==================== uart_prog_loader
`config.mk`:
```
export PLATFORM = sky130hd
export DESIGN_NAME = uart_prog_loader
export DESIGN_NICKNAME = d
export VERILOG_FILES = /design/src/rtl/uart_prog_loader.sv
export SDC_FILE = /design/constraint.sdc
export NUM_CORES = 1
export LEC_CHECK = 0
export ABC_AREA = 1
export CAP_MARGIN = 20
export CORE_ASPECT_RATIO = 0.7
export CORE_MARGIN = 1
export CORE_UTILIZATION = 45
export CTS_CLUSTER_DIAMETER = 60
export DETAILED_ROUTE_END_ITERATION = 8
export PLACE_DENSITY = 0.81
export SYNTH_ARGS = -nofsm -noshare
export SYNTH_HDL_FRONTEND = slang
export SYNTH_SLANG_ARGS = --single-unit
```
`constraint.sdc`:
```
create_clock -name clk -period 1.6 [get_ports clk]
set_clock_uncertainty 0.05 [all_clocks]
set_input_delay 0.24 -clock clk [delete_from_list [all_inputs] [get_ports clk]]
set_output_delay 0.24 -clock clk [all_outputs]
set_load 0.02 [all_outputs]
```
`src/rtl/uart_prog_loader.sv`:
```
// Boot loader: packs UART bytes into little-endian 32-bit words, writes them to instruction
// memory and holds the core in reset until loaded. Optional checksum byte: LOADER_CHECKSUM_EN.
module uart_prog_loader #(
    parameter int CELL_NUMBERS = 16,
    parameter int ADDR_W       = 8
) (
    input  logic              clk,
    input  logic              rst,
    input  logic [7:0]        rx_data,
    input  logic              rx_valid,
    output logic              mem_we,
    output logic [ADDR_W-1:0] mem_addr,
    output logic [31:0]       mem_wdata,
    output logic              cpu_rst,
    output logic              done,
    output logic              error,
    output logic [1:0]        state_dbg
);

    // Handshake: rx_valid is a one-cycle strobe with no back-pressure; every strobe seen in
    // LOAD/CHECK is consumed that cycle. mem_we is a one-cycle pulse qualifying mem_addr/mem_wdata.

    localparam logic [1:0] S_LOAD  = 2'd0;
    localparam logic [1:0] S_RUN   = 2'd2;
`ifdef LOADER_CHECKSUM_EN
    localparam logic [1:0] S_CHECK = 2'd1;
    localparam logic [1:0] S_ERR   = 2'd3;
`endif

    localparam logic [ADDR_W-1:0] LAST_IDX = ADDR_W'(CELL_NUMBERS - 1);

    logic [1:0]        state;
    logic [1:0]        byte_idx;
    logic [ADDR_W-1:0] word_idx;
    logic [23:0]       shift_q;

    assign state_dbg = state;

`ifdef LOADER_CHECKSUM_EN
    logic [7:0] sum_q;
    logic       error_q;

    assign error = error_q;
`else
    assign error = 1'b0;
`endif

    always_ff @(posedge clk) begin
        if (rst) begin
            state     <= S_LOAD;
            byte_idx  <= 2'd0;
            word_idx  <= '0;
            shift_q   <= '0;
            mem_we    <= 1'b0;
            mem_addr  <= '0;
            mem_wdata <= '0;
            cpu_rst   <= 1'b1;
            done      <= 1'b0;
`ifdef LOADER_CHECKSUM_EN
            sum_q     <= '0;
            error_q   <= 1'b0;
`endif
        end else begin
            mem_we <= 1'b0;
            case (state)
                S_LOAD: begin
                    if (rx_valid) begin
                        byte_idx <= byte_idx + 2'd1;
`ifdef LOADER_CHECKSUM_EN
                        sum_q    <= sum_q + rx_data;
`endif
                        case (byte_idx)
                            2'd0: shift_q[7:0]   <= rx_data;
                            2'd1: shift_q[15:8]  <= rx_data;
                            2'd2: shift_q[23:16] <= rx_data;
                            default: begin
                                // The 4th byte goes straight into the write word, so a strobe
                                // in the mem_we cycle already lands in lane 0 of the next word.
                                mem_we    <= 1'b1;
                                mem_addr  <= word_idx;
                                mem_wdata <= {rx_data, shift_q};
                                word_idx  <= word_idx + 1'b1;
                                if (word_idx == LAST_IDX) begin
`ifdef LOADER_CHECKSUM_EN
                                    state <= S_CHECK;
`else
                                    state <= S_RUN;
`endif
                                end
                            end
                        endcase
                    end
                end
`ifdef LOADER_CHECKSUM_EN
                S_CHECK: begin
                    if (rx_valid) begin
                        if (rx_data == sum_q) begin
                            state   <= S_RUN;
                            cpu_rst <= 1'b0;
                            done    <= 1'b1;
                        end else begin
                            state   <= S_ERR;
                            error_q <= 1'b1;
                        end
                    end
                end
                S_ERR: begin
                    error_q <= 1'b1;
                end
`endif
                S_RUN: begin
                    // Release lags the last write by a cycle so memory is settled first.
                    cpu_rst <= 1'b0;
                    done    <= 1'b1;
                end
                default: state <= S_LOAD;
            endcase
        end
    end

endmodule
```
==================== rr_arb_mux
### config.mk
export PLATFORM = sky130hd
export DESIGN_NAME = rr_arb_mux
export DESIGN_NICKNAME = d
export VERILOG_FILES = /design/src/rtl/rr_arb_mux.sv
export SDC_FILE = /design/constraint.sdc
export NUM_CORES = 1
export LEC_CHECK = 0
export CORE_ASPECT_RATIO = 1.4
export CORE_MARGIN = 2
export CORE_UTILIZATION = 39
export DETAILED_ROUTE_END_ITERATION = 12
export PLACE_DENSITY = 0.89
export SYNTH_ARGS = -nofsm -noshare
export SYNTH_HDL_FRONTEND = slang
export SYNTH_SLANG_ARGS = --single-unit
### constraint.sdc
create_clock -name clk -period 5.1 [get_ports clk]
set_input_delay 0.51 -clock clk [delete_from_list [all_inputs] [get_ports clk]]
set_output_delay 0.51 -clock clk [all_outputs]
set_load 0.02 [all_outputs]
### src/rtl/rr_arb_mux.sv
// Round-robin N:1 valid/ready mux with a registered output stage and winner index.
// Define RR_ARB_MUX_FIXED_PRIO_EN to replace round-robin with lowest-index-wins priority.

module rr_arb_mux_lane #(
   parameter int WIDTH = 32
) (
   input  logic             gnt,
   input  logic             load,
   input  logic [WIDTH-1:0] data,
   output logic             rdy,
   output logic [WIDTH-1:0] data_m
);
   assign rdy    = load & gnt;
   assign data_m = data & {WIDTH{gnt}};
endmodule

module rr_arb_mux #(
   parameter int WIDTH  = 32,
   parameter int NUM_CH = 4,
   localparam int SEL_W = $clog2(NUM_CH)
) (
   input  logic                    clk,
   input  logic                    rst_n,
   input  logic [NUM_CH-1:0]       in_valid,
   input  logic [NUM_CH*WIDTH-1:0] in_data,
   output logic [NUM_CH-1:0]       in_ready,
   output logic                    out_valid,
   output logic [WIDTH-1:0]        out_data,
   output logic [SEL_W-1:0]        out_ch,
   input  logic                    out_ready
);
   localparam logic [SEL_W-1:0] LAST_CH = SEL_W'(NUM_CH - 1);

   logic                              load;
   logic                              xfer;
   logic [NUM_CH-1:0]                 grant;
   logic [SEL_W-1:0]                  gnt_idx;
   logic [SEL_W-1:0]                  base;
   logic [NUM_CH-1:0][WIDTH-1:0]      data_m;
   logic [WIDTH-1:0]                  sel_data;

   // Gating with rst_n keeps in_ready low while the output stage is held in reset.
   assign load = rst_n & (~out_valid | out_ready);
   assign xfer = load & (|grant);

`ifdef RR_ARB_MUX_FIXED_PRIO_EN
   assign base = '0;
`else
   logic [SEL_W-1:0] ptr;

   assign base = ptr;

   always_ff @(posedge clk or negedge rst_n) begin
      if (!rst_n)    ptr <= '0;
      else if (xfer) ptr <= (gnt_idx == LAST_CH) ? '0 : gnt_idx + 1'b1;
   end
`endif

   // Scan from base upward with wrap; first requester wins.
   always_comb begin
      logic [SEL_W-1:0] idx;
      logic             found;
      grant   = '0;
      gnt_idx = '0;
      found   = 1'b0;
      idx     = base;
      for (int k = 0; k < NUM_CH; k++) begin
         if (!found && in_valid[idx]) begin
            grant[idx] = 1'b1;
            gnt_idx    = idx;
            found      = 1'b1;
         end
         idx = (idx == LAST_CH) ? '0 : idx + 1'b1;
      end
   end

   for (genvar i = 0; i < NUM_CH; i++) begin : g_lane
      rr_arb_mux_lane #(.WIDTH(WIDTH)) u_lane (
         .gnt    (grant[i]),
         .load   (load),
         .data   (in_data[i*WIDTH +: WIDTH]),
         .rdy    (in_ready[i]),
         .data_m (data_m[i])
      );
   end

   // Grant is one-hot, so an OR of the masked lanes is the selected word.
   always_comb begin
      sel_data = '0;
      for (int i = 0; i < NUM_CH; i++) sel_data = sel_data | data_m[i];
   end

   always_ff @(posedge clk or negedge rst_n) begin
      if (!rst_n) begin
         out_valid <= 1'b0;
         out_data  <= '0;
         out_ch    <= '0;
      end else if (xfer) begin
         out_valid <= 1'b1;
         out_data  <= sel_data;
         out_ch    <= gnt_idx;
      end else if (out_ready) begin
         out_valid <= 1'b0;
      end
   end
endmodule

==================== fifo_pop_stage
## src/rtl/fifo_pop_stage.sv

```systemverilog
// rtl/fifo_pop_stage.sv - two-entry pop stage between an upstream fifo and a ready/valid sink
module fifo_pop_stage #(
    parameter int DATA_WIDTH = 32,
    parameter int CNT_WIDTH  = 16
) (
    input  logic                  clk_i,
    input  logic                  rst_i,
    input  logic                  flush_i,
    input  logic                  fifo_empty_i,
    input  logic [DATA_WIDTH-1:0] fifo_data_i,
    output logic                  fifo_pop_o,
    output logic                  valid_o,
    input  logic                  ready_i,
    output logic [DATA_WIDTH-1:0] data_o,
    output logic [1:0]            occupancy_o,
    output logic [CNT_WIDTH-1:0]  beats_o
);

    typedef enum logic [1:0] {
        EMPTY = 2'd0,
        ONE   = 2'd1,
        FULL  = 2'd2
    } state_t;

    state_t                state_q, state_d;
    logic [DATA_WIDTH-1:0] head_q, head_d;
    logic [DATA_WIDTH-1:0] skid_q, skid_d;
    logic [CNT_WIDTH-1:0]  beats_q;
    logic                  pop;
    logic                  xfer;

    // Pop depends only on local state, never on ready_i, so the upstream path stays short.
    assign pop  = ~rst_i & ~fifo_empty_i & ~flush_i & (state_q != FULL);
    assign xfer = (state_q != EMPTY) & ready_i;

    assign fifo_pop_o  = pop;
    assign valid_o     = (state_q != EMPTY);
    assign data_o      = head_q;
    assign occupancy_o = state_q;
    assign beats_o     = beats_q;

    always_ff @(posedge clk_i or posedge rst_i) begin
        if (rst_i) begin
            state_q <= EMPTY;
            head_q  <= '0;
            skid_q  <= '0;
            beats_q <= '0;
        end else begin
            state_q <= state_d;
            head_q  <= head_d;
            skid_q  <= skid_d;
            if (xfer) begin
                beats_q <= beats_q + CNT_WIDTH'(1);
            end
        end
    end

    always_comb begin
        state_d = state_q;
        head_d  = head_q;
        skid_d  = skid_q;
        if (flush_i) begin
            state_d = EMPTY;
            head_d  = '0;
            skid_d  = '0;
        end else begin
            unique case (state_q)
                EMPTY: begin
                    if (pop) begin
                        head_d  = fifo_data_i;
                        state_d = ONE;
                    end
                end
                ONE: begin
                    if (pop && xfer) begin
                        head_d = fifo_data_i;
                    end else if (pop) begin
                        skid_d  = fifo_data_i;
                        state_d = FULL;
                    end else if (xfer) begin
                        state_d = EMPTY;
                    end
                end
                FULL: begin
                    if (xfer) begin
                        head_d  = skid_q;
                        state_d = ONE;
                    end
                end
                default: state_d = EMPTY;
            endcase
        end
    end

endmodule

```

## config.mk

```make
export PLATFORM = sky130hd
export DESIGN_NAME = fifo_pop_stage
export DESIGN_NICKNAME = d
export VERILOG_FILES = /design/src/rtl/fifo_pop_stage.sv
export SDC_FILE = /design/constraint.sdc
export NUM_CORES = 1
export LEC_CHECK = 0
export CORE_ASPECT_RATIO = 0.8
export CORE_MARGIN = 2
export CORE_UTILIZATION = 40
export CTS_CLUSTER_SIZE = 28
export DETAILED_ROUTE_END_ITERATION = 16
export HOLD_SLACK_MARGIN = 0.05
export PLACE_DENSITY = 0.67
export SYNTH_ARGS = -nofsm -noshare
export SYNTH_HDL_FRONTEND = slang
export SYNTH_SLANG_ARGS = --single-unit
```

## constraint.sdc

```tcl
create_clock -name clk_i -period 3.7 [get_ports clk_i]
set_input_delay 0.37 -clock clk_i [delete_from_list [all_inputs] [get_ports clk_i]]
set_output_delay 0.37 -clock clk_i [all_outputs]
set_load 0.02 [all_outputs]
```

==================== capture_ctrl
File: src/rtl/la_pkg.sv
// Shared definitions for the logic-analyzer capture path.
package la_pkg;

    localparam int DEF_DATA_WIDTH = 8;
    localparam int DEF_ADDR_WIDTH = 11;

    // State codes, 3 bits wide.
    localparam logic [2:0] S_IDLE      = 3'd0;
    localparam logic [2:0] S_PRE_FILL  = 3'd1;
    localparam logic [2:0] S_WAIT_TRIG = 3'd2;
    localparam logic [2:0] S_POST_FILL = 3'd3;
    localparam logic [2:0] S_DONE      = 3'd4;

    typedef enum logic [2:0] {
        ST_IDLE      = S_IDLE,
        ST_PRE_FILL  = S_PRE_FILL,
        ST_WAIT_TRIG = S_WAIT_TRIG,
        ST_POST_FILL = S_POST_FILL,
        ST_DONE      = S_DONE
    } cap_state_t;

endpackage

File: src/rtl/trig_matcher.sv
// Registered masked compare: captures the probe sample and its match flag together.
module trig_matcher
    import la_pkg::*;
#(
    parameter int DATA_WIDTH = DEF_DATA_WIDTH
) (
    input  logic                  clk,
    input  logic                  rst_n,
    input  logic [DATA_WIDTH-1:0] probe_in,
    input  logic [DATA_WIDTH-1:0] mask,
    input  logic [DATA_WIDTH-1:0] pattern,
    output logic [DATA_WIDTH-1:0] sample_q,
    output logic                  match_q
);

    // Sample and match flag share one register stage so they stay aligned.
    always_ff @(posedge clk or negedge rst_n) begin
        if (!rst_n) begin
            sample_q <= '0;
            match_q  <= 1'b0;
        end else begin
            sample_q <= probe_in;
            match_q  <= (((probe_in ^ pattern) & mask) == '0);
        end
    end

endmodule

File: src/rtl/capture_ctrl.sv
// Trigger-driven capture controller feeding a circular sample buffer.
module capture_ctrl
    import la_pkg::*;
#(
    parameter int DATA_WIDTH = DEF_DATA_WIDTH,
    parameter int ADDR_WIDTH = DEF_ADDR_WIDTH
) (
    input  logic                  clk,
    input  logic                  rst_n,
    input  logic                  arm,
    input  logic                  abort,
    input  logic [DATA_WIDTH-1:0] probe_in,
    input  logic [DATA_WIDTH-1:0] trig_mask,
    input  logic [DATA_WIDTH-1:0] trig_pattern,
    input  logic [ADDR_WIDTH-1:0] pre_trig_len,
    output logic                  wr_en,
    output logic [ADDR_WIDTH-1:0] wr_addr,
    output logic [DATA_WIDTH-1:0] wr_data,
    output logic                  busy,
    output logic                  triggered,
    output logic                  done,
    output logic [ADDR_WIDTH-1:0] trig_addr,
    output logic [ADDR_WIDTH-1:0] start_addr
);

    // DEPTH expressed in the widened post-counter width.
    localparam logic [ADDR_WIDTH:0] DEPTH_C = {1'b1, {ADDR_WIDTH{1'b0}}};

    cap_state_t            state;
    logic [ADDR_WIDTH-1:0] ptr;
    logic [ADDR_WIDTH-1:0] pre_cnt;
    logic [ADDR_WIDTH:0]   post_cnt;
    logic [ADDR_WIDTH-1:0] pre_len_q;
    logic [DATA_WIDTH-1:0] mask_q;
    logic [DATA_WIDTH-1:0] pattern_q;
    logic                  trig_pend;
    logic                  arm_ok;
    logic                  writing;
    logic [DATA_WIDTH-1:0] mask_eff;
    logic [DATA_WIDTH-1:0] pattern_eff;
    logic [DATA_WIDTH-1:0] sample_q;
    logic                  match_q;
    logic [ADDR_WIDTH:0]   post_target;

    assign arm_ok  = arm && !abort && (state == ST_IDLE || state == ST_DONE);
    assign writing = (state == ST_PRE_FILL) || (state == ST_WAIT_TRIG) || (state == ST_POST_FILL);
    // The sample taken on the arm edge is written first, so it must already
    // be compared against the new mask/pattern rather than the stale ones.
    assign mask_eff    = arm_ok ? trig_mask    : mask_q;
    assign pattern_eff = arm_ok ? trig_pattern : pattern_q;
    assign post_target = DEPTH_C - {1'b0, pre_len_q};

    trig_matcher #(.DATA_WIDTH(DATA_WIDTH)) u_match (
        .clk      (clk),
        .rst_n    (rst_n),
        .probe_in (probe_in),
        .mask     (mask_eff),
        .pattern  (pattern_eff),
        .sample_q (sample_q),
        .match_q  (match_q)
    );

    // Capture FSM with write pointer, counters and registered status outputs.
    always_ff @(posedge clk or negedge rst_n) begin
        if (!rst_n) begin
            state      <= ST_IDLE;
            ptr        <= '0;
            pre_cnt    <= '0;
            post_cnt   <= '0;
            pre_len_q  <= '0;
            mask_q     <= '0;
            pattern_q  <= '0;
            trig_pend  <= 1'b0;
            wr_en      <= 1'b0;
            wr_addr    <= '0;
            wr_data    <= '0;
            busy       <= 1'b0;
            triggered  <= 1'b0;
            done       <= 1'b0;
            trig_addr  <= '0;
            start_addr <= '0;
        end else begin
            wr_data <= sample_q;
            wr_en   <= writing;
            busy    <= writing;
            if (writing) begin
                wr_addr <= ptr;
                ptr     <= ptr + 1'b1;
            end
            // Status follows one edge after the trigger sample's write cycle,
            // when wr_addr still holds the trigger sample's address.
            if (trig_pend) begin
                trig_pend  <= 1'b0;
                triggered  <= 1'b1;
                trig_addr  <= wr_addr;
                start_addr <= wr_addr - pre_len_q;
            end
            if (abort) begin
                state <= ST_IDLE;
                wr_en <= 1'b0;
                busy  <= 1'b0;
                done  <= 1'b0;
            end else begin
                case (state)
                    ST_IDLE, ST_DONE: begin
                        if (state == ST_DONE) done <= 1'b1;
                        if (arm) begin
                            mask_q     <= trig_mask;
                            pattern_q  <= trig_pattern;
                            pre_len_q  <= pre_trig_len;
                            triggered  <= 1'b0;
                            done       <= 1'b0;
                            trig_addr  <= '0;
                            start_addr <= '0;
                            trig_pend  <= 1'b0;
                            ptr        <= '0;
                            pre_cnt    <= '0;
                            post_cnt   <= '0;
                            state      <= (pre_trig_len == '0) ? ST_WAIT_TRIG : ST_PRE_FILL;
                        end
                    end
                    ST_PRE_FILL: begin
                        pre_cnt <= pre_cnt + 1'b1;
                        if (pre_cnt + 1'b1 == pre_len_q) state <= ST_WAIT_TRIG;
                    end
                    ST_WAIT_TRIG: begin
                        // match_q belongs to the sample being written on this edge.
                        if (match_q) begin
                            post_cnt  <= {{ADDR_WIDTH{1'b0}}, 1'b1};
                            trig_pend <= 1'b1;
                            state     <= (&pre_len_q) ? ST_DONE : ST_POST_FILL;
                        end
                    end
                    ST_POST_FILL: begin
                        post_cnt <= post_cnt + 1'b1;
                        if (post_cnt + 1'b1 == post_target) state <= ST_DONE;
                    end
                    default: state <= ST_IDLE;
                endcase
            end
        end
    end

endmodule
File: config.mk
export PLATFORM = sky130hd
export DESIGN_NAME = capture_ctrl
export DESIGN_NICKNAME = d
export VERILOG_FILES = /design/src/rtl/la_pkg.sv /design/src/rtl/trig_matcher.sv /design/src/rtl/capture_ctrl.sv
export SDC_FILE = /design/constraint.sdc
export NUM_CORES = 1
export LEC_CHECK = 0
export CAP_MARGIN = 10
export CELL_PAD_IN_SITES_DETAIL_PLACEMENT = 1
export CELL_PAD_IN_SITES_GLOBAL_PLACEMENT = 1
export CORE_AREA = 2 2 122 124
export CTS_CLUSTER_SIZE = 24
export DETAILED_ROUTE_END_ITERATION = 6
export DIE_AREA = 0 0 124 126
export GPL_TIMING_DRIVEN = 1
export HOLD_SLACK_MARGIN = 0.06
export PLACE_DENSITY_LB_ADDON = 0.1
export RECOVER_POWER = 100
export SYNTH_ARGS = -nofsm -noshare
export SYNTH_HDL_FRONTEND = slang
export SYNTH_SLANG_ARGS = --single-unit
File: constraint.sdc
create_clock -name clk -period 3.75 [get_ports clk]
set_clock_uncertainty 0.1 [all_clocks]
set_input_delay 1.125 -clock clk [delete_from_list [all_inputs] [get_ports clk]]
set_output_delay 1.125 -clock clk [all_outputs]
set_load 0.05 [all_outputs]
==================== new_usb_listservice_flat
`config.mk`:
```
export PLATFORM = sky130hd
export DESIGN_NAME = new_usb_listservice_flat
export DESIGN_NICKNAME = d
export VERILOG_FILES = /design/src/rtl/new_usb_listservice_if.sv /design/src/rtl/new_usb_listservice.sv /design/src/flat_wrapper.sv
export SDC_FILE = /design/constraint.sdc
export NUM_CORES = 1
export LEC_CHECK = 0
export CORE_MARGIN = 8
export CORE_UTILIZATION = 45
export CTS_CLUSTER_DIAMETER = 40
export DETAILED_ROUTE_END_ITERATION = 7
export MAX_ROUTING_LAYER = met4
export PLACE_DENSITY = 0.8
export SLEW_MARGIN = 20
export SYNTH_ARGS = -nofsm -noshare
export SYNTH_HDL_FRONTEND = slang
export SYNTH_SLANG_ARGS = --single-unit
```
`constraint.sdc`:
```
create_clock -name clk_i -period 2.1 [get_ports clk_i]
set_input_delay 0.42 -clock clk_i [delete_from_list [all_inputs] [get_ports clk_i]]
set_output_delay 0.42 -clock clk_i [all_outputs]
set_load 0.005 [all_outputs]
```
`src/rtl/new_usb_listservice_if.sv`:
```
// new_usb_listservice_if: ED request/completion handshake between list scheduler and ED processor
interface new_usb_listservice_if;
  logic ed_req_o;
  logic ed_is_bulk_o;
  logic ed_ack_i;
  logic ed_done_i;
  logic ed_td_served_i;
  logic ed_list_end_i;
  modport master(
    output ed_req_o, ed_is_bulk_o,
    input  ed_ack_i, ed_done_i, ed_td_served_i, ed_list_end_i
  );
  modport slave(
    input  ed_req_o, ed_is_bulk_o,
    output ed_ack_i, ed_done_i, ed_td_served_i, ed_list_end_i
  );
endinterface

```
`src/rtl/new_usb_listservice.sv`:
```
// new_usb_listservice: OHCI nonperiodic control/bulk list scheduler with CBSR ratio and CLF/BLF clearing
module new_usb_listservice (
  input  logic                         clk_i,
  input  logic                         rst_ni,
  input  logic [1:0]                   cbsr_i,
  input  logic                         cle_i,
  input  logic                         ble_i,
  input  logic                         clf_i,
  input  logic                         blf_i,
  input  logic                         window_open_i,
  new_usb_listservice_if.master        ed,
  output logic                         clf_clr_o,
  output logic                         blf_clr_o,
  output logic [2:0]                   ratio_cnt_o,
  output logic                         busy_o
);
  typedef enum logic [1:0] {IDLE, ISSUE, WAIT} state_t;
  state_t     state;
  logic       req;
  logic       sel;
  logic       busy;
  logic [2:0] cnt;
  logic       ctrl_hit;
  logic       bulk_hit;
  logic       want_ctrl;
  logic       want_bulk;
  logic       prefer_bulk;
  logic       done;
  assign want_ctrl   = cle_i & clf_i;
  assign want_bulk   = ble_i & blf_i;
  assign prefer_bulk = cnt > {1'b0, cbsr_i};
  assign done        = (state == WAIT) & ed.ed_done_i;
  assign ed.ed_req_o     = req;
  assign ed.ed_is_bulk_o = sel;
  assign ratio_cnt_o     = cnt;
  assign busy_o          = busy;
  // A list pass that reached its tail without serving any TD clears that list's filled bit
  always_comb begin
    clf_clr_o = done & ~sel & ed.ed_list_end_i & ~(ctrl_hit | ed.ed_td_served_i);
    blf_clr_o = done &  sel & ed.ed_list_end_i & ~(bulk_hit | ed.ed_td_served_i);
  end
  // Scheduler FSM plus ratio counter and per-list pass tracking, all updated on ED completion
  always_ff @(posedge clk_i or negedge rst_ni) begin
    if (!rst_ni) begin
      state    <= IDLE;
      req      <= 1'b0;
      sel      <= 1'b0;
      busy     <= 1'b0;
      cnt      <= 3'd0;
      ctrl_hit <= 1'b0;
      bulk_hit <= 1'b0;
    end else begin
      case (state)
        IDLE: if (window_open_i & (want_ctrl | want_bulk)) begin
          state <= ISSUE;
          req   <= 1'b1;
          busy  <= 1'b1;
          sel   <= (prefer_bulk & want_bulk) | ~want_ctrl;
        end
        ISSUE: if (ed.ed_ack_i) begin
          state <= WAIT;
          req   <= 1'b0;
        end
        WAIT: if (ed.ed_done_i) begin
          state <= IDLE;
          busy  <= 1'b0;
        end
        default: state <= IDLE;
      endcase
      if (done) begin
        if (ed.ed_td_served_i) cnt <= sel ? 3'd0 : (cnt == 3'd4 ? 3'd4 : cnt + 3'd1);
        if (!sel) ctrl_hit <= ed.ed_list_end_i ? 1'b0 : (ctrl_hit | ed.ed_td_served_i);
        else bulk_hit <= ed.ed_list_end_i ? 1'b0 : (bulk_hit | ed.ed_td_served_i);
      end
    end
  end
endmodule

```
`src/flat_wrapper.sv`:
```
// flat-port wrapper written by rule: the top's interface ports become plain ports
module new_usb_listservice_flat 
  (clk_i, rst_ni, cbsr_i, cle_i, ble_i, clf_i, blf_i, window_open_i, clf_clr_o, blf_clr_o, ratio_cnt_o, busy_o, ed_ed_req_o, ed_ed_is_bulk_o, ed_ed_ack_i, ed_ed_done_i, ed_ed_td_served_i, ed_ed_list_end_i);
  new_usb_listservice_if ed_i ();
  input  logic clk_i;
  input  logic rst_ni;
  input  logic [1:0] cbsr_i;
  input  logic cle_i;
  input  logic ble_i;
  input  logic clf_i;
  input  logic blf_i;
  input  logic window_open_i;
  output logic clf_clr_o;
  output logic blf_clr_o;
  output logic [2:0] ratio_cnt_o;
  output logic busy_o;
  output wire logic [$bits(ed_i.ed_req_o)-1:0] ed_ed_req_o;
  output wire logic [$bits(ed_i.ed_is_bulk_o)-1:0] ed_ed_is_bulk_o;
  input wire logic [$bits(ed_i.ed_ack_i)-1:0] ed_ed_ack_i;
  input wire logic [$bits(ed_i.ed_done_i)-1:0] ed_ed_done_i;
  input wire logic [$bits(ed_i.ed_td_served_i)-1:0] ed_ed_td_served_i;
  input wire logic [$bits(ed_i.ed_list_end_i)-1:0] ed_ed_list_end_i;
  assign ed_ed_req_o = ed_i.ed_req_o;
  assign ed_ed_is_bulk_o = ed_i.ed_is_bulk_o;
  assign ed_i.ed_ack_i = ed_ed_ack_i;
  assign ed_i.ed_done_i = ed_ed_done_i;
  assign ed_i.ed_td_served_i = ed_ed_td_served_i;
  assign ed_i.ed_list_end_i = ed_ed_list_end_i;
  new_usb_listservice u_core (.clk_i(clk_i), .rst_ni(rst_ni), .cbsr_i(cbsr_i), .cle_i(cle_i), .ble_i(ble_i), .clf_i(clf_i), .blf_i(blf_i), .window_open_i(window_open_i), .ed(ed_i), .clf_clr_o(clf_clr_o), .blf_clr_o(blf_clr_o), .ratio_cnt_o(ratio_cnt_o), .busy_o(busy_o));
endmodule
```
capture_ctrl, zoomed window:
Region (83, 84) to (103, 104) µm. Cells in grey, sequential cells in the stronger grey; small squares are vias.
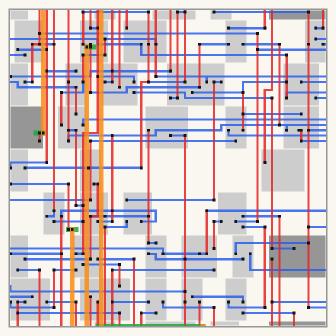
blue -> met1
red -> met2
orange -> met4
green -> met3
sequential cells in the window = 0
most frequent = nor2_1 (7), nand2_1 (4), o21ai_0 (3)
cells with their middle in the window = 30

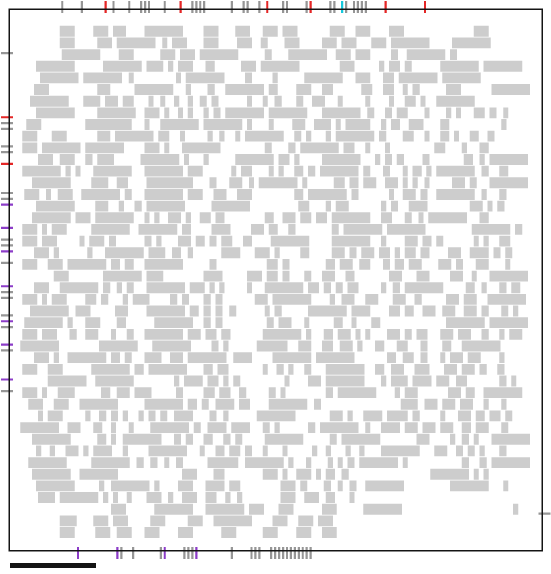
capture_ctrl: ports around the boundary
The bar under the picture is 20 µm long. Pins as bars across the die edge, other pins in grey.
cyan -> arm  # pins 1, direction input, edge north
red -> wr_data  # pins 8, direction output, edge 6 north, 2 west
purple -> wr_addr  # pins 11, direction output, edge 7 west, 4 south
all pins by edge = 33 north, 25 west, 25 south, 1 east

==> flow_metrics.py, capture_ctrl <==
# Physical implementation metrics
metrics = {
    "synth": {
        "simple_gate_share_pct": 20.23,
        "synth.cellmix.xorXnorShare_pct": 7.781,
    },
    "clock_tree": {
        "numCtsBuffers": 17,
        "cts_resized": 0,
        "clk_pin_slew_ns": 0.06,
        "cts_hold_buf": 0,
        "postCtsSetupBuffers": 0,
    },
    "critical_path": {
        "cp_slowest_cell": "o31ai_1",
        "reg2reg_slack_ns": 0.54,
    },
    "run_status": {
        "outcome": "finished, violations left",
        "violations": "max-capacitance violations, max-slew violations",
    },
    "pwr": {
        "seqPwrFrac_pct": 33.4,
        "total_power_w": 0.006039,
        "powerComb_w": 0.00241,
    },
    "placement": {
        "placedCellCount": 903,
    },
    "route": {
        "drc": 0,
        "vias": 5260,
        "vias_per_cell": 5.626,
    },
    "layout": {
        "num-nonclk-inverters": 17,
        "layout_top_cells": "118 x dfrtp_1, 88 x nand2_1, 59 x nor2_1",
        "final_util_pct": 54.40,
        "seq_area_mm2": 0.002953,
        "nonClkBufAreaFrac_pct": 11.44,
        "seq_area_share_pct": 37.92,
    },
    "sta": {
        "hold_ws_ns": 0.2395,
        "slew_violations": 32,
        "setup_tns_ns": 0,
    },
    "run": {
        "maxCapViolCount": 1,
    },
    "global_routing": {
        "grt_pass1_wl_um": 29130,
    },
}
[capture_ctrl: synthesized netlist by cell type (5+ instances only)]
cell        n  area share, %
dfrtp_1   118             47
and3_1     11            1.1
nor4_1      5           0.50
mux2_2     13            2.3
mux2i_1    14            2.2
o31ai_1     9            1.1
nand4_1    13            1.3
ha_1       15            3.0
xnor2_1    33            4.6
nor2_1     59            3.5
or2_2       5           0.50
a21oi_1    26            2.1
o211ai_1    5           0.60
clkbuf_1   22            1.3
xor2_1     23            3.2
or3_1       5           0.50
a211oi_1    5           0.60
nand2_1    88            5.2
nand3_1    26            2.1
o21ai_0    54            4.3
inv_1      17            1.0
nor3_1     15            1.2
o21a_1      5           0.60
nor2b_1     7           0.69
[capture_ctrl: worst max-delay path, delay by kind of cell, from the launching register on]
family,cells,cell delay [ns]
AND/OR/NAND/NOR,3,0.84
AND-OR/OR-AND,2,0.81
flip-flops,1,0.51
XOR/XNOR,2,0.31
adder cells (fa/ha/maj),1,0.28
buffers and inverters,1,0.20
[capture_ctrl: routing by layer]
metal  track usage, %  vias up
met4            10.91        0
li1                 -     2483
met3            4.937       40
met1            29.04     2655
met5                0        -
met2            42.28       82
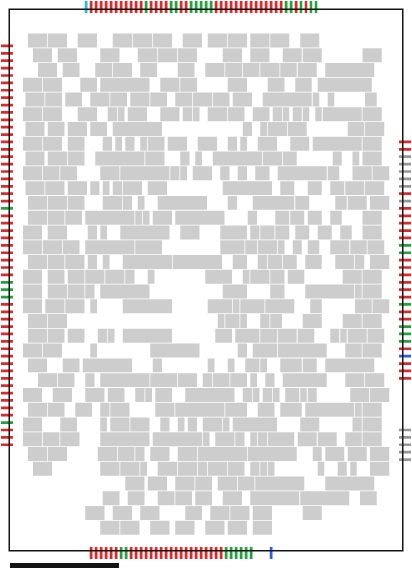
rr_arb_mux: ports around the boundary
The bar under the picture is 20 µm long. Pins as bars across the die edge, other pins in grey.
blue -> out_ch  # pins 2, direction output, edge 1 east, 1 south
cyan -> clk  # pins 1, direction input, edge north
red -> in_data  # pins 128, direction input, edge 50 west, 33 north, 25 south, 20 east
green -> out_data  # pins 32, direction output, edge 13 north, 8 south, 6 east, 5 west
all pins by edge = 55 west, 47 north, 38 east, 34 south

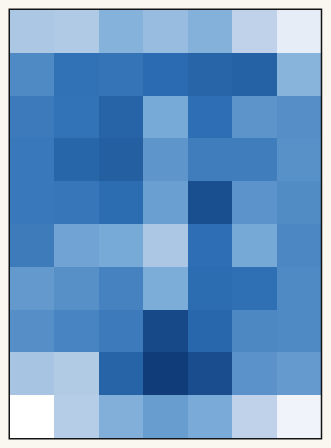
rr_arb_mux: cell area per tile
7 x 10 tiles, from white (low) to dark blue (high), 0 to 100% covered.
nearly empty tiles = 1.4%
mean over tiles = 60%
emptiest ninth of the die = south-west
densest ninth of the die = south

==> flow_metrics.py, rr_arb_mux <==
# Physical implementation metrics
metrics = {
    "run_status": {
        "outcome": "finished clean",
    },
    "pwr": {
        "p_switching_w": 0.001296,
        "p_int_w": 0.001424,
    },
    "critical_path": {
        "reg2reg_to": "base[0]",
        "worstPathMaxFanout": 17,
    },
    "sta": {
        "setup_viol": 0,
        "max_freq_ghz": 0.2227,
        "hold_ws_ns": 0.3138,
    },
    "placement": {
        "pre_cts_ws_ns": 0.9540,
    },
    "global_routing": {
        "grt_max_degree": 73,
        "grt_util_all_layers_pct": 25.02,
    },
    "worst_hold_path": {
        "hp-class": "in -> async",
    },
    "die": {
        "die_x_um": 72.17,
    },
    "synth": {
        "synthDistinctLibCells": 44,
        "synthAdderAreaFrac_pct": 2.959,
    },
    "route": {
        "wl_per_cell_um": 17.56,
    },
    "layout": {
        "largest-register": "out_data",
        "syn2layout_area_growth_pct": 71.79,
        "nets": 574,
        "final_util_pct": 69.71,
    },
}
[rr_arb_mux: worst max-delay path: stages (launching register included)]
cell and delay [ns]:
dfrtp_1 0.70, clkinv_1 0.31, ha_1 0.48, or3_1 0.46
a2111oi_2 0.62, o211ai_1 0.21, o211ai_1 0.15, and2_1 0.16
clkdlybuf4s50_1 0.60
[rr_arb_mux: layout by cell type (no fill, tap or decap), types with 2 or more instances in the layout]
master / netlist / final
a221oi_1: 32 / 32
o21ai_1: 33 / 33
buf_4: 8 / 4
ha_1: 6 / 6
or3b_1: 2 / 2
o211ai_1: 9 / 9
and2_1: 5 / 5
mux4_2: 2 / 2
a22oi_1: 4 / 4
a22o_1: 32 / 32
nand3_1: 4 / 4
nand2_1: 43 / 43
a21o_1: 2 / 2
a21oi_1: 3 / 3
clkdlybuf4s50_1: 0 / 172
clkinv_2: 0 / 2
o21ai_0: 5 / 5
inv_1: 4 / 4
clkbuf_8: 0 / 5
dfrtp_1: 37 / 37
and3b_1: 2 / 2
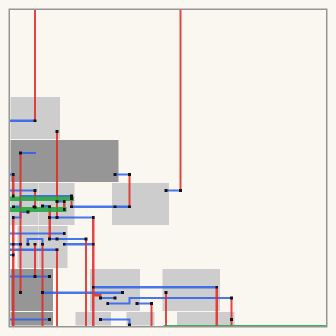
new_usb_listservice_flat: zoomed window
Region (29, 29) to (49, 49) µm. Cells in grey, sequential cells in the stronger grey; small squares are vias.
green -> met3
blue -> met1
red -> met2
cells with their middle in the window = 9
most frequent = clkdlybuf4s50_1 (3)
sequential cells in the window = 1
netlist names of flops here include = u_core.ed.ed_req_o (1)

==> flow_metrics.py, new_usb_listservice_flat <==
# Physical implementation metrics
metrics = {
    "run_status": {
        "outcome": "finished clean",
    },
    "synth": {
        "synthTopLogicFamily": "simple AND/OR/NAND/NOR gates",
        "ys_seq_share_pct": 42.19,
        "yosys.area.top_type": "dfrtp_1",
        "synthCells": 61,
    },
    "layout": {
        "fin_cells": 101,
        "combGateArea_um2": 292.8,
        "syn2layout_area_growth_pct": 43.67,
        "nonClkBufAreaFrac_pct": 26.73,
        "seq_area_um2": 250.2,
    },
    "clock_tree": {
        "cts_hold_buf": 0,
        "cts_root_buf": "clkbuf_4",
    },
    "die": {
        "num_rows": 13,
        "die_h_um": 52.31,
    },
    "pwr": {
        "vdd_ir_drop_max_mv": 0.6391,
    },
    "sta": {
        "hold_viol": 0,
        "setup_viol": 0,
        "min_period_ns": 1.994,
    },
    "critical_path": {
        "cp_slowest_cell": "clkdlybuf4s50_1",
    },
}
## new_usb_listservice_flat: through the flow
step	utilization, %	power [W]	instance area [µm²]	hold WS, ns	setup WS [ns]
5_1_grt	67.16	0.0009540	852.1	0.4952	-0.006740
3_5_place_dp	64.00	0.0007016	812.0	0.4856	-0.2421
2_1_floorplan	-	0.0005228	593.1	0.1244	0.6683
3_3_place_gp	64.00	0.0006887	812.0	0.4843	-0.1819
6_report	67.16	0.0008762	852.1	0.4555	0.1064
4_1_cts	67.16	0.0008855	852.1	0.4680	0.08781
## new_usb_listservice_flat: timing repair
item / in CTS / in global routing
gates resized: 3 / 0
setup buffers: 0 / 0
gates cloned: 0 / 0
setup endpoints to repair: 2 / 1
pin swaps: 1 / 0
## new_usb_listservice_flat: per-layer routing
metal | GRT usage, % | up-vias | wire, µm
met2 | 17.98 | 17 | 631
met3 | 3.693 | 5 | 92
li1 | - | 271 | -
met5 | - | - | 0
met1 | 13.14 | 250 | 598
met4 | 7.759 | 0 | 38
## new_usb_listservice_flat: power breakdown
group          internal (W)  switching [W]  total (W)
sequential         0.000268      0.0000623   0.000330
clock              0.000106      0.0000721   0.000178
combinational      0.000211       0.000158   0.000369
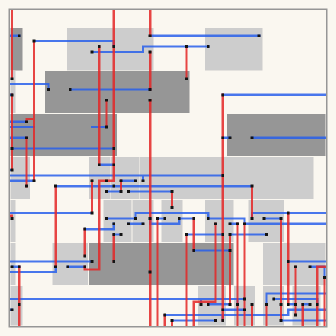
fifo_pop_stage: zoomed window
Region (76, 60) to (96, 80) µm. Cells in grey, sequential cells in the stronger grey; small squares are vias.
red -> met2
blue -> met1
most frequent = nand2_1 (6), dfrtp_1 (4), o21ai_0 (3)
sequential cells in the window = 4
netlist names of flops here include = data_o (2), skid_q (2)
cells with their middle in the window = 21

==> flow_metrics.py, fifo_pop_stage <==
# Physical implementation metrics
metrics = {
    "run_status": {
        "outcome": "finished clean",
    },
    "sta": {
        "max_freq_ghz": 0.4384,
        "min_period_ns": 2.281,
        "fin_crit_sh_pct": 61.64,
        "fin_ws_ns": 1.419,
        "hold_viol": 0,
        "slew_violations": 0,
    },
    "synth": {
        "top_cells_by_area": "dfrtp_1 52%, mux2_4 11%, nand2_1 9.6%",
        "async_flop_share_pct": 100.0,
        "ys_cells": 390,
        "yosys.area.top_type": "dfrtp_1",
        "ys.flop_type": "dfrtp_1",
        "synthDistinctLibCells": 34,
    },
    "pwr": {
        "pwr-share-clk_pct": 37.9,
        "vdd_ir_drop_max_mv": 0.2236,
        "seqPwrFrac_pct": 43.0,
        "power_leader": "sequential cells",
        "total_power_w": 0.002455,
    },
    "route": {
        "firstDrtPassIters": 4,
        "ant_nets": 0,
    },
    "die": {
        "ios": 89,
        "die_h_um": 92.84,
    },
    "layout": {
        "num-clock-buffers": 10,
        "largest_cell_class": "sequential cells",
        "layout_top_cells": "101 x nand2_1, 87 x clkdlybuf4s50_1, 82 x dfrtp_1",
        "antenna_cells": 0,
        "num-nonclk-inverters": 2,
    },
    "global_routing": {
        "grt_util_all_layers_pct": 18.34,
    },
    "clock_tree": {
        "numCtsBuffers": 9,
        "postCtsSetupBuffers": 0,
        "htreeDepth": 3,
    },
    "placement": {
        "placedCellCount": 579,
        "routabilityCongestion": 0.7491,
        "pre_cts_ws_ns": 1.236,
    },
    "critical_path": {
        "end_kind": "output port",
        "critPathLaunch": "occupancy_o[1]",
        "startpoint_type": "register",
        "crit_required_ns": 3.33,
        "arrival_ns": 1.91,
    },
    "run": {
        "warnings": 26,
        "maxCapViolCount": 0,
    },
}
-- fifo_pop_stage: per-layer routing --
| metal | global-route usage (%) | vias to the layer above | wire length (µm) |
|---|---|---|---|
| li1 | - | 1454 | - |
| met1 | 25.08 | 1463 | 4204 |
| met2 | 29.41 | 77 | 4441 |
| met3 | 3.861 | 5 | 379 |
| met4 | 5.422 | 0 | 75 |
| met5 | 0 | - | 0 |
-- fifo_pop_stage: cell families (layout without fill, tap and decap cells) --
| family | after synthesis | in the layout | share of synthesized area (%) |
|---|---|---|---|
| and+or+nand+nor | 159 | 159 | 18.61 |
| xor gates and xnor gates | 15 | 15 | 3.329 |
| muxes | 34 | 34 | 12.52 |
| adders and majority gates | 1 | 1 | 0.3170 |
| DFF | 82 | 82 | 52.00 |
| buffers and inverters | 27 | 113 | 3.456 |
| AOI/OAI and AO/OA | 72 | 72 | 9.766 |
-- fifo_pop_stage: registers in the layout, indices dropped and copies added, names as in the netlist --
| name | cells |
|---|---|
| occupancy_o | 2 |
| beats_o | 16 |
| skid_q | 32 |
| data_o | 32 |
-- fifo_pop_stage: critical path, stage by stage, from the launching register on --
cell             delay, ns
dfrtp_1               0.49
nor2b_2               0.22
nor4_1                0.20
clkdlybuf4s50_1       0.67
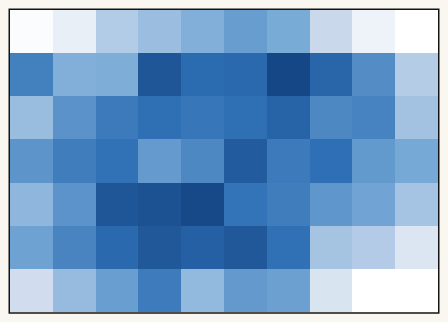
uart_prog_loader: cell area per tile
10 x 7 tiles, from white (low) to dark blue (high), 0 to 100% covered.
fullest tile = 91%
nearly empty tiles = 5.7%
mean over tiles = 55%
tiles over 75% full = 20%

==> flow_metrics.py, uart_prog_loader <==
# Physical implementation metrics
metrics = {
    "clock_tree": {
        "cts_tree": "built",
        "clockBufferDepth": 2,
        "postCtsSetupBuffers": 0,
        "clk_pin_slew_ns": 0.08,
        "htreeDepth": 3,
        "cts_root_buf": "clkbuf_8",
    },
    "synth": {
        "synthDistinctLibCells": 19,
        "syn_area_per_cell_um2": 7.703,
        "synthCells": 371,
        "yosysWarnings": 0,
    },
    "route": {
        "firstDrtPassIters": 4,
        "vias": 2526,
    },
    "layout": {
        "final_util_pct": 63.30,
        "ff_count": 78,
        "combGateArea_mm2": 0.001139,
        "drive_gt1_share_pct": 8.736,
        "layout_top_cell": "nor2_1",
        "nets": 446,
        "sh_comb_area_pct": 30.34,
        "fin_cells": 510,
        "antenna_cells": 0,
        "clk_share_pct": 5.035,
    },
    "die": {
        "core_area_mm2": 0.005928,
        "tapcell.inserted": 75,
    },
    "sta": {
        "fin_ws_ns": 0.1385,
        "setup_tns_ns": 0,
        "hold_viol": 0,
    },
    "critical_path": {
        "reg2reg_depth": 6,
        "crit_cells": 1,
        "worstPathMaxFanout": 4,
        "startpoint_type": "register",
        "critPathLaunch": "state_dbg[1]",
        "reg2reg_slack_ns": 0.21,
        "r2r-start": "byte_idx[1]",
    },
    "placement": {
        "io_buffers": 54,
    },
    "global_routing": {
        "use_met3_pct": 6.754,
    },
    "pwr": {
        "pwr-share-clk_pct": 37.0,
        "seq-power_w": 0.00206,
        "power.density_mw_per_mm2": 1022,
        "seqPwrFrac_pct": 53.6,
    },
    "run_status": {
        "outcome": "finished clean",
    },
}
[uart_prog_loader: cell usage after synthesis, drive strengths merged]
cell	n	area, µm²
clkbuf	6	23.77
ha	5	62.56
o21ai	65	325.3
nand2	27	108.9
a21oi	11	55.05
nor2	137	516.8
a211oi	1	7.510
nand3	9	50.05
dfxtp	78	1562
buf	13	75.07
conb	1	3.750
inv	18	67.57
[uart_prog_loader: logic make-up after synthesis]
group                    after synthesis  share of synthesized area, %
other                                  1                        0.1312
buffers and inverters                 37                         5.823
AND-OR/OR-AND                         77                         13.57
AND/OR/NAND/NOR                      173                         23.64
flip-flops                            78                         54.64
adder cells (fa/ha/maj)                5                         2.189
[uart_prog_loader: registers in the layout, summed over array words and instances, names as in the netlist]
| register | flops |
|---|---|
| mem_wdata | 32 |
| shift_q | 24 |
| mem_addr | 8 |
| word_idx | 8 |
| byte_idx | 2 |
| cpu_rst | 1 |
| done | 1 |
| mem_we | 1 |
| state_dbg | 1 |
[uart_prog_loader: routing by layer]
metal / wire length (µm) / share of wire (%) / up-vias
li1: - / - / 1290
met1: 2939 / 46 / 1150
met2: 2902 / 45 / 81
met3: 513 / 8.0 / 5
met4: 57 / 0.89 / 0
met5: 0 / 0 / -

==> layout pictures side by side <==
Placement view.
(a)
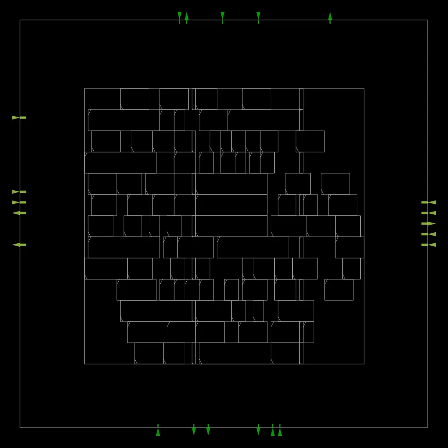
(b)
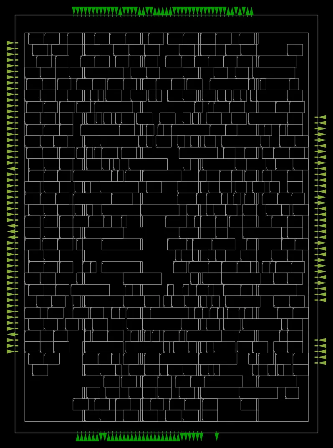
(c)
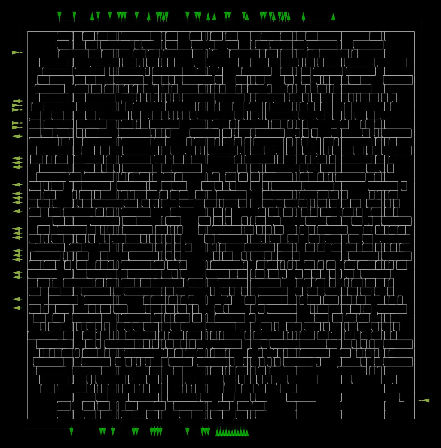
(d)
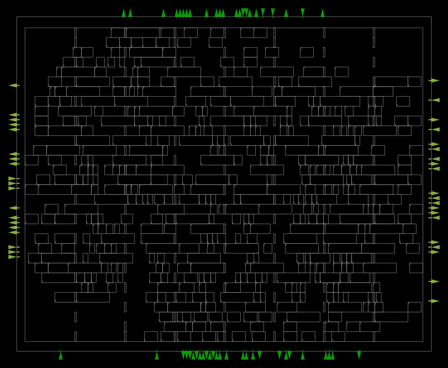
(e)
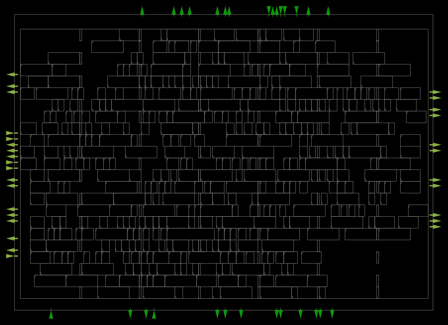
(b): rr_arb_mux
(e): uart_prog_loader
(c): capture_ctrl
(a): new_usb_listservice_flat
(d): fifo_pop_stage
- fewest sequential cells: (a)
- most cells: (c)


==================== rd_req_arb
rd_req_arb, cells by drive strength:
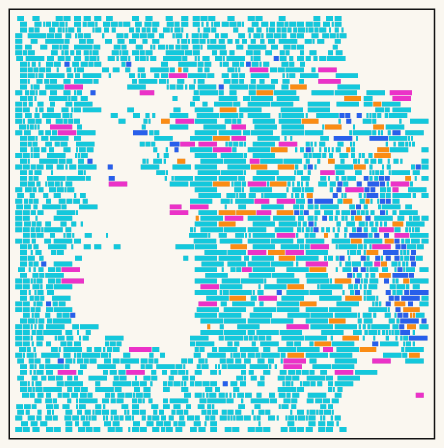

--- config.mk ---
export PLATFORM = sky130hd
export DESIGN_NAME = rd_req_arb
export DESIGN_NICKNAME = d
export VERILOG_FILES = /design/src/rtl/rd_req_arb.sv
export SDC_FILE = /design/constraint.sdc
export NUM_CORES = 1
export LEC_CHECK = 0
export CAP_MARGIN = 15
export CORE_AREA = 2 2 200 202
export DETAILED_ROUTE_END_ITERATION = 6
export DIE_AREA = 0 0 202 204
export PLACE_DENSITY = 0.76
export SLEW_MARGIN = 20
export SYNTH_ARGS = -nofsm -noshare
export SYNTH_HDL_FRONTEND = slang
export SYNTH_SLANG_ARGS = --single-unit
--- constraint.sdc ---
create_clock -name clk -period 5.64 [get_ports clk]
set_input_delay 1.128 -clock clk [delete_from_list [all_inputs] [get_ports clk]]
set_output_delay 1.128 -clock clk [all_outputs]
set_load 0.005 [all_outputs]
--- src/rtl/rd_req_arb.sv ---
// Read-request arbiter: round-robin grant of per-requester read requests,
// one large downstream request per grant, and in-order completion tracking
// of downstream R bursts through an order FIFO.
module rd_req_arb #(
  parameter int unsigned NUM_REQ     = 4,
  parameter int unsigned ADDR_WIDTH  = 64,
  parameter int unsigned DATA_WIDTH  = 256,
  parameter int unsigned ORDER_DEPTH = 4
) (
  input  logic                          clk,
  input  logic                          rstn,
  input  logic [NUM_REQ-1:0]            req_valid,
  output logic [NUM_REQ-1:0]            req_ready,
  input  logic [NUM_REQ*ADDR_WIDTH-1:0] req_addr,
  input  logic [NUM_REQ*32-1:0]         req_len,
  output logic                          dn_start_valid,
  input  logic                          dn_start_ready,
  output logic [ADDR_WIDTH-1:0]         dn_start_addr,
  output logic [31:0]                   dn_start_len,
  input  logic                          burst_done,
  input  logic [8:0]                    burst_beats,
  output logic [NUM_REQ-1:0]            req_done,
  output logic                          busy,
  output logic                          err
);

  localparam int unsigned BEAT_BYTES = DATA_WIDTH / 8;
  localparam int unsigned LEN_W      = 32;
  localparam int unsigned IDX_W      = (NUM_REQ > 1) ? $clog2(NUM_REQ) : 1;
  localparam int unsigned PTR_W      = (ORDER_DEPTH > 1) ? $clog2(ORDER_DEPTH) : 1;
  localparam int unsigned CNT_W      = $clog2(ORDER_DEPTH + 1);

  typedef enum logic {
    IDLE  = 1'b0,
    ISSUE = 1'b1
  } state_t;

  state_t               state;
  logic [IDX_W-1:0]     rr_ptr;
  logic [IDX_W-1:0]     win_idx;
  logic [LEN_W-1:0]     consumed;

  logic [IDX_W-1:0]     fifo_idx [ORDER_DEPTH];
  logic [LEN_W-1:0]     fifo_len [ORDER_DEPTH];
  logic [PTR_W-1:0]     wr_ptr;
  logic [PTR_W-1:0]     rd_ptr;
  logic [CNT_W-1:0]     count;

  logic                 sel_found;
  logic [IDX_W-1:0]     sel_idx;
  logic                 grant_c;
  logic [IDX_W-1:0]     rr_nxt;
  logic                 fifo_full;
  logic                 fifo_empty;
  logic                 push_c;
  logic                 pop_c;
  logic                 overrun_c;
  logic                 stray_c;
  logic [IDX_W-1:0]     head_idx;
  logic [LEN_W-1:0]     head_len;
  logic [LEN_W-1:0]     burst_bytes;
  logic [LEN_W:0]       sum;
  logic [CNT_W-1:0]     count_nxt;
  logic                 issue_nxt;
  logic [NUM_REQ-1:0]   done_c;

  // Wrap-around increment for order FIFO pointers
  function automatic logic [PTR_W-1:0] ptr_inc(input logic [PTR_W-1:0] p);
    return (p == PTR_W'(ORDER_DEPTH - 1)) ? '0 : p + 1'b1;
  endfunction

  // Round-robin search starting at rr_ptr, ascending with wrap to 0
  always_comb begin
    int unsigned cand;
    logic [IDX_W-1:0] cand_idx;
    cand      = 0;
    cand_idx  = '0;
    sel_found = 1'b0;
    sel_idx   = '0;
    for (int unsigned i = 0; i < NUM_REQ; i++) begin
      cand = 32'(rr_ptr) + i;
      if (cand >= NUM_REQ) cand = cand - NUM_REQ;
      cand_idx = IDX_W'(cand);
      if (!sel_found && req_valid[cand_idx]) begin
        sel_found = 1'b1;
        sel_idx   = cand_idx;
      end
    end
  end

  // Grant, FIFO push/pop and completion decode
  always_comb begin
    fifo_full   = (count == CNT_W'(ORDER_DEPTH));
    fifo_empty  = (count == '0);
    grant_c     = (state == IDLE) && (req_ready == '0) && !fifo_full && sel_found;
    rr_nxt      = (sel_idx == IDX_W'(NUM_REQ - 1)) ? '0 : sel_idx + 1'b1;
    push_c      = (state == ISSUE) && dn_start_ready;
    head_idx    = fifo_idx[rd_ptr];
    head_len    = fifo_len[rd_ptr];
    burst_bytes = 32'(burst_beats) * 32'(BEAT_BYTES);
    sum         = 33'(consumed) + 33'(burst_bytes);
    stray_c     = burst_done && fifo_empty;
    pop_c       = burst_done && !fifo_empty && (sum >= 33'(head_len));
    overrun_c   = burst_done && !fifo_empty && (sum > 33'(head_len));
    count_nxt   = count + CNT_W'(push_c) - CNT_W'(pop_c);
    issue_nxt   = ((state == IDLE) && (req_ready != '0) && (dn_start_len != '0)) ||
                  ((state == ISSUE) && !dn_start_ready);
    done_c      = '0;
    if ((state == IDLE) && (req_ready != '0) && (dn_start_len == '0)) done_c = req_ready;
    if (pop_c) done_c = done_c | (NUM_REQ'(1) << head_idx);
  end

  // Control FSM, arbitration state, latched request and registered outputs
  always_ff @(posedge clk or negedge rstn) begin
    if (!rstn) begin
      state          <= IDLE;
      rr_ptr         <= '0;
      win_idx        <= '0;
      consumed       <= '0;
      wr_ptr         <= '0;
      rd_ptr         <= '0;
      count          <= '0;
      req_ready      <= '0;
      req_done       <= '0;
      dn_start_valid <= 1'b0;
      dn_start_addr  <= '0;
      dn_start_len   <= '0;
      busy           <= 1'b0;
      err            <= 1'b0;
    end else begin
      req_ready <= '0;
      req_done  <= done_c;
      busy      <= issue_nxt || (count_nxt != '0);
      count     <= count_nxt;

      if (grant_c) begin
        req_ready     <= NUM_REQ'(1) << sel_idx;
        win_idx       <= sel_idx;
        dn_start_addr <= req_addr[32'(sel_idx) * ADDR_WIDTH +: ADDR_WIDTH];
        dn_start_len  <= req_len[32'(sel_idx) * LEN_W +: LEN_W];
        rr_ptr        <= rr_nxt;
      end

      case (state)
        IDLE: begin
          if ((req_ready != '0) && (dn_start_len != '0)) begin
            state          <= ISSUE;
            dn_start_valid <= 1'b1;
          end
        end
        ISSUE: begin
          if (dn_start_ready) begin
            state          <= IDLE;
            dn_start_valid <= 1'b0;
          end
        end
        default: state <= IDLE;
      endcase

      if (push_c) wr_ptr <= ptr_inc(wr_ptr);

      if (pop_c) begin
        rd_ptr   <= ptr_inc(rd_ptr);
        consumed <= '0;
      end else if (burst_done && !fifo_empty) begin
        consumed <= sum[LEN_W-1:0];
      end

      if (stray_c || overrun_c) err <= 1'b1;
    end
  end

  // Order FIFO payload storage; validity is tracked by the pointers above
  always_ff @(posedge clk) begin
    if (push_c) begin
      fifo_idx[wr_ptr] <= win_idx;
      fifo_len[wr_ptr] <= dn_start_len;
    end
  end

endmodule

==================== commit_trace_buffer
### src/rtl/commit_trace_buffer.sv
// Commit-stream trace buffer: circular capture, PC-match trigger with post-count, oldest-first readout.
// Latency: a commit is readable one cycle after it is written; state changes are visible the next cycle.
// Backpressure: rd_* hold while rd_valid & !rd_ready; commits are never stalled and are dropped outside capture.
module commit_trace_buffer #(
    parameter  int XLEN  = 32,
    parameter  int DEPTH = 16,
    localparam int AW    = $clog2(DEPTH)
) (
    input  logic            clk,
    input  logic            reset,
    input  logic            arm,
    input  logic            force_stop,
    input  logic            trig_en,
    input  logic [XLEN-1:0] trig_pc,
    input  logic [AW:0]     post_count,
    input  logic            commit_valid,
    input  logic [XLEN-1:0] commit_pc,
    input  logic [31:0]     commit_instr,
    input  logic [XLEN-1:0] commit_result,
    input  logic            commit_we,
    output logic            rd_valid,
    input  logic            rd_ready,
    output logic [XLEN-1:0] rd_pc,
    output logic [31:0]     rd_instr,
    output logic [XLEN-1:0] rd_result,
    output logic            rd_we,
    output logic            rd_last,
    output logic [1:0]      state,
    output logic [AW:0]     count,
    output logic            triggered
);

    typedef enum logic [1:0] {
        S_IDLE  = 2'd0,
        S_ARMED = 2'd1,
        S_POST  = 2'd2,
        S_DONE  = 2'd3
    } state_t;

    typedef struct packed {
        logic [XLEN-1:0] pc;
        logic [31:0]     instr;
        logic [XLEN-1:0] result;
        logic            we;
    } entry_t;

    localparam logic [AW:0] DEPTH_C  = (AW+1)'(DEPTH);
    localparam logic [AW:0] MAX_POST = (AW+1)'(DEPTH - 1);

    entry_t          mem [DEPTH];
    state_t          state_q, state_d;
    logic [AW-1:0]   wr_ptr_q, wr_ptr_d;
    logic [AW-1:0]   rd_ptr_q, rd_ptr_d;
    logic [AW:0]     count_q, count_d;
    logic [AW-1:0]   remain_q, remain_d;
    logic            triggered_q, triggered_d;

    logic            capturing;
    logic            wr_en;
    logic            trig_hit;
    logic [AW:0]     post_clamp;
    entry_t          rd_ent;

    assign capturing  = (state_q == S_ARMED) || (state_q == S_POST);
    assign wr_en      = capturing && commit_valid;
    assign trig_hit   = (state_q == S_ARMED) && trig_en && commit_valid && (commit_pc == trig_pc);
    // Clamp keeps the trigger entry from being overwritten by its own post-trigger commits.
    assign post_clamp = (post_count > MAX_POST) ? MAX_POST : post_count;

    always_comb begin
        state_d     = state_q;
        wr_ptr_d    = wr_ptr_q;
        rd_ptr_d    = rd_ptr_q;
        count_d     = count_q;
        remain_d    = remain_q;
        triggered_d = triggered_q;
        case (state_q)
            S_IDLE: begin
                if (arm) begin
                    state_d     = S_ARMED;
                    wr_ptr_d    = '0;
                    count_d     = '0;
                    triggered_d = 1'b0;
                end
            end
            S_ARMED, S_POST: begin
                if (wr_en) begin
                    wr_ptr_d = wr_ptr_q + AW'(1);
                    if (count_q != DEPTH_C) begin
                        count_d = count_q + (AW+1)'(1);
                    end
                end
                if (trig_hit) begin
                    triggered_d = 1'b1;
                    remain_d    = post_clamp[AW-1:0];
                    state_d     = (post_clamp == '0) ? S_DONE : S_POST;
                end
                if ((state_q == S_POST) && commit_valid) begin
                    remain_d = remain_q - AW'(1);
                    if (remain_q == AW'(1)) begin
                        state_d = S_DONE;
                    end
                end
                if (force_stop) begin
                    state_d = S_DONE;
                end
                // A full buffer truncates count to 0 here, which correctly lands on wr_ptr.
                if (state_d == S_DONE) begin
                    rd_ptr_d = wr_ptr_d - count_d[AW-1:0];
                end
            end
            S_DONE: begin
                if (arm) begin
                    state_d     = S_ARMED;
                    wr_ptr_d    = '0;
                    count_d     = '0;
                    triggered_d = 1'b0;
                end else if (count_q == '0) begin
                    state_d = S_IDLE;
                end else if (rd_ready) begin
                    rd_ptr_d = rd_ptr_q + AW'(1);
                    count_d  = count_q - (AW+1)'(1);
                    if (count_q == (AW+1)'(1)) begin
                        state_d = S_IDLE;
                    end
                end
            end
            default: state_d = S_IDLE;
        endcase
    end

    always_ff @(posedge clk or negedge reset) begin
        if (!reset) begin
            state_q     <= S_IDLE;
            wr_ptr_q    <= '0;
            rd_ptr_q    <= '0;
            count_q     <= '0;
            remain_q    <= '0;
            triggered_q <= 1'b0;
        end else begin
            state_q     <= state_d;
            wr_ptr_q    <= wr_ptr_d;
            rd_ptr_q    <= rd_ptr_d;
            count_q     <= count_d;
            remain_q    <= remain_d;
            triggered_q <= triggered_d;
        end
    end

    always_ff @(posedge clk) begin
        if (wr_en) begin
            mem[wr_ptr_q] <= '{pc: commit_pc, instr: commit_instr, result: commit_result, we: commit_we};
        end
    end

    assign rd_valid  = (state_q == S_DONE) && (count_q != '0);
    assign rd_ent    = rd_valid ? mem[rd_ptr_q] : '0;
    assign rd_pc     = rd_ent.pc;
    assign rd_instr  = rd_ent.instr;
    assign rd_result = rd_ent.result;
    assign rd_we     = rd_ent.we;
    assign rd_last   = rd_valid && (count_q == (AW+1)'(1));
    assign state     = state_q;
    assign count     = count_q;
    assign triggered = triggered_q;

endmodule

### config.mk
export PLATFORM = sky130hd
export DESIGN_NAME = commit_trace_buffer
export DESIGN_NICKNAME = d
export VERILOG_FILES = /design/src/rtl/commit_trace_buffer.sv
export SDC_FILE = /design/constraint.sdc
export NUM_CORES = 2
export LEC_CHECK = 0
export CAP_MARGIN = 10
export CORE_MARGIN = 2
export CORE_UTILIZATION = 55
export DETAILED_ROUTE_END_ITERATION = 8
export PLACE_DENSITY = 0.76
export SLEW_MARGIN = 5
export SYNTH_ARGS = -nofsm -noshare
export SYNTH_HDL_FRONTEND = slang
export SYNTH_SLANG_ARGS = --single-unit
### constraint.sdc
create_clock -name clk -period 4.75 [get_ports clk]
set_clock_uncertainty 0.2 [all_clocks]
set_input_delay 0.7125 -clock clk [delete_from_list [all_inputs] [get_ports clk]]
set_output_delay 0.7125 -clock clk [all_outputs]
set_load 0.005 [all_outputs]
commit_trace_buffer, cell area per tile:
34 x 34 tiles, from white (low) to dark blue (high), 0 to 100% covered.
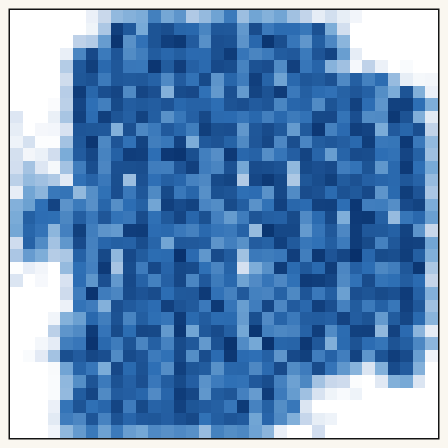
tiles over 75% full = 46%
nearly empty tiles = 13%
mean over tiles = 61%
fullest tile = 100%

==> flow_metrics.py, commit_trace_buffer <==
# Physical implementation metrics
metrics = {
    "run_status": {
        "outcome": "finished clean",
    },
    "sta": {
        "slew_violations": 0,
    },
    "route": {
        "wl_per_cell_um": 32.09,
        "wl_met1_um": 54700,
        "drt-initial-drc-count": 3523,
    },
    "synth": {
        "aoi_share_pct": 0.6166,
        "top_cells_by_area": "edfxtp_1 76%, mux4_2 18%, and2_1 1.1%",
        "fp_nets": 2696,
    },
    "die": {
        "ios": 248,
    },
    "clock_tree": {
        "clockBufferDepth": 3,
        "htreeDepth": 4,
        "cts_hold_buf": 0,
    },
    "layout": {
        "sh_comb_area_pct": 18.65,
        "layout.comb_gates.multi_input": 818,
    },
    "placement": {
        "placedCellCount": 4225,
        "dpl_cell_area_mm2": 0.06603,
    },
    "critical_path": {
        "worstPathMaxFanout": 28,
        "crit_required_ns": 3.84,
        "crit_path_max_incr_delay_ns": 0.60,
    },
    "pwr": {
        "seqPwrFrac_pct": 42.9,
    },
}
## commit_trace_buffer: worst max-delay path by stage
stage / start / end / cells after the start
final: rd_ptr_q[0] / rd_instr[0] / 6
after global routing: rd_ptr_q[0] / rd_instr[3] / 6
after CTS: rd_ptr_q[0] / rd_instr[0] / 6
after global placement: rd_ptr_q[0] / rd_pc[30] / 5
after detailed placement: commit_pc[2] / rd_ptr_q[1] / 8
after floorplan: state[0] / mem[10][0] / 6
## commit_trace_buffer: state kept, by name, summed over array words and instances (netlist names)
register,flops
triggered,1
rd_ptr_q,4
wr_ptr_q,4
count,5
state,2
remain_q,4
mem,1552
## commit_trace_buffer: placed cells by master (no fill, tap or decap), drive strengths merged, types with 6 or more instances in the layout
cell           instances
nor2                  18
nand4                 14
ha                    17
clkdlybuf4s50        247
edfxtp              1552
xnor2                 42
bufinv                 8
inv                   28
o21ai                 21
clkbuf               186
mux4                 485
buf                   91
a21oi                 12
nand3                 12
clkinvlp               9
nand2                 21
and2                 110
clkinv                71
dfrtp                 20
nor4                   6
and3                   7
## commit_trace_buffer: metal layers
metal  vias to the layer above  track usage, %
met2                      1660           42.76
met5                         -               0
li1                      11610               -
met4                        16           6.791
met3                       247           5.822
met1                     15410           35.85
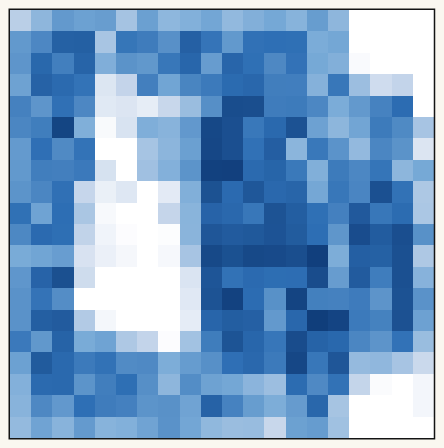
rd_req_arb: cell area per tile
20 x 20 tiles, from white (low) to dark blue (high), 0 to 100% covered.
tiles over 75% full = 24%
mean over tiles = 53%
fullest tile = 94%
nearly empty tiles = 11%

## Picture notes: 'cells by drive strength' of rd_req_arb
magenta -> drive 6 and up  # cells 56, share 2.9%, most used clkbuf_16
cyan -> drive 1 or less  # cells 1734, share 89%, most used clkdlybuf4s50_1
orange -> drive 2  # cells 61, share 3.1%, most used mux4_2
blue -> drive 3 to 4  # cells 95, share 4.9%, most used buf_4

==> flow_metrics.py, rd_req_arb <==
# Physical implementation metrics
metrics = {
    "run_status": {
        "outcome": "finished clean",
    },
    "placement": {
        "io_buffers": 507,
    },
    "layout": {
        "layout_top_cell": "clkdlybuf4s50_1",
        "largest_reg_flops": 128,
        "drive_gt1_share_pct": 10.89,
        "fill_cells": 3189,
    },
    "synth": {
        "synthDistinctLibCells": 69,
        "simple_gate_share_pct": 14.81,
        "aoi_share_pct": 19.71,
    },
    "sta": {
        "setup_viol": 0,
    },
    "critical_path": {
        "startpoint_type": "input pin",
        "cp_slowest_cell": "or4_4",
    },
    "global_routing": {
        "grt-busiest-layer": "met2",
    },
    "clock_tree": {
        "cts_tree": "built",
    },
    "pwr": {
        "p_leak_nw": 9.202,
    },
}
[rd_req_arb: worst max-delay path by stage]
stage | cells after the start | endpoint | from
3_3_place_gp | 24 | busy | burst_beats[0]
6_report | 21 | busy | burst_beats[4]
2_1_floorplan | 23 | busy | burst_beats[0]
4_1_cts | 22 | busy | burst_beats[0]
5_1_grt | 24 | busy | burst_beats[6]
3_5_place_dp | 24 | busy | burst_beats[0]
[rd_req_arb: final cells by class]
type                    instances  area [µm²]  share of cell area, %
inverters                      53       201.4                 0.8908
multi-input cells             965        7005                  30.98
diodes                          5       12.51                0.05533
well taps                     525       656.9                  2.905
repair buffers                590        5839                  25.82
clock buffers                  37       828.3                  3.663
clock inverters                19       330.3                  1.461
flip-flops and latches        282        7739                  34.22
[rd_req_arb: power by group]
group | switching [W] | internal (W) | total, W
clock | 0.000846 | 0.00142 | 0.00226
combinational | 0.00317 | 0.00289 | 0.00606
sequential | 0.000618 | 0.00296 | 0.00357
total | 0.00464 | 0.00726 | 0.0119
[rd_req_arb: timing repair]
item | CTS | global route
pin swaps | 7 | 30
cloned | 0 | 1
endpoints found under the setup margin | 1 | 1
buffers inserted | 6 | 9
resized | 2 | 34

==> gallery <==
Placement view.
picture 1
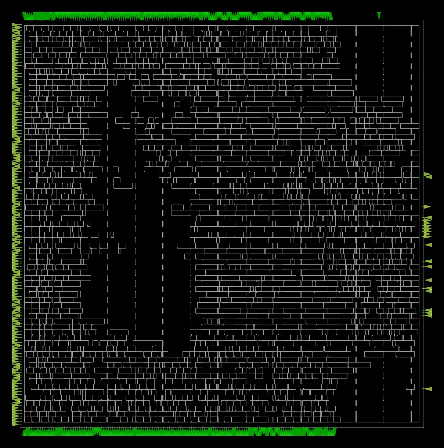
picture 2
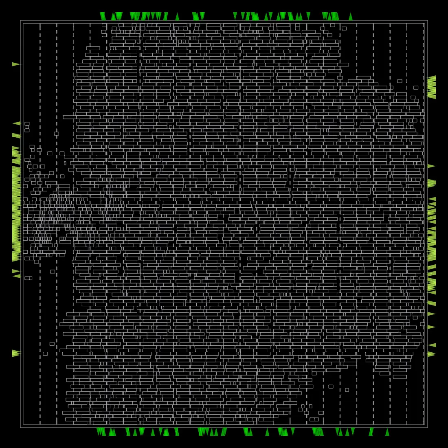
The one with the most cells is picture 2.
The one with the most sequential cells is picture 2.
Picture 2 comes from commit_trace_buffer.
Picture 1 comes from rd_req_arb.


==================== vga_timing_gen_flat
===== config.mk =====
export PLATFORM = sky130hd
export DESIGN_NAME = vga_timing_gen_flat
export DESIGN_NICKNAME = d
export VERILOG_FILES = /design/src/rtl/vga_timing_gen_pkg.sv /design/src/rtl/vga_timing_gen_if.sv /design/src/rtl/vga_timing_gen_pix_tick_gen.sv /design/src/rtl/vga_timing_gen.sv /design/src/flat_wrapper.sv
export SDC_FILE = /design/constraint.sdc
export NUM_CORES = 1
export LEC_CHECK = 0
export CAP_MARGIN = 5
export CORE_ASPECT_RATIO = 1.1
export CORE_MARGIN = 4
export CORE_UTILIZATION = 55
export CTS_CLUSTER_DIAMETER = 120
export DETAILED_ROUTE_END_ITERATION = 6
export PLACE_DENSITY = 0.83
export SYNTH_ARGS = -nofsm -noshare
export SYNTH_HDL_FRONTEND = slang
export SYNTH_HIERARCHICAL = 1
export SYNTH_SLANG_ARGS = --single-unit

===== constraint.sdc =====
create_clock -name clk -period 3.5 [get_ports clk]
set_input_delay 0.7 -clock clk [delete_from_list [all_inputs] [get_ports clk]]
set_output_delay 0.7 -clock clk [all_outputs]
set_load 0.005 [all_outputs]

===== src/rtl/vga_timing_gen_pkg.sv =====
// vga_pkg: 640x480@60 timing constants, sync-window bounds, raster types and a window-decode helper
package vga_pkg;
  localparam int VGA_H_ACTIVE = 640;
  localparam int VGA_H_FP = 16;
  localparam int VGA_H_SYNC = 96;
  localparam int VGA_H_BP = 48;
  localparam int VGA_V_ACTIVE = 480;
  localparam int VGA_V_FP = 10;
  localparam int VGA_V_SYNC = 2;
  localparam int VGA_V_BP = 33;
  localparam int VGA_H_TOTAL = VGA_H_ACTIVE + VGA_H_FP + VGA_H_SYNC + VGA_H_BP;
  localparam int VGA_V_TOTAL = VGA_V_ACTIVE + VGA_V_FP + VGA_V_SYNC + VGA_V_BP;
  localparam int VGA_HS_LO = VGA_H_ACTIVE + VGA_H_FP;
  localparam int VGA_HS_HI = VGA_HS_LO + VGA_H_SYNC - 1;
  localparam int VGA_VS_LO = VGA_V_ACTIVE + VGA_V_FP;
  localparam int VGA_VS_HI = VGA_VS_LO + VGA_V_SYNC - 1;
  localparam int CNT_W = 10;
  localparam int ADDR_W = 19;
  typedef logic [CNT_W-1:0] cnt_t;
  typedef logic [ADDR_W-1:0] addr_t;
  function automatic logic in_win(cnt_t x, cnt_t lo, cnt_t hi);
    return x >= lo && x <= hi;
  endfunction
endpackage


===== src/rtl/vga_timing_gen_if.sv =====
// vga_timing_gen_if: raster bus (pixel_tick, H/V counts, syncs, video_on, frame_start, pixel_addr); master drives, slave consumes
interface vga_timing_gen_if;
  import vga_pkg::*;
  logic pixel_tick;
  cnt_t H_Count_Value;
  cnt_t V_Count_Value;
  logic hsync;
  logic vsync;
  logic video_on;
  logic frame_start;
  addr_t pixel_addr;
  modport master(output pixel_tick, H_Count_Value, V_Count_Value, hsync, vsync, video_on, frame_start, pixel_addr);
  modport slave(input pixel_tick, H_Count_Value, V_Count_Value, hsync, vsync, video_on, frame_start, pixel_addr);
endinterface


===== src/rtl/vga_timing_gen_pix_tick_gen.sv =====
// pix_tick_gen: clock-enable divider; o_tick is high on the last clk of every CLK_DIV-clk period, low in reset
module pix_tick_gen #(
  parameter int CLK_DIV = 2
) (
  input  logic clk,
  input  logic rst_n,
  output logic o_tick
);
  localparam int DW = CLK_DIV > 1 ? $clog2(CLK_DIV) : 1;
  localparam logic [DW-1:0] LAST = DW'(CLK_DIV - 1);
  logic [DW-1:0] r_div;
  always_ff @(posedge clk or negedge rst_n)
    if (!rst_n) r_div <= '0;
    else r_div <= r_div == LAST ? '0 : r_div + DW'(1);
  assign o_tick = rst_n && r_div == LAST;
endmodule


===== src/rtl/vga_timing_gen.sv =====
// vga_timing_gen: VGA raster generator; ports clk, rst_n (async active-low) and master raster bus o_vga, all outputs but pixel_tick registered from the next position
module vga_timing_gen import vga_pkg::*; #(
  parameter int CLK_DIV = 2,
  parameter int H_ACTIVE = VGA_H_ACTIVE,
  parameter int H_FP = VGA_H_FP,
  parameter int H_SYNC = VGA_H_SYNC,
  parameter int H_BP = VGA_H_BP,
  parameter int V_ACTIVE = VGA_V_ACTIVE,
  parameter int V_FP = VGA_V_FP,
  parameter int V_SYNC = VGA_V_SYNC,
  parameter int V_BP = VGA_V_BP,
  parameter logic SYNC_POL = 1'b0
) (
  input  logic clk,
  input  logic rst_n,
  vga_timing_gen_if.master o_vga
);
  localparam int H_TOTAL = H_ACTIVE + H_FP + H_SYNC + H_BP;
  localparam int V_TOTAL = V_ACTIVE + V_FP + V_SYNC + V_BP;
  localparam int HS_LO = H_ACTIVE + H_FP;
  localparam int HS_HI = HS_LO + H_SYNC - 1;
  localparam int VS_LO = V_ACTIVE + V_FP;
  localparam int VS_HI = VS_LO + V_SYNC - 1;
  logic w_tick;
  cnt_t r_h, r_v;
  logic r_hs, r_vs, r_von, r_fs;
  addr_t r_addr;
  cnt_t w_h_nx, w_v_nx;
  logic w_h_wrap, w_zero, w_act;
  pix_tick_gen #(.CLK_DIV(CLK_DIV)) u_tick (.clk(clk), .rst_n(rst_n), .o_tick(w_tick));
  always_comb begin
    w_h_wrap = r_h == cnt_t'(H_TOTAL - 1);
    w_h_nx = w_h_wrap ? '0 : r_h + cnt_t'(1);
    w_v_nx = !w_h_wrap ? r_v : r_v == cnt_t'(V_TOTAL - 1) ? '0 : r_v + cnt_t'(1);
    w_zero = w_h_nx == '0 && w_v_nx == '0;
    w_act = w_h_nx < cnt_t'(H_ACTIVE) && w_v_nx < cnt_t'(V_ACTIVE);
  end
  always_ff @(posedge clk or negedge rst_n)
    if (!rst_n) begin
      r_h <= cnt_t'(H_TOTAL - 1);
      r_v <= cnt_t'(V_TOTAL - 1);
      r_hs <= !SYNC_POL;
      r_vs <= !SYNC_POL;
      r_von <= 1'b0;
      r_fs <= 1'b0;
      r_addr <= '0;
    end else begin
      r_fs <= w_tick && w_zero;
      if (w_tick) begin
        r_h <= w_h_nx;
        r_v <= w_v_nx;
        r_hs <= in_win(w_h_nx, cnt_t'(HS_LO), cnt_t'(HS_HI)) ? SYNC_POL : !SYNC_POL;
        r_vs <= in_win(w_v_nx, cnt_t'(VS_LO), cnt_t'(VS_HI)) ? SYNC_POL : !SYNC_POL;
        r_von <= w_act;
        r_addr <= w_zero ? '0 : w_act ? r_addr + addr_t'(1) : r_addr;
      end
    end
  assign o_vga.pixel_tick = w_tick;
  assign o_vga.H_Count_Value = r_h;
  assign o_vga.V_Count_Value = r_v;
  assign o_vga.hsync = r_hs;
  assign o_vga.vsync = r_vs;
  assign o_vga.video_on = r_von;
  assign o_vga.frame_start = r_fs;
  assign o_vga.pixel_addr = r_addr;
endmodule


===== src/flat_wrapper.sv =====
// flat-port wrapper written by rule: the top's interface ports become plain ports
module vga_timing_gen_flat import vga_pkg::*;
#(
  parameter int CLK_DIV = 2,
  parameter int H_ACTIVE = VGA_H_ACTIVE,
  parameter int H_FP = VGA_H_FP,
  parameter int H_SYNC = VGA_H_SYNC,
  parameter int H_BP = VGA_H_BP,
  parameter int V_ACTIVE = VGA_V_ACTIVE,
  parameter int V_FP = VGA_V_FP,
  parameter int V_SYNC = VGA_V_SYNC,
  parameter int V_BP = VGA_V_BP,
  parameter logic SYNC_POL = 1'b0
)
  (clk, rst_n, o_vga_pixel_tick, o_vga_H_Count_Value, o_vga_V_Count_Value, o_vga_hsync, o_vga_vsync, o_vga_video_on, o_vga_frame_start, o_vga_pixel_addr);
  vga_timing_gen_if o_vga_i ();
  input  logic clk;
  input  logic rst_n;
  output wire logic [$bits(o_vga_i.pixel_tick)-1:0] o_vga_pixel_tick;
  output wire logic [$bits(o_vga_i.H_Count_Value)-1:0] o_vga_H_Count_Value;
  output wire logic [$bits(o_vga_i.V_Count_Value)-1:0] o_vga_V_Count_Value;
  output wire logic [$bits(o_vga_i.hsync)-1:0] o_vga_hsync;
  output wire logic [$bits(o_vga_i.vsync)-1:0] o_vga_vsync;
  output wire logic [$bits(o_vga_i.video_on)-1:0] o_vga_video_on;
  output wire logic [$bits(o_vga_i.frame_start)-1:0] o_vga_frame_start;
  output wire logic [$bits(o_vga_i.pixel_addr)-1:0] o_vga_pixel_addr;
  assign o_vga_pixel_tick = o_vga_i.pixel_tick;
  assign o_vga_H_Count_Value = o_vga_i.H_Count_Value;
  assign o_vga_V_Count_Value = o_vga_i.V_Count_Value;
  assign o_vga_hsync = o_vga_i.hsync;
  assign o_vga_vsync = o_vga_i.vsync;
  assign o_vga_video_on = o_vga_i.video_on;
  assign o_vga_frame_start = o_vga_i.frame_start;
  assign o_vga_pixel_addr = o_vga_i.pixel_addr;
  vga_timing_gen #(.CLK_DIV(CLK_DIV), .H_ACTIVE(H_ACTIVE), .H_FP(H_FP), .H_SYNC(H_SYNC), .H_BP(H_BP), .V_ACTIVE(V_ACTIVE), .V_FP(V_FP), .V_SYNC(V_SYNC), .V_BP(V_BP), .SYNC_POL(SYNC_POL)) u_core (.clk(clk), .rst_n(rst_n), .o_vga(o_vga_i));
endmodule

==================== cla_pipe_addsub
`src/rtl/cla_pkg.sv`:
```
// Shared types and elaboration-time helpers for the pipelined CLA adder/subtractor.
// The per-stage partial sum is held beside stage_ctl_t because its width grows stage by stage.
package cla_pkg;

    localparam int CLA_MAX_W = 128;

    typedef struct packed {
        logic valid;
        logic carry;
        logic sat;
    } stage_ctl_t;

    function automatic int seg_w(input int width, input int stages);
        return width / stages;
    endfunction

    function automatic bit cfg_ok(input int width, input int stages, input int block);
        return (stages >= 1) && (block >= 1) && (width <= CLA_MAX_W) &&
               (width % (stages * block) == 0);
    endfunction

    function automatic logic [CLA_MAX_W-1:0] smax(input int width);
        logic [CLA_MAX_W-1:0] v;
        v = '0;
        for (int i = 0; i < width - 1; i++) v[i] = 1'b1;
        return v;
    endfunction

    function automatic logic [CLA_MAX_W-1:0] smin(input int width);
        logic [CLA_MAX_W-1:0] v;
        v = '0;
        v[width-1] = 1'b1;
        return v;
    endfunction

endpackage

```
`src/rtl/cla_seg_adder.sv`:
```
// Combinational segment adder: BLOCK-wide lookahead groups with group generate/propagate.
// c_msb is the carry into the segment MSB, used for signed-overflow detection.
module cla_seg_adder
    import cla_pkg::*;
#(
    parameter int SEG   = 16,
    parameter int BLOCK = 4
) (
    input  logic [SEG-1:0] a,
    input  logic [SEG-1:0] b,
    input  logic           c_in,
    output logic [SEG-1:0] sum,
    output logic           c_out,
    output logic           c_msb
);

    localparam int NG = SEG / BLOCK;

    logic [SEG-1:0] p, g, carry;
    logic [NG-1:0]  gg, gp;
    logic [NG:0]    cg;

    // NOTE: every variable gets a default at the top of the block so no path leaves one unassigned (no latch).
    always_comb begin
        p     = a ^ b;
        g     = a & b;
        gg    = '0;
        gp    = '1;
        cg    = '0;
        carry = '0;
        cg[0] = c_in;
        for (int j = 0; j < NG; j++) begin
            for (int i = 0; i < BLOCK; i++) begin
                gg[j] = g[j*BLOCK+i] | (p[j*BLOCK+i] & gg[j]);
                gp[j] = gp[j] & p[j*BLOCK+i];
            end
            cg[j+1] = gg[j] | (gp[j] & cg[j]);
        end
        // Bit carries inside each group start from that group's lookahead carry-in.
        for (int j = 0; j < NG; j++) begin
            carry[j*BLOCK] = cg[j];
            for (int i = 1; i < BLOCK; i++) begin
                carry[j*BLOCK+i] = g[j*BLOCK+i-1] | (p[j*BLOCK+i-1] & carry[j*BLOCK+i-1]);
            end
        end
        sum   = p ^ carry;
        c_out = cg[NG];
        c_msb = carry[SEG-1];
    end

endmodule

```
`src/rtl/cla_pipe_addsub.sv`:
```
// Pipelined CLA adder/subtractor: one carry-chained segment per stage, global-enable stall.
// Optional saturation on signed overflow is built when CLA_SATURATE_EN is defined (adds port sat).
module cla_pipe_addsub
    import cla_pkg::*;
#(
    parameter int WIDTH  = 32,
    parameter int STAGES = 2,
    parameter int BLOCK  = 4
) (
    input  logic             clk,
    input  logic             rst_n,
    input  logic             in_valid,
    output logic             in_ready,
    input  logic [WIDTH-1:0] a,
    input  logic [WIDTH-1:0] b,
    input  logic             c_in,
    input  logic             sub,
`ifdef CLA_SATURATE_EN
    input  logic             sat,
`endif
    output logic             out_valid,
    input  logic             out_ready,
    output logic [WIDTH-1:0] res_sum,
    output logic             c_out,
    output logic             ovf,
    output logic             zero
);

    localparam int SEG = seg_w(WIDTH, STAGES);
    localparam logic [CLA_MAX_W-1:0] SMAX_FULL = smax(WIDTH);
    localparam logic [CLA_MAX_W-1:0] SMIN_FULL = smin(WIDTH);
    localparam logic [WIDTH-1:0]     SMAX      = SMAX_FULL[WIDTH-1:0];
    localparam logic [WIDTH-1:0]     SMIN      = SMIN_FULL[WIDTH-1:0];

    if (!cfg_ok(WIDTH, STAGES, BLOCK)) begin : g_bad_cfg
        $error("cla_pipe_addsub: WIDTH must be a multiple of STAGES*BLOCK");
    end

    logic             en, eff_c, sat_in;
    logic [WIDTH-1:0] eff_b;
    logic             out_valid_d, out_valid_q, c_out_d, c_out_q, ovf_d, ovf_q, zero_d, zero_q;
    logic [WIDTH-1:0] res_d, res_q;

`ifdef CLA_SATURATE_EN
    assign sat_in = sat;
`else
    assign sat_in = 1'b0;
`endif

    assign en       = !(out_valid_q && !out_ready);
    assign in_ready = en;
    assign eff_b    = sub ? ~b : b;
    assign eff_c    = sub ^ c_in;

    for (genvar k = 0; k < STAGES; k++) begin : g_st
        logic [SEG-1:0] sa, sb, ss;
        logic           ci, co, cm, v_i, sat_i;

        if (k == 0) begin : g_src
            assign sa    = a[SEG-1:0];
            assign sb    = eff_b[SEG-1:0];
            assign ci    = eff_c;
            assign v_i   = in_valid;
            assign sat_i = sat_in;
        end else begin : g_src
            assign sa    = g_st[k-1].g_reg.a_q[SEG-1:0];
            assign sb    = g_st[k-1].g_reg.b_q[SEG-1:0];
            assign ci    = g_st[k-1].g_reg.ctl_q.carry;
            assign v_i   = g_st[k-1].g_reg.ctl_q.valid;
            assign sat_i = g_st[k-1].g_reg.ctl_q.sat;
        end

        cla_seg_adder #(.SEG(SEG), .BLOCK(BLOCK)) u_seg (
            .a     (sa),
            .b     (sb),
            .c_in  (ci),
            .sum   (ss),
            .c_out (co),
            .c_msb (cm)
        );

        if (k < STAGES - 1) begin : g_reg
            localparam int HI = (k + 1) * SEG;
            localparam int RW = WIDTH - HI;

            // Upper operand slices wait for their stage; finished low sum slices ride along.
            logic [RW-1:0] a_d, a_q, b_d, b_q;
            logic [HI-1:0] sum_d, sum_q;
            stage_ctl_t    ctl_d, ctl_q;

            if (k == 0) begin : g_ld
                assign a_d   = a[WIDTH-1:HI];
                assign b_d   = eff_b[WIDTH-1:HI];
                assign sum_d = ss;
            end else begin : g_ld
                assign a_d   = g_st[k-1].g_reg.a_q[RW+SEG-1:SEG];
                assign b_d   = g_st[k-1].g_reg.b_q[RW+SEG-1:SEG];
                assign sum_d = {ss, g_st[k-1].g_reg.sum_q};
            end

            assign ctl_d = '{valid: v_i, carry: co, sat: sat_i};

            // NOTE: sequential state uses non-blocking assignments so all flops sample pre-edge values.
            always_ff @(posedge clk or negedge rst_n) begin
                if (!rst_n)  ctl_q <= '0;
                else if (en) ctl_q <= ctl_d;
            end

            // NOTE: datapath flops carry no reset; their contents are only meaningful under ctl_q.valid.
            always_ff @(posedge clk) begin
                if (en) begin
                    a_q   <= a_d;
                    b_q   <= b_d;
                    sum_q <= sum_d;
                end
            end
        end else begin : g_fin
            logic [WIDTH-1:0] res_raw;

            if (k == 0) begin : g_lo
                assign res_raw = ss;
            end else begin : g_lo
                assign res_raw = {ss, g_st[k-1].g_reg.sum_q};
            end

            always_comb begin
                out_valid_d = v_i;
                c_out_d     = co;
                ovf_d       = cm ^ co;
                res_d       = res_raw;
                // On overflow the wrapped MSB is the inverse of the true sign.
                if (sat_i && ovf_d) res_d = res_raw[WIDTH-1] ? SMAX : SMIN;
                zero_d      = (res_d == '0);
            end
        end
    end

    always_ff @(posedge clk or negedge rst_n) begin
        if (!rst_n) begin
            out_valid_q <= 1'b0;
            res_q       <= '0;
            c_out_q     <= 1'b0;
            ovf_q       <= 1'b0;
            zero_q      <= 1'b0;
        end else if (en) begin
            out_valid_q <= out_valid_d;
            if (out_valid_d) begin
                res_q   <= res_d;
                c_out_q <= c_out_d;
                ovf_q   <= ovf_d;
                zero_q  <= zero_d;
            end
        end
    end

    assign out_valid = out_valid_q;
    assign res_sum   = res_q;
    assign c_out     = c_out_q;
    assign ovf       = ovf_q;
    assign zero      = zero_q;

endmodule

```
`config.mk`:
```
export PLATFORM = sky130hd
export DESIGN_NAME = cla_pipe_addsub
export DESIGN_NICKNAME = d
export VERILOG_FILES = /design/src/rtl/cla_pkg.sv /design/src/rtl/cla_seg_adder.sv /design/src/rtl/cla_pipe_addsub.sv
export SDC_FILE = /design/constraint.sdc
export NUM_CORES = 1
export LEC_CHECK = 0
export CAP_MARGIN = 30
export CORE_MARGIN = 3
export CORE_UTILIZATION = 42
export DETAILED_ROUTE_END_ITERATION = 6
export GPL_ROUTABILITY_DRIVEN = 1
export HOLD_SLACK_MARGIN = 0.06
export PLACE_DENSITY = 0.69
export SKIP_LAST_GASP = 1
export SLEW_MARGIN = 20
export SYNTH_ARGS = -nofsm -noshare
export SYNTH_HDL_FRONTEND = slang
export SYNTH_SLANG_ARGS = --single-unit
```
`constraint.sdc`:
```
create_clock -name clk -period 9.3 [get_ports clk]
set_input_delay 2.79 -clock clk [delete_from_list [all_inputs] [get_ports clk]]
set_output_delay 2.79 -clock clk [all_outputs]
set_load 0.1 [all_outputs]
```
==================== serial_sub_4b
### src/rtl/serial_sub_pkg.sv
// Shared definitions for the bit-serial subtractor: FSM state encoding and default width.
package serial_sub_pkg;

    typedef enum logic [1:0] {
        IDLE = 2'd0,
        CALC = 2'd1,
        DONE = 2'd2
    } state_t;

    localparam int DEFAULT_WIDTH = 4;

endpackage

### src/rtl/full_adder.sv
// One-bit full adder used as the serial arithmetic slice.
module full_adder (
    input  logic a,
    input  logic b,
    input  logic cin,
    output logic sum,
    output logic cout
);

    assign sum  = a ^ b ^ cin;
    assign cout = (a & b) | (a & cin) | (b & cin);

endmodule

### src/rtl/serial_sub_4b.sv
// Bit-serial unsigned subtractor (a + ~b + 1), one bit per clock, LSB first.
// Optional signed-overflow output ovf is built when SERIAL_SUB_4B_OVF_EN is defined.
module serial_sub_4b
    import serial_sub_pkg::*;
#(
    parameter int WIDTH = DEFAULT_WIDTH
) (
    input  logic             clk,
    input  logic             rst,
    input  logic             start,
    input  logic [WIDTH-1:0] a,
    input  logic [WIDTH-1:0] b,
    output logic             busy,
    output logic             done,
    output logic [WIDTH-1:0] diff,
    output logic             borrow
`ifdef SERIAL_SUB_4B_OVF_EN
    ,
    output logic             ovf
`endif
);

    localparam int CW = $clog2(WIDTH);

    state_t           state;
    state_t           state_next;
    logic [WIDTH-1:0] a_r;
    logic [WIDTH-1:0] b_r;
    logic [WIDTH-1:0] res;
    logic [CW-1:0]    cnt;
    logic             carry;
    logic             fa_sum;
    logic             fa_cout;
    logic             last_bit;

    full_adder u_fa (
        .a    (a_r[0]),
        .b    (~b_r[0]),
        .cin  (carry),
        .sum  (fa_sum),
        .cout (fa_cout)
    );

    assign last_bit = (state == CALC) && (cnt == CW'(WIDTH - 1));

    always_comb begin
        state_next = state;
        case (state)
            IDLE:    if (start) state_next = CALC;
            CALC:    if (last_bit) state_next = DONE;
            DONE:    state_next = IDLE;
            default: state_next = IDLE;
        endcase
    end

    // busy/done are registered copies of the next state so they line up with it.
    always_ff @(posedge clk) begin
        if (rst) begin
            state  <= IDLE;
            busy   <= 1'b0;
            done   <= 1'b0;
            diff   <= '0;
            borrow <= 1'b0;
            a_r    <= '0;
            b_r    <= '0;
            res    <= '0;
            cnt    <= '0;
            carry  <= 1'b0;
`ifdef SERIAL_SUB_4B_OVF_EN
            ovf    <= 1'b0;
`endif
        end else begin
            state <= state_next;
            busy  <= (state_next == CALC);
            done  <= (state_next == DONE);
            case (state)
                IDLE: begin
                    if (start) begin
                        a_r   <= a;
                        b_r   <= b;
                        carry <= 1'b1;
                        cnt   <= '0;
                    end
                end
                CALC: begin
                    a_r   <= a_r >> 1;
                    b_r   <= b_r >> 1;
                    res   <= {fa_sum, res[WIDTH-1:1]};
                    carry <= fa_cout;
                    cnt   <= cnt + 1'b1;
                    if (last_bit) begin
                        diff   <= {fa_sum, res[WIDTH-1:1]};
                        borrow <= ~fa_cout;
`ifdef SERIAL_SUB_4B_OVF_EN
                        // carry register holds the carry into the MSB at this point
                        ovf    <= carry ^ fa_cout;
`endif
                    end
                end
                default: ;
            endcase
        end
    end

endmodule

### config.mk
export PLATFORM = sky130hd
export DESIGN_NAME = serial_sub_4b
export DESIGN_NICKNAME = d
export VERILOG_FILES = /design/src/rtl/serial_sub_pkg.sv /design/src/rtl/full_adder.sv /design/src/rtl/serial_sub_4b.sv
export SDC_FILE = /design/constraint.sdc
export NUM_CORES = 1
export LEC_CHECK = 0
export CAP_MARGIN = 0
export CORE_MARGIN = 4
export CORE_UTILIZATION = 40
export CTS_CLUSTER_DIAMETER = 120
export DETAILED_ROUTE_END_ITERATION = 10
export PLACE_DENSITY = 0.73
export SLEW_MARGIN = 25
export SYNTH_ARGS = -nofsm -noshare
export SYNTH_HDL_FRONTEND = slang
export SYNTH_SLANG_ARGS = --single-unit
export TNS_END_PERCENT = 100
### constraint.sdc
create_clock -name clk -period 3.6 [get_ports clk]
set_clock_uncertainty 0.1 [all_clocks]
set_input_delay 0.72 -clock clk [delete_from_list [all_inputs] [get_ports clk]]
set_output_delay 0.72 -clock clk [all_outputs]
set_load 0.05 [all_outputs]
==================== mul_cell_sequencer
File: src/rtl/mul_cell_sequencer.sv
// mul_cell_sequencer: drives an external DATA_W x NIB_W multiplier cell one
// src2 slice at a time. It shift-accumulates the partial products into the
// low DATA_W bits of src1*src2 and returns the result over a valid/ready
// handshake.
module mul_cell_sequencer #(
  parameter int DATA_W       = 32,
  parameter int NIB_W        = 4,
  parameter int CELL_LATENCY = 1,
  parameter int EARLY_EXIT   = 1
) (
  input  logic              clk,
  input  logic              reset,
  input  logic              start,
  output logic              ready,
  input  logic [DATA_W-1:0] src1,
  input  logic [DATA_W-1:0] src2,
  input  logic              flush,
  output logic              busy,
  output logic [DATA_W-1:0] result,
  output logic              result_valid,
  input  logic              result_ready,
  output logic [DATA_W-1:0] cell_src1,
  output logic [NIB_W-1:0]  cell_src2,
  input  logic [DATA_W-1:0] cell_result,
  output logic              cell_aclr
);

  localparam int NIBS = DATA_W / NIB_W;
  localparam int IDXW = (NIBS > 1) ? $clog2(NIBS) : 1;
  localparam int DCW  = (CELL_LATENCY > 1) ? $clog2(CELL_LATENCY) : 1;

  typedef enum logic [1:0] {IDLE, ISSUE, DRAIN, DONE} state_t;

  state_t            state_q, state_d;
  logic [DATA_W-1:0] src1_q, src2_q, acc_q;
  logic [IDXW-1:0]   idx_q, lastIdx_q;
  logic [DCW-1:0]    drainCnt_q;
  logic              tagValid_q [CELL_LATENCY];
  logic [IDXW-1:0]   tagK_q     [CELL_LATENCY];

  logic              accept;
  logic              abort;
  logic              issueFire;
  logic [IDXW-1:0]   highIdx;
  logic [IDXW-1:0]   lastIdxIn;
  logic [DATA_W-1:0] partial;

  assign accept    = (state_q == IDLE) && start && !flush;
  assign abort     = (state_q != IDLE) && flush;
  assign issueFire = (state_q == ISSUE) && !flush;
  assign cell_aclr = reset;

  // Find the highest nonzero src2 slice so early exit can skip the zero slices above it
  always_comb begin
    highIdx = '0;
    for (int i = 0; i < NIBS; i++) begin
      if (src2[i*NIB_W +: NIB_W] != '0) highIdx = IDXW'(i);
    end
    lastIdxIn = (EARLY_EXIT != 0) ? highIdx : IDXW'(NIBS - 1);
  end

  // Align the retiring partial product to its slice position
  always_comb begin
    partial = cell_result << (int'(tagK_q[CELL_LATENCY-1]) * NIB_W);
  end

  // State register
  always_ff @(posedge clk or posedge reset) begin
    if (reset) state_q <= IDLE;
    else       state_q <= state_d;
  end

  // Next-state logic; flush beats start and result_ready
  always_comb begin
    state_d = state_q;
    case (state_q)
      IDLE:  if (accept) state_d = ISSUE;
      ISSUE: if (flush) state_d = IDLE;
             else if (idx_q == lastIdx_q) state_d = DRAIN;
      DRAIN: if (flush) state_d = IDLE;
             else if (drainCnt_q == DCW'(CELL_LATENCY - 1)) state_d = DONE;
      DONE:  if (flush || result_ready) state_d = IDLE;
      default: state_d = IDLE;
    endcase
  end

  // Output decode; cell_src2 is zero whenever no slice is being issued
  always_comb begin
    ready        = (state_q == IDLE);
    busy         = (state_q != IDLE);
    result_valid = (state_q == DONE);
    result       = acc_q;
    cell_src1    = src1_q;
    cell_src2    = '0;
    if (state_q == ISSUE) cell_src2 = src2_q[int'(idx_q)*NIB_W +: NIB_W];
  end

  // Operand capture at accept, and the slice index that walks src2 during ISSUE
  always_ff @(posedge clk or posedge reset) begin
    if (reset) begin
      src1_q    <= '0;
      src2_q    <= '0;
      idx_q     <= '0;
      lastIdx_q <= '0;
    end else if (accept) begin
      src1_q    <= src1;
      src2_q    <= src2;
      idx_q     <= '0;
      lastIdx_q <= lastIdxIn;
    end else if (abort) begin
      idx_q <= '0;
    end else if (state_q == ISSUE) begin
      idx_q <= idx_q + 1'b1;
    end
  end

  // Count the DRAIN cycles spent waiting for the last tag to retire
  always_ff @(posedge clk or posedge reset) begin
    if (reset)                                drainCnt_q <= '0;
    else if (state_q == DRAIN && !flush)      drainCnt_q <= drainCnt_q + 1'b1;
    else                                      drainCnt_q <= '0;
  end

  // Carry each issue's valid bit and shift amount alongside the cell latency
  always_ff @(posedge clk or posedge reset) begin
    if (reset) begin
      for (int i = 0; i < CELL_LATENCY; i++) begin
        tagValid_q[i] <= 1'b0;
        tagK_q[i]     <= '0;
      end
    end else if (abort) begin
      for (int i = 0; i < CELL_LATENCY; i++) tagValid_q[i] <= 1'b0;
    end else begin
      tagValid_q[0] <= issueFire;
      tagK_q[0]     <= idx_q;
      for (int i = 1; i < CELL_LATENCY; i++) begin
        tagValid_q[i] <= tagValid_q[i-1];
        tagK_q[i]     <= tagK_q[i-1];
      end
    end
  end

  // Accumulate the returned partial products; the sum wraps at DATA_W bits
  always_ff @(posedge clk or posedge reset) begin
    if (reset)                            acc_q <= '0;
    else if (accept || abort)             acc_q <= '0;
    else if (tagValid_q[CELL_LATENCY-1])  acc_q <= acc_q + partial;
  end

endmodule

File: config.mk
export PLATFORM = sky130hd
export DESIGN_NAME = mul_cell_sequencer
export DESIGN_NICKNAME = d
export VERILOG_FILES = /design/src/rtl/mul_cell_sequencer.sv
export SDC_FILE = /design/constraint.sdc
export NUM_CORES = 1
export LEC_CHECK = 0
export CORE_ASPECT_RATIO = 0.8
export CORE_MARGIN = 2
export CORE_UTILIZATION = 51
export DETAILED_ROUTE_END_ITERATION = 7
export MAX_ROUTING_LAYER = met4
export PLACE_DENSITY_LB_ADDON = 0.2
export SYNTH_ARGS = -nofsm -noshare
export SYNTH_HDL_FRONTEND = slang
export SYNTH_SLANG_ARGS = --single-unit
File: constraint.sdc
create_clock -name clk -period 5.2 [get_ports clk]
set_input_delay 1.56 -clock clk [delete_from_list [all_inputs] [get_ports clk]]
set_output_delay 1.56 -clock clk [all_outputs]
set_load 0.01 [all_outputs]
cla_pipe_addsub, placement view:
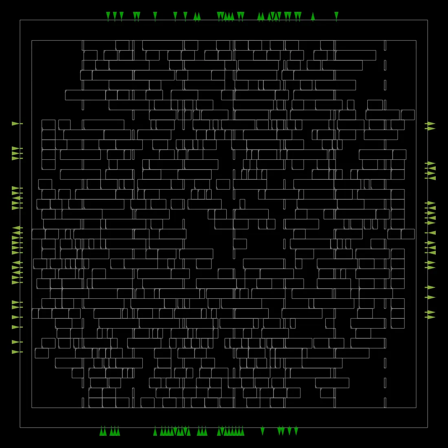
core area: 0.01060 mm²
Finished Layout Cells: 606
total of fill cells in the finished design: 930

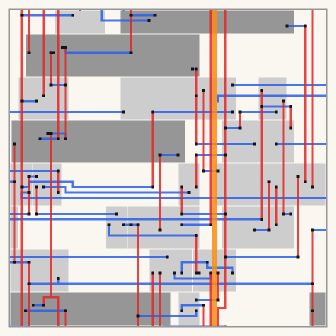
cla_pipe_addsub: zoomed window
Region (74, 74) to (94, 94) µm. Cells in grey, sequential cells in the stronger grey; small squares are vias.
blue -> met1
red -> met2
orange -> met4
sequential cells in the window = 4
cells with their middle in the window = 21
most frequent = edfxtp_1 (4), nand2_1 (3), ha_1 (3)
netlist names of flops here include = g_st.g_reg.b_q (4)

==> flow_metrics.py, cla_pipe_addsub <==
# Physical implementation metrics
metrics = {
    "run_status": {
        "outcome": "finished clean",
    },
    "route": {
        "vias": 2935,
        "drc": 0,
    },
    "synth": {
        "aoi_share_pct": 4.987,
        "synth_top_cell_by_count": "edfxtp_1",
        "syn_area_per_cell_um2": 13.25,
        "synthTopCellsByCount": "48 x edfxtp_1, 45 x inv_1, 38 x dfrtp_1",
        "mux_share_pct": 6.960,
        "synthAdderAreaFrac_pct": 18.77,
        "fp_nets": 480,
        "simple_gate_share_pct": 5.387,
    },
    "worst_hold_path": {
        "hold_end": "res_sum[19]",
        "hp-class": "reg -> reg",
    },
    "sta": {
        "hold_viol": 0,
        "fin_ws_ns": 1.957,
        "slew_headroom_pct": 31.91,
    },
    "clock_tree": {
        "worstSkewPairLatency_ns": 0.35,
        "postCtsSetupBuffers": 0,
        "cts_resized": 0,
    },
    "die": {
        "num_rows": 37,
        "dieArea_mm2": 0.01248,
        "ios": 107,
    },
    "critical_path": {
        "cp_slowest_cell": "clkdlybuf4s50_1",
        "reg2reg_depth": 13,
        "crit_required_ns": 6.51,
        "reg2reg_to": "zero",
        "path_buffers": 2,
        "critPathLaunch": "out_ready",
        "crit_cells": 3,
    },
    "pwr": {
        "pwr-share-clk_pct": 12.7,
    },
    "layout": {
        "drive_gt1_share_pct": 11.70,
        "nNonClkBuffers": 109,
        "largest_reg_flops": 32,
        "seq_area_mm2": 0.002392,
    },
    "placement": {
        "pre_cts_ws_ns": 1.959,
        "placedCellCount": 588,
    },
    "global_routing": {
        "grt_overflow_total": 0,
        "antenna_found_initial": 0,
    },
}
cla_pipe_addsub: placed cells by master (no fill, tap or decap), types with 2 or more instances in the layout:
cell	instances
a21oi_1	15
buf_12	2
buf_2	2
clkbuf_1	2
clkbuf_8	9
clkdlybuf4s50_1	104
clkinv_2	4
dfrtp_1	38
edfxtp_1	48
fa_1	24
ha_1	32
inv_1	45
mux2_2	29
nand2_1	16
nand3_1	3
nand4_1	7
nor2_1	6
nor2b_1	2
nor4_1	6
o21ai_0	13
xnor2_1	8
xor2_1	33
cla_pipe_addsub: routing by layer:
layer / global-route usage [%] / wire length [µm] / up-vias
li1: - / - / 1439
met1: 20.39 / 4132 / 1418
met2: 25.90 / 4635 / 68
met3: 3.696 / 420 / 10
met4: 4.298 / 125 / 0
met5: 0 / 0 / -
cla_pipe_addsub: stage by stage:
step                      cell area [µm²]  power (W)
after CTS                            6036   0.001782
after global routing                 6076   0.001851
final                                6076   0.001764
after floorplan                      4692   0.001292
after detailed placement             5876   0.001556
after global placement               5876   0.001541
cla_pipe_addsub: worst register-to-register path: cells and delay by family, from the launching register on:
family	cells	cell delay [ns]
simple gates	4	0.73
fa+ha+maj	4	1.60
compound gates	5	0.87
flops	1	0.42
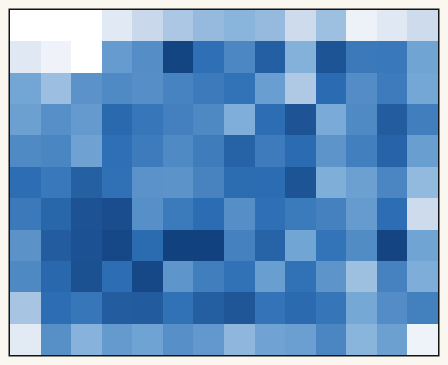
mul_cell_sequencer: cell area per tile
14 x 11 tiles, from white (low) to dark blue (high), 0 to 100% covered.
mean over tiles = 61%
fullest tile = 93%
emptiest ninth of the die = north-west
tiles over 75% full = 25%
nearly empty tiles = 2.6%

==> flow_metrics.py, mul_cell_sequencer <==
# Physical implementation metrics
metrics = {
    "run_status": {
        "outcome": "finished clean",
    },
    "sta": {
        "fin_ws_ns": 0.6544,
        "max_freq_ghz": 0.2200,
    },
    "route": {
        "vias_per_cell": 5.941,
        "firstDrtPassIters": 5,
        "ant_nets": 0,
        "vias": 6256,
    },
    "synth": {
        "aoi_share_pct": 14.11,
        "ys_seq_share_pct": 37.97,
        "ys_cells": 719,
        "fp_nets": 853,
        "syn_area_mm2": 0.007184,
        "synthCells": 719,
        "synthAdderAreaFrac_pct": 5.852,
    },
    "layout": {
        "seq_area_mm2": 0.002728,
        "fill_cells": 1053,
        "antenna_cells": 0,
    },
    "placement": {
        "dpl_cell_area_mm2": 0.009031,
        "dp_hpwl_um": 15120,
        "pre_cts_ws_ns": 0.4051,
    },
    "clock_tree": {
        "cts_root_buf": "clkbuf_16",
    },
    "die": {
        "dieArea_mm2": 0.01506,
        "num_rows": 38,
    },
    "run": {
        "warnings": 26,
    },
    "global_routing": {
        "first_global_vias": 6217,
        "grt_util_all_layers_pct": 28.06,
    },
    "pwr": {
        "powerComb_w": 0.00327,
        "power_leader": "combinational logic",
        "power_frac_comb_pct": 60.8,
    },
    "critical_path": {
        "r2r-start": "tagK_q[1]",
        "end_kind": "register",
    },
}
mul_cell_sequencer: worst max-delay path by stage:
| stage | startpoint | slack [ns] | end |
|---|---|---|---|
| 4_1_cts | cell_result[2] | 0.75 | result[31] |
| 5_1_grt | cell_result[1] | 0.45 | result[28] |
| 6_report | cell_result[2] | 0.65 | result[23] |
| 3_3_place_gp | cell_result[2] | 0.48 | result[23] |
| 3_5_place_dp | cell_result[2] | 0.41 | result[31] |
| 2_1_floorplan | reset | 0.77 | cell_src1[0] |
mul_cell_sequencer: area by class of cell:
type / instances / area share [%]
sequential: 109 / 29.19
timing repair buffer: 180 / 19.20
tap: 180 / 2.410
clock inverter: 7 / 0.9506
inverter: 11 / 0.4686
multi-input combinational: 557 / 45.37
clock buffer: 9 / 2.410
mul_cell_sequencer: layout by cell type (no fill, tap or decap), drive strengths merged, types with 6 or more instances in the layout:
master	n
buf	8
and2	9
or4	6
o211ai	6
clkdlybuf4s50	172
a21oi	40
nor2	61
xor2	14
xnor2	18
mux2	77
nor3	9
inv	14
o21ai	50
mux2i	50
nand2b	7
mux4	10
nand2	60
o21a	8
o22ai	11
a211oi	8
dfrtp	109
ha	32
nand3	6
nor2b	11
a21o	8
clkbuf	9
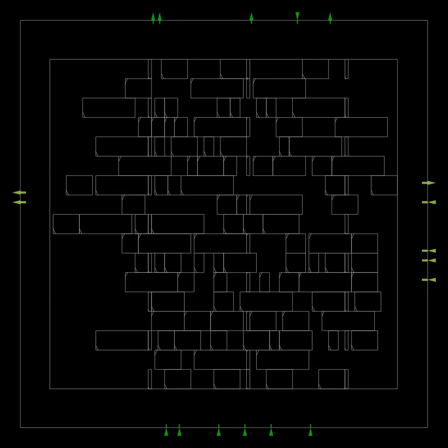
serial_sub_4b: placement view
Flops: 23
Layout Utilization: 50.78%

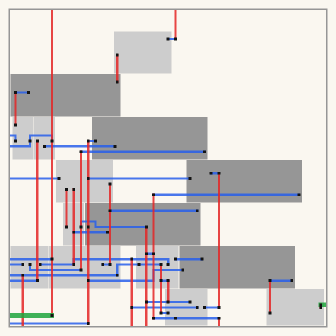
serial_sub_4b: zoomed window
Region (33, 33) to (53, 53) µm. Cells in grey, sequential cells in the stronger grey; small squares are vias.
red -> met2
blue -> met1
green -> met3
cells with their middle in the window = 15
sequential cells in the window = 5
most frequent = dfxtp_1 (5), nor2_1 (3)
netlist names of flops here include = cnt (2)

==> flow_metrics.py, serial_sub_4b <==
# Physical implementation metrics
metrics = {
    "pwr": {
        "total_power_w": 0.0004597,
        "powerComb_w": 0.0000642,
        "clock_power_w": 0.000117,
    },
    "route": {
        "wl_per_cell_um": 11.89,
        "routed_wirelength_um": 1582,
        "vias_per_cell": 4.910,
    },
    "run_status": {
        "outcome": "finished clean",
    },
    "worst_hold_path": {
        "holdPathStages": 2,
        "hold_end": "diff[1]",
    },
    "sta": {
        "fin_crit_sh_pct": 63.92,
    },
    "critical_path": {
        "worstPathMaxFanout": 2,
        "reg2reg_slack_ns": 1.88,
        "cp_cell_sequence": "clkdlybuf4s50_1",
    },
    "placement": {
        "pre_cts_ws_ns": 1.374,
    },
    "global_routing": {
        "grt_max_degree": 24,
        "grt_pass1_wl_um": 2849,
        "grt_util_all_layers_pct": 10.66,
    },
    "layout": {
        "seq_area_um2": 460.4,
        "nets": 119,
        "antenna_cells": 0,
    },
    "clock_tree": {
        "cts_hold_buf": 0,
    },
    "run": {
        "warnings": 26,
    },
    "die": {
        "core_area_mm2": 0.002255,
    },
}
## serial_sub_4b: cells in the mapped netlist (all sizes together), types with 2 or more instances
cell type | count | area, µm²
nor2b | 2 | 20.02
buf | 4 | 46.29
nand2 | 4 | 15.01
nand3 | 4 | 20.02
dfxtp | 23 | 460.4
a21oi | 5 | 25.02
a22oi | 3 | 22.52
nor2 | 16 | 70.06
a211oi | 8 | 90.08
clkbuf | 2 | 7.510
mux2i | 10 | 100.1
## serial_sub_4b: worst register-to-register path, delay by kind of cell, from the launching register on
family / cells / cell delay (ns)
DFF: 1 / 0.71
and+or+nand+nor: 1 / 0.44
AOI/OAI and AO/OA: 2 / 0.37
## serial_sub_4b: routing by layer
layer | vias to the layer above | part of all wire (%) | GRT usage [%]
met5 | - | 0 | 0
li1 | 345 | - | -
met1 | 299 | 50 | 14.70
met3 | 0 | 2.8 | 1.357
met2 | 9 | 47 | 16.48
met4 | 0 | 0 | 4.967
## serial_sub_4b: cell families after synthesis
| logic type | share of synthesized area, % |
|---|---|
| AOI/OAI and AO/OA | 17.62 |
| and+or+nand+nor | 15.02 |
| muxes | 10.36 |
| buffers and inverters | 5.958 |
| adders and majority gates | 3.368 |
| DFF | 47.67 |
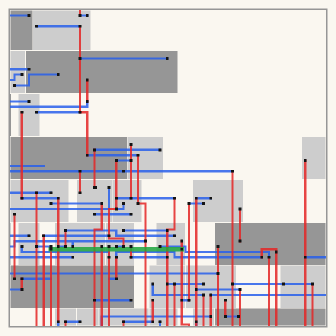
vga_timing_gen_flat: zoomed window
Region (51, 56) to (71, 76) µm. Cells in grey, sequential cells in the stronger grey; small squares are vias.
blue -> met1
green -> met3
red -> met2
cells with their middle in the window = 19
most frequent = dfrtp_1 (3)
netlist names of flops here include = u_core/o_vga.V_Count_Value (4)
sequential cells in the window = 4

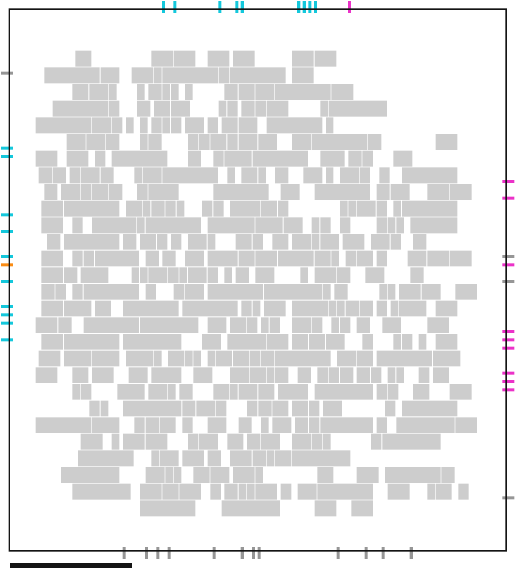
vga_timing_gen_flat: ports around the boundary
The bar under the picture is 20 µm long. Pins as bars across the die edge, other pins in grey.
cyan -> o_vga_pixel_addr  # pins 19, direction output, edge 10 west, 9 north
magenta -> o_vga_V_Count_Value  # pins 10, direction output, edge 9 east, 1 north
orange -> o_vga_video_on  # pins 1, direction output, edge west

==> flow_metrics.py, vga_timing_gen_flat <==
# Physical implementation metrics
metrics = {
    "run_status": {
        "outcome": "finished clean",
    },
    "clock_tree": {
        "cts_resized": 0,
        "cts_hold_buf": 0,
    },
    "synth": {
        "synthCells": 361,
        "yosys.area.top_type": "dfrtp_1",
        "synth_top_area_share_pct": 24.90,
        "edf_count": 0,
        "ys.flop_type": "dfrtp_1",
        "numSynthFlops": 44,
    },
    "die": {
        "core_area_mm2": 0.005535,
    },
    "global_routing": {
        "grt_overflow_total": 0,
        "first_global_vias": 2836,
        "grt-busiest-layer": "met2",
    },
    "worst_hold_path": {
        "hold_end": "u_core/u_tick/r_div",
    },
    "route": {
        "met2_length_um": 4146,
        "ant_nets": 0,
    },
    "layout": {
        "antenna_cells": 0,
    },
    "placement": {
        "dpl_cell_area_mm2": 0.003706,
    },
    "pwr": {
        "total_power_w": 0.001383,
        "vdd_ir_drop_max_mv": 0.2547,
    },
}
-- vga_timing_gen_flat: where the power goes --
group / internal (W) / switching, W / total [W]
logic: 0.000202 / 0.000197 / 0.000398
registers: 0.000577 / 0.0000960 / 0.000673
clock network: 0.000138 / 0.000174 / 0.000312
-- vga_timing_gen_flat: sequential cells by signal, indices dropped and copies added, names as in the netlist --
signal                      flops
u_core/o_vga.H_Count_Value     10
u_core/o_vga.V_Count_Value     10
u_core/o_vga.frame_start        1
u_core/o_vga.hsync              1
u_core/o_vga.pixel_addr        19
u_core/o_vga.video_on           1
u_core/o_vga.vsync              1
u_core/u_tick/r_div             1
-- vga_timing_gen_flat: cell type report --
type | instances | area (µm²)
multi-input combinational | 280 | 1908
sequential | 44 | 1116
inverter | 12 | 45.04
clock buffer | 7 | 76.32
timing repair buffer | 61 | 565.5
fill | 463 | 1730
tap | 75 | 93.84
-- vga_timing_gen_flat: metrics by stage --
stage | hold WS (ns) | std cells | utilization [%]
floorplan | 0.3863 | 361 | -
global placement | 0.3977 | 469 | 66.95
detailed placement | 0.4012 | 469 | 66.95
CTS | 0.4132 | 476 | 68.33
global route | 0.4422 | 479 | 68.74
finish | 0.4097 | 479 | 68.74

==> gallery <==
Cells by drive strength.
Plate I
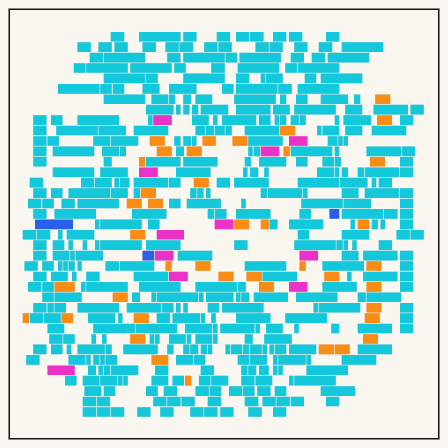
Plate II
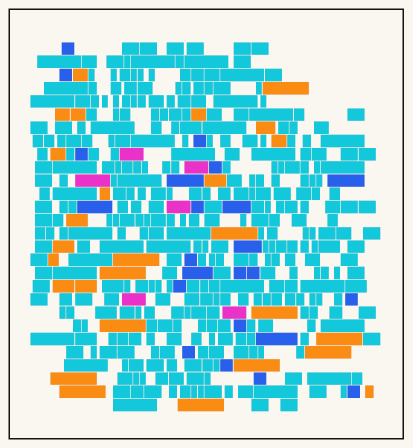
Plate III
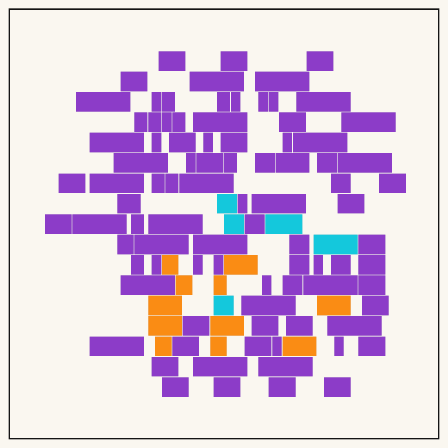
Plate IV
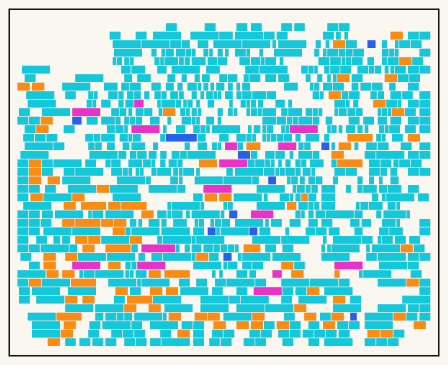
mul_cell_sequencer is Plate IV.
cla_pipe_addsub is Plate I.
vga_timing_gen_flat is Plate II.
serial_sub_4b is Plate III.
- fewest cells: Plate III
- most cells: Plate IV

Key to Plate IV:
cyan -> drive 1 or less  # cells 753, share 86%, most used clkdlybuf4s50_1
blue -> drive 3 to 4  # cells 11, share 1.3%, most used buf_4
magenta -> drive 6 and up  # cells 15, share 1.7%, most used clkbuf_16
orange -> drive 2  # cells 94, share 11%, most used mux2_2


==================== pc_branch_unit
pc_branch_unit, ports around the boundary:
The bar under the picture is 20 µm long. Pins as bars across the die edge, other pins in grey.
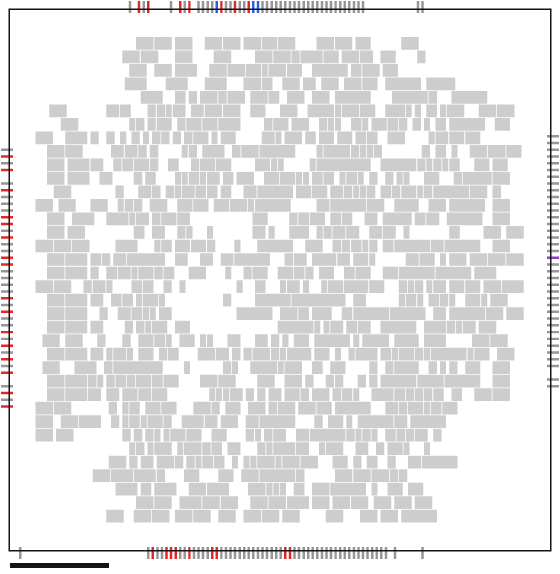
pc_branch_unit, cell area per tile:
11 x 11 tiles, from white (low) to dark blue (high), 0 to 100% covered.
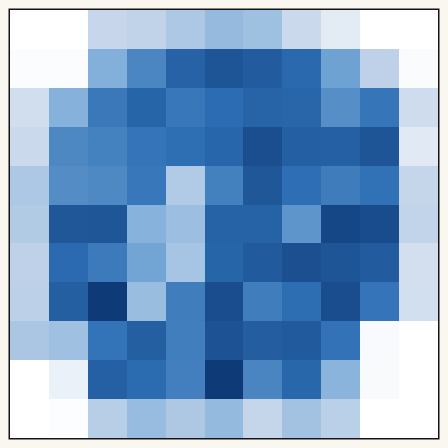
**config.mk**
```make
export PLATFORM = sky130hd
export DESIGN_NAME = pc_branch_unit
export DESIGN_NICKNAME = d
export VERILOG_FILES = /design/src/rtl/pc_branch_unit.sv
export SDC_FILE = /design/constraint.sdc
export NUM_CORES = 1
export LEC_CHECK = 0
export CAP_MARGIN = 20
export CORE_MARGIN = 5
export CORE_UTILIZATION = 44
export DETAILED_ROUTE_END_ITERATION = 10
export HOLD_SLACK_MARGIN = 0.12
export MAX_ROUTING_LAYER = met4
export PLACE_DENSITY = 0.82
export SETUP_SLACK_MARGIN = 0.4
export SYNTH_ARGS = -nofsm -noshare
export SYNTH_HDL_FRONTEND = slang
export SYNTH_SLANG_ARGS = --single-unit
```
**constraint.sdc**
```tcl
create_clock -name clk -period 3.8 [get_ports clk]
set_input_delay 0.57 -clock clk [delete_from_list [all_inputs] [get_ports clk]]
set_output_delay 0.57 -clock clk [all_outputs]
set_load 0.05 [all_outputs]
```
**src/rtl/pc_branch_unit.sv**
```systemverilog
// pc_branch_unit: fetch PC register with branch/jump resolution, flush bubbles and misalign halt
module pc_branch_unit #(
  parameter logic [31:0] RESET_PC = 32'h0000_0000,
  parameter int FLUSH_CYCLES = 2
) (
  input  logic        clk,
  input  logic        rst,
  input  logic        stall,
  input  logic        ex_valid,
  input  logic        is_branch,
  input  logic        is_jal,
  input  logic        is_jalr,
  input  logic [2:0]  funct3,
  input  logic        BrEq,
  input  logic        BrLT,
  output logic        BrUn,
  input  logic [31:0] pc_ex,
  input  logic [31:0] imm,
  input  logic [31:0] alu_result,
  output logic [31:0] pc,
  output logic [31:0] pc_plus4,
  output logic        taken,
  output logic        flush,
  output logic        misalign_err,
  output logic        halted
);
  typedef enum logic [1:0] {RUN, FLUSH, HALT} state_t;
  state_t state, state_n;
  logic [2:0] cnt;
  logic [31:0] target;
  logic cond, mis;
  // branch condition, compare mode and redirect target
  always_comb begin
    BrUn = funct3[2] & funct3[1];
    cond = funct3[2] ? (BrLT ^ funct3[0]) : (~funct3[1] & (BrEq ^ funct3[0]));
    target = is_jalr ? {alu_result[31:1], 1'b0} : pc_ex + imm;
    mis = target[1:0] != 2'b00;
    pc_plus4 = pc + 32'd4;
  end
  // state register
  always_ff @(posedge clk)
    if (rst) state <= RUN;
    else state <= state_n;
  // next-state logic
  always_comb
    state_n = state == RUN ? (taken ? (mis ? HALT : FLUSH) : RUN) :
              state == FLUSH ? (cnt == 3'd0 ? RUN : FLUSH) : HALT;
  // state-dependent outputs
  always_comb begin
    taken = state == RUN && ex_valid && (is_jal || is_jalr || (is_branch && cond));
    flush = taken || state == FLUSH;
    halted = state == HALT;
  end
  // pc, bubble counter and misalign pulse
  always_ff @(posedge clk)
    if (rst) begin
      pc <= RESET_PC;
      cnt <= 3'd0;
      misalign_err <= 1'b0;
    end else begin
      misalign_err <= taken && mis;
      if (taken) begin
        if (!mis) begin
          pc <= target;
          cnt <= 3'(FLUSH_CYCLES - 1);
        end
      end else begin
        if (!stall && state != HALT) pc <= pc_plus4;
        if (state == FLUSH && cnt != 3'd0) cnt <= cnt - 3'd1;
      end
    end
endmodule

```
==> flow_metrics.py <==
# Physical implementation metrics
metrics = {
    "worst_hold_path": {
        "hp-class": "reg -> reg",
    },
    "global_routing": {
        "grt_util_met2_pct": 39.63,
        "grt_max_degree": 52,
        "antenna_found_initial": 0,
    },
    "layout": {
        "layout_top_cells": "157 x clkdlybuf4s50_1, 58 x a21oi_1, 54 x nand2_1, 54 x nor2_1, 38 x dfxtp_1",
        "seq_area_um2": 760.7,
        "sh_comb_area_pct": 52.98,
        "ff_count": 38,
        "combGateArea_mm2": 0.003349,
        "layout.comb_gates.multi_input": 498,
    },
    "clock_tree": {
        "clockBufferDepth": 2,
        "cts_resized": 12,
    },
    "synth": {
        "synth_top_area_share_pct": 17.75,
        "synth_top_cell_by_count": "a21oi_1",
        "yosysWarnings": 0,
        "synthAdderAreaFrac_pct": 10.39,
        "synthTopCellsByCount": "58 x a21oi_1, 54 x nand2_1, 54 x nor2_1",
        "syn_area_per_cell_um2": 7.303,
        "top_cells_by_area": "dfxtp_1 18%, ha_1 9.9%, xnor2_1 7.4%",
        "synthDistinctLibCells": 74,
    },
    "sta": {
        "fin_crit_sh_pct": 86.61,
        "max_freq_ghz": 0.3038,
        "hold_ws_ns": 0.4944,
    },
    "pwr": {
        "seq-power_w": 0.000497,
        "power_leader": "combinational logic",
        "power.density_mw_per_mm2": 322.3,
        "powerComb_w": 0.00111,
    },
    "route": {
        "ant_nets": 0,
        "vias": 5161,
        "routed_wirelength_um": 14950,
    },
    "run_status": {
        "outcome": "finished clean",
    },
    "critical_path": {
        "reg2reg_depth": 9,
    },
}
Notes on 'ports around the boundary' of pc_branch_unit above:
red -> pc_ex  # pins 32, direction input, edge 16 west, 9 south, 7 north
purple -> ex_valid  # pins 1, direction input, edge east
blue -> funct3  # pins 3, direction input, edge north

Notes on 'cell area per tile' of pc_branch_unit above:
mean over tiles = 52%
nearly empty tiles = 11%
tiles over 75% full = 32%

## worst min path at each step
stage / start / end / slack, ns / cells after the start
6_report: pc[0] / pc[0] / 0.49 / 1
2_1_floorplan: cnt[0] / cnt[0] / 0.44 / 1
5_1_grt: pc[0] / pc[0] / 0.53 / 1
3_5_place_dp: cnt[0] / cnt[0] / 0.49 / 1
4_1_cts: cnt[0] / cnt[0] / 0.50 / 1
3_3_place_gp: cnt[0] / cnt[0] / 0.46 / 1
## metrics by stage
step,setup slack [ns],total power (W),cells
4_1_cts,0.4560,0.002023,880
2_1_floorplan,0.4132,0.001208,587
5_1_grt,0.3782,0.002135,881
6_report,0.5089,0.002037,881
3_3_place_gp,0.1733,0.001578,872
3_5_place_dp,0.09539,0.001599,872
## worst max-delay path: cells and delay by family (launching register included)
kind                   cells  cell delay (ns)
XOR/XNOR                   1             0.23
buffers and inverters      1             0.84
flip-flops                 1             0.50
AND/OR/NAND/NOR            3             0.86
## metal layers
layer,vias to the layer above,share of wire [%]
met4,0,3.3
met5,-,0
met2,262,47
li1,2493,-
met1,2367,42
met3,39,7.7
## sequential cells by signal, indices dropped and copies added (netlist names)
signal	count
pc	32
cnt	3
state	2
misalign_err	1


==> layout pictures side by side <==
Cells by drive strength.
shot_01.png
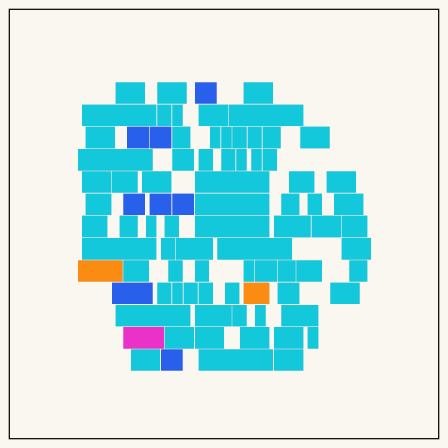
shot_02.png
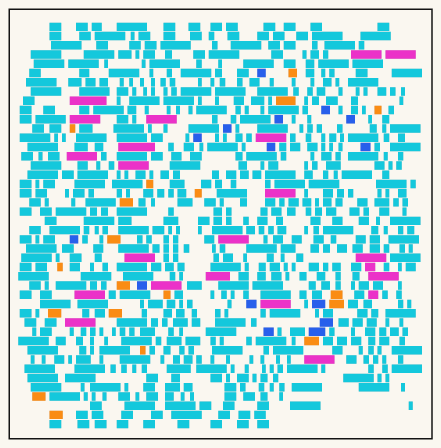
shot_03.png
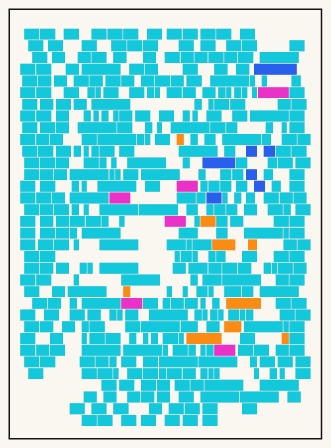
shot_04.png
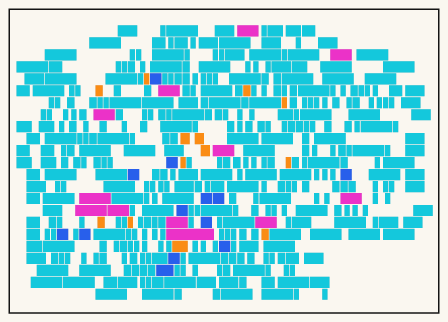
shot_05.png
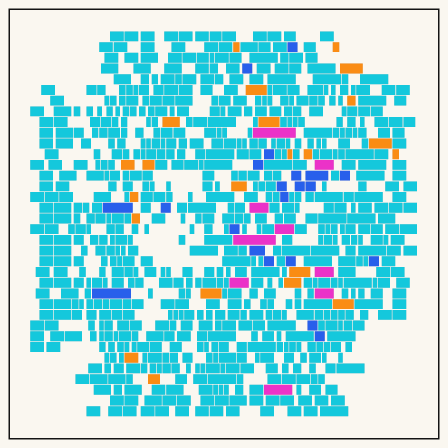
shot_06.png
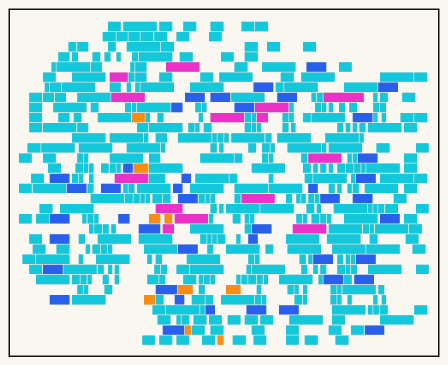
The one with the fewest cells is shot_01.png.
| from | picture |
|---|---|
| pc_branch_unit | shot_05.png |
| new_usb_listservice_flat | shot_01.png |
| uart_prog_loader | shot_04.png |
| capture_ctrl | shot_02.png |
| rr_arb_mux | shot_03.png |
| fifo_pop_stage | shot_06.png |

Key to shot_05.png:
blue -> drive 3 to 4  # cells 21, share 2.8%, most used buf_4
orange -> drive 2  # cells 22, share 2.9%
cyan -> drive 1 or less  # cells 696, share 93%, most used clkdlybuf4s50_1
magenta -> drive 6 and up  # cells 9, share 1.2%, most used clkbuf_8


==> gallery <==
Ports around the boundary.
panel A
The bar under the picture is 50 µm long. Pins as bars across the die edge, other pins in grey.
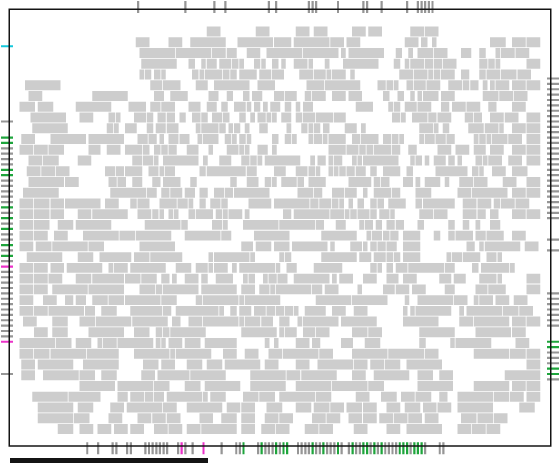
panel B
The bar under the picture is 100 µm long. Pins as bars across the die edge, other pins in grey.
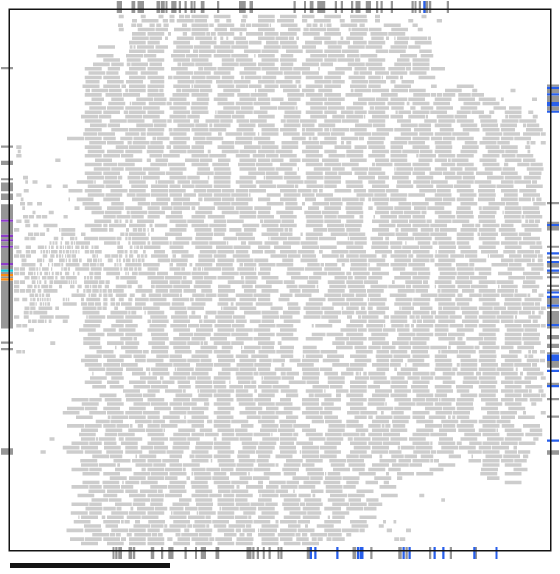
panel C
The bar under the picture is 20 µm long. Pins as bars across the die edge, other pins in grey.
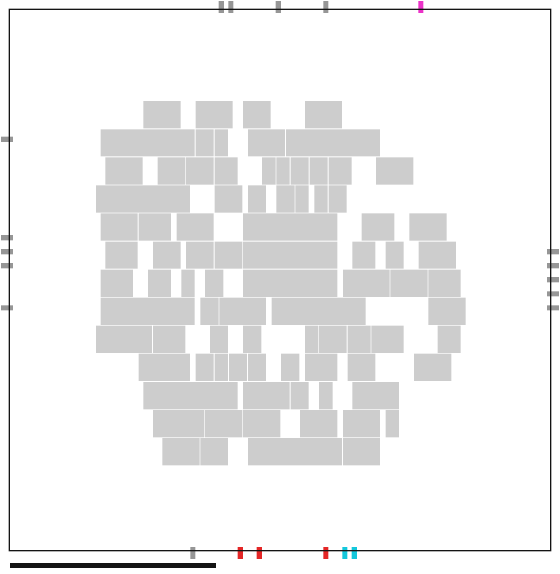
panel D
The bar under the picture is 20 µm long. Pins as bars across the die edge, other pins in grey.
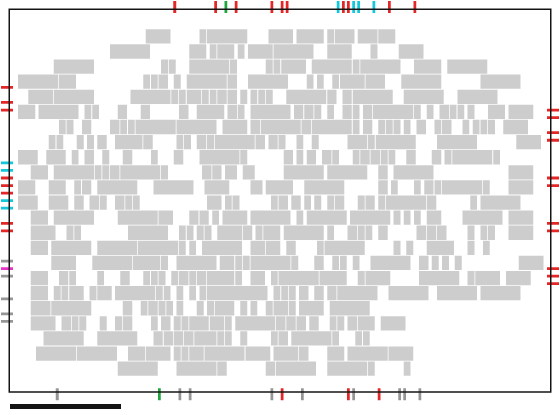
panel E
The bar under the picture is 20 µm long. Pins as bars across the die edge, other pins in grey.
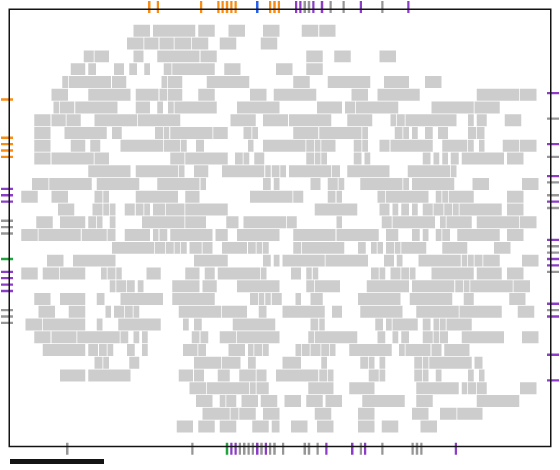
panel F
The bar under the picture is 20 µm long. Pins as bars across the die edge, other pins in grey.
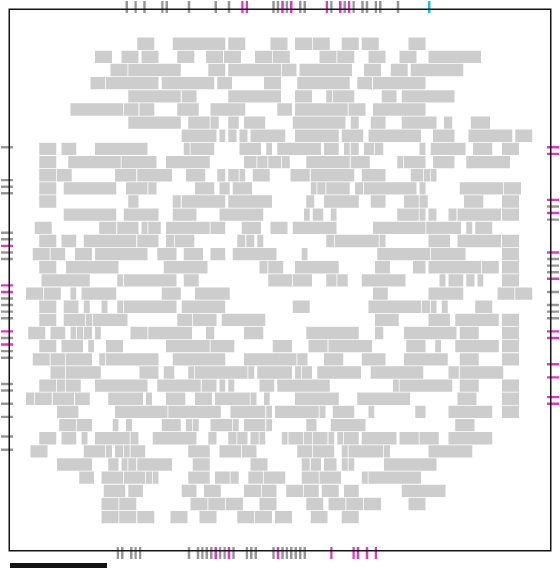
Panel E is fifo_pop_stage.
Panel D is uart_prog_loader.
Panel C is new_usb_listservice_flat.
Panel A is mul_cell_sequencer.
Panel F is cla_pipe_addsub.
Panel B is commit_trace_buffer.

Key to panel E:
blue -> valid_o  # pins 1, direction output, edge north
orange -> beats_o  # pins 16, direction output, edge 11 north, 5 west
green -> occupancy_o  # pins 2, direction output, edge 1 west, 1 south
purple -> data_o  # pins 32, direction output, edge 11 east, 8 south, 7 west, 6 north
all pins by edge = 27 south, 23 north, 20 east, 19 west

Power and IR drop assume default switching activity.
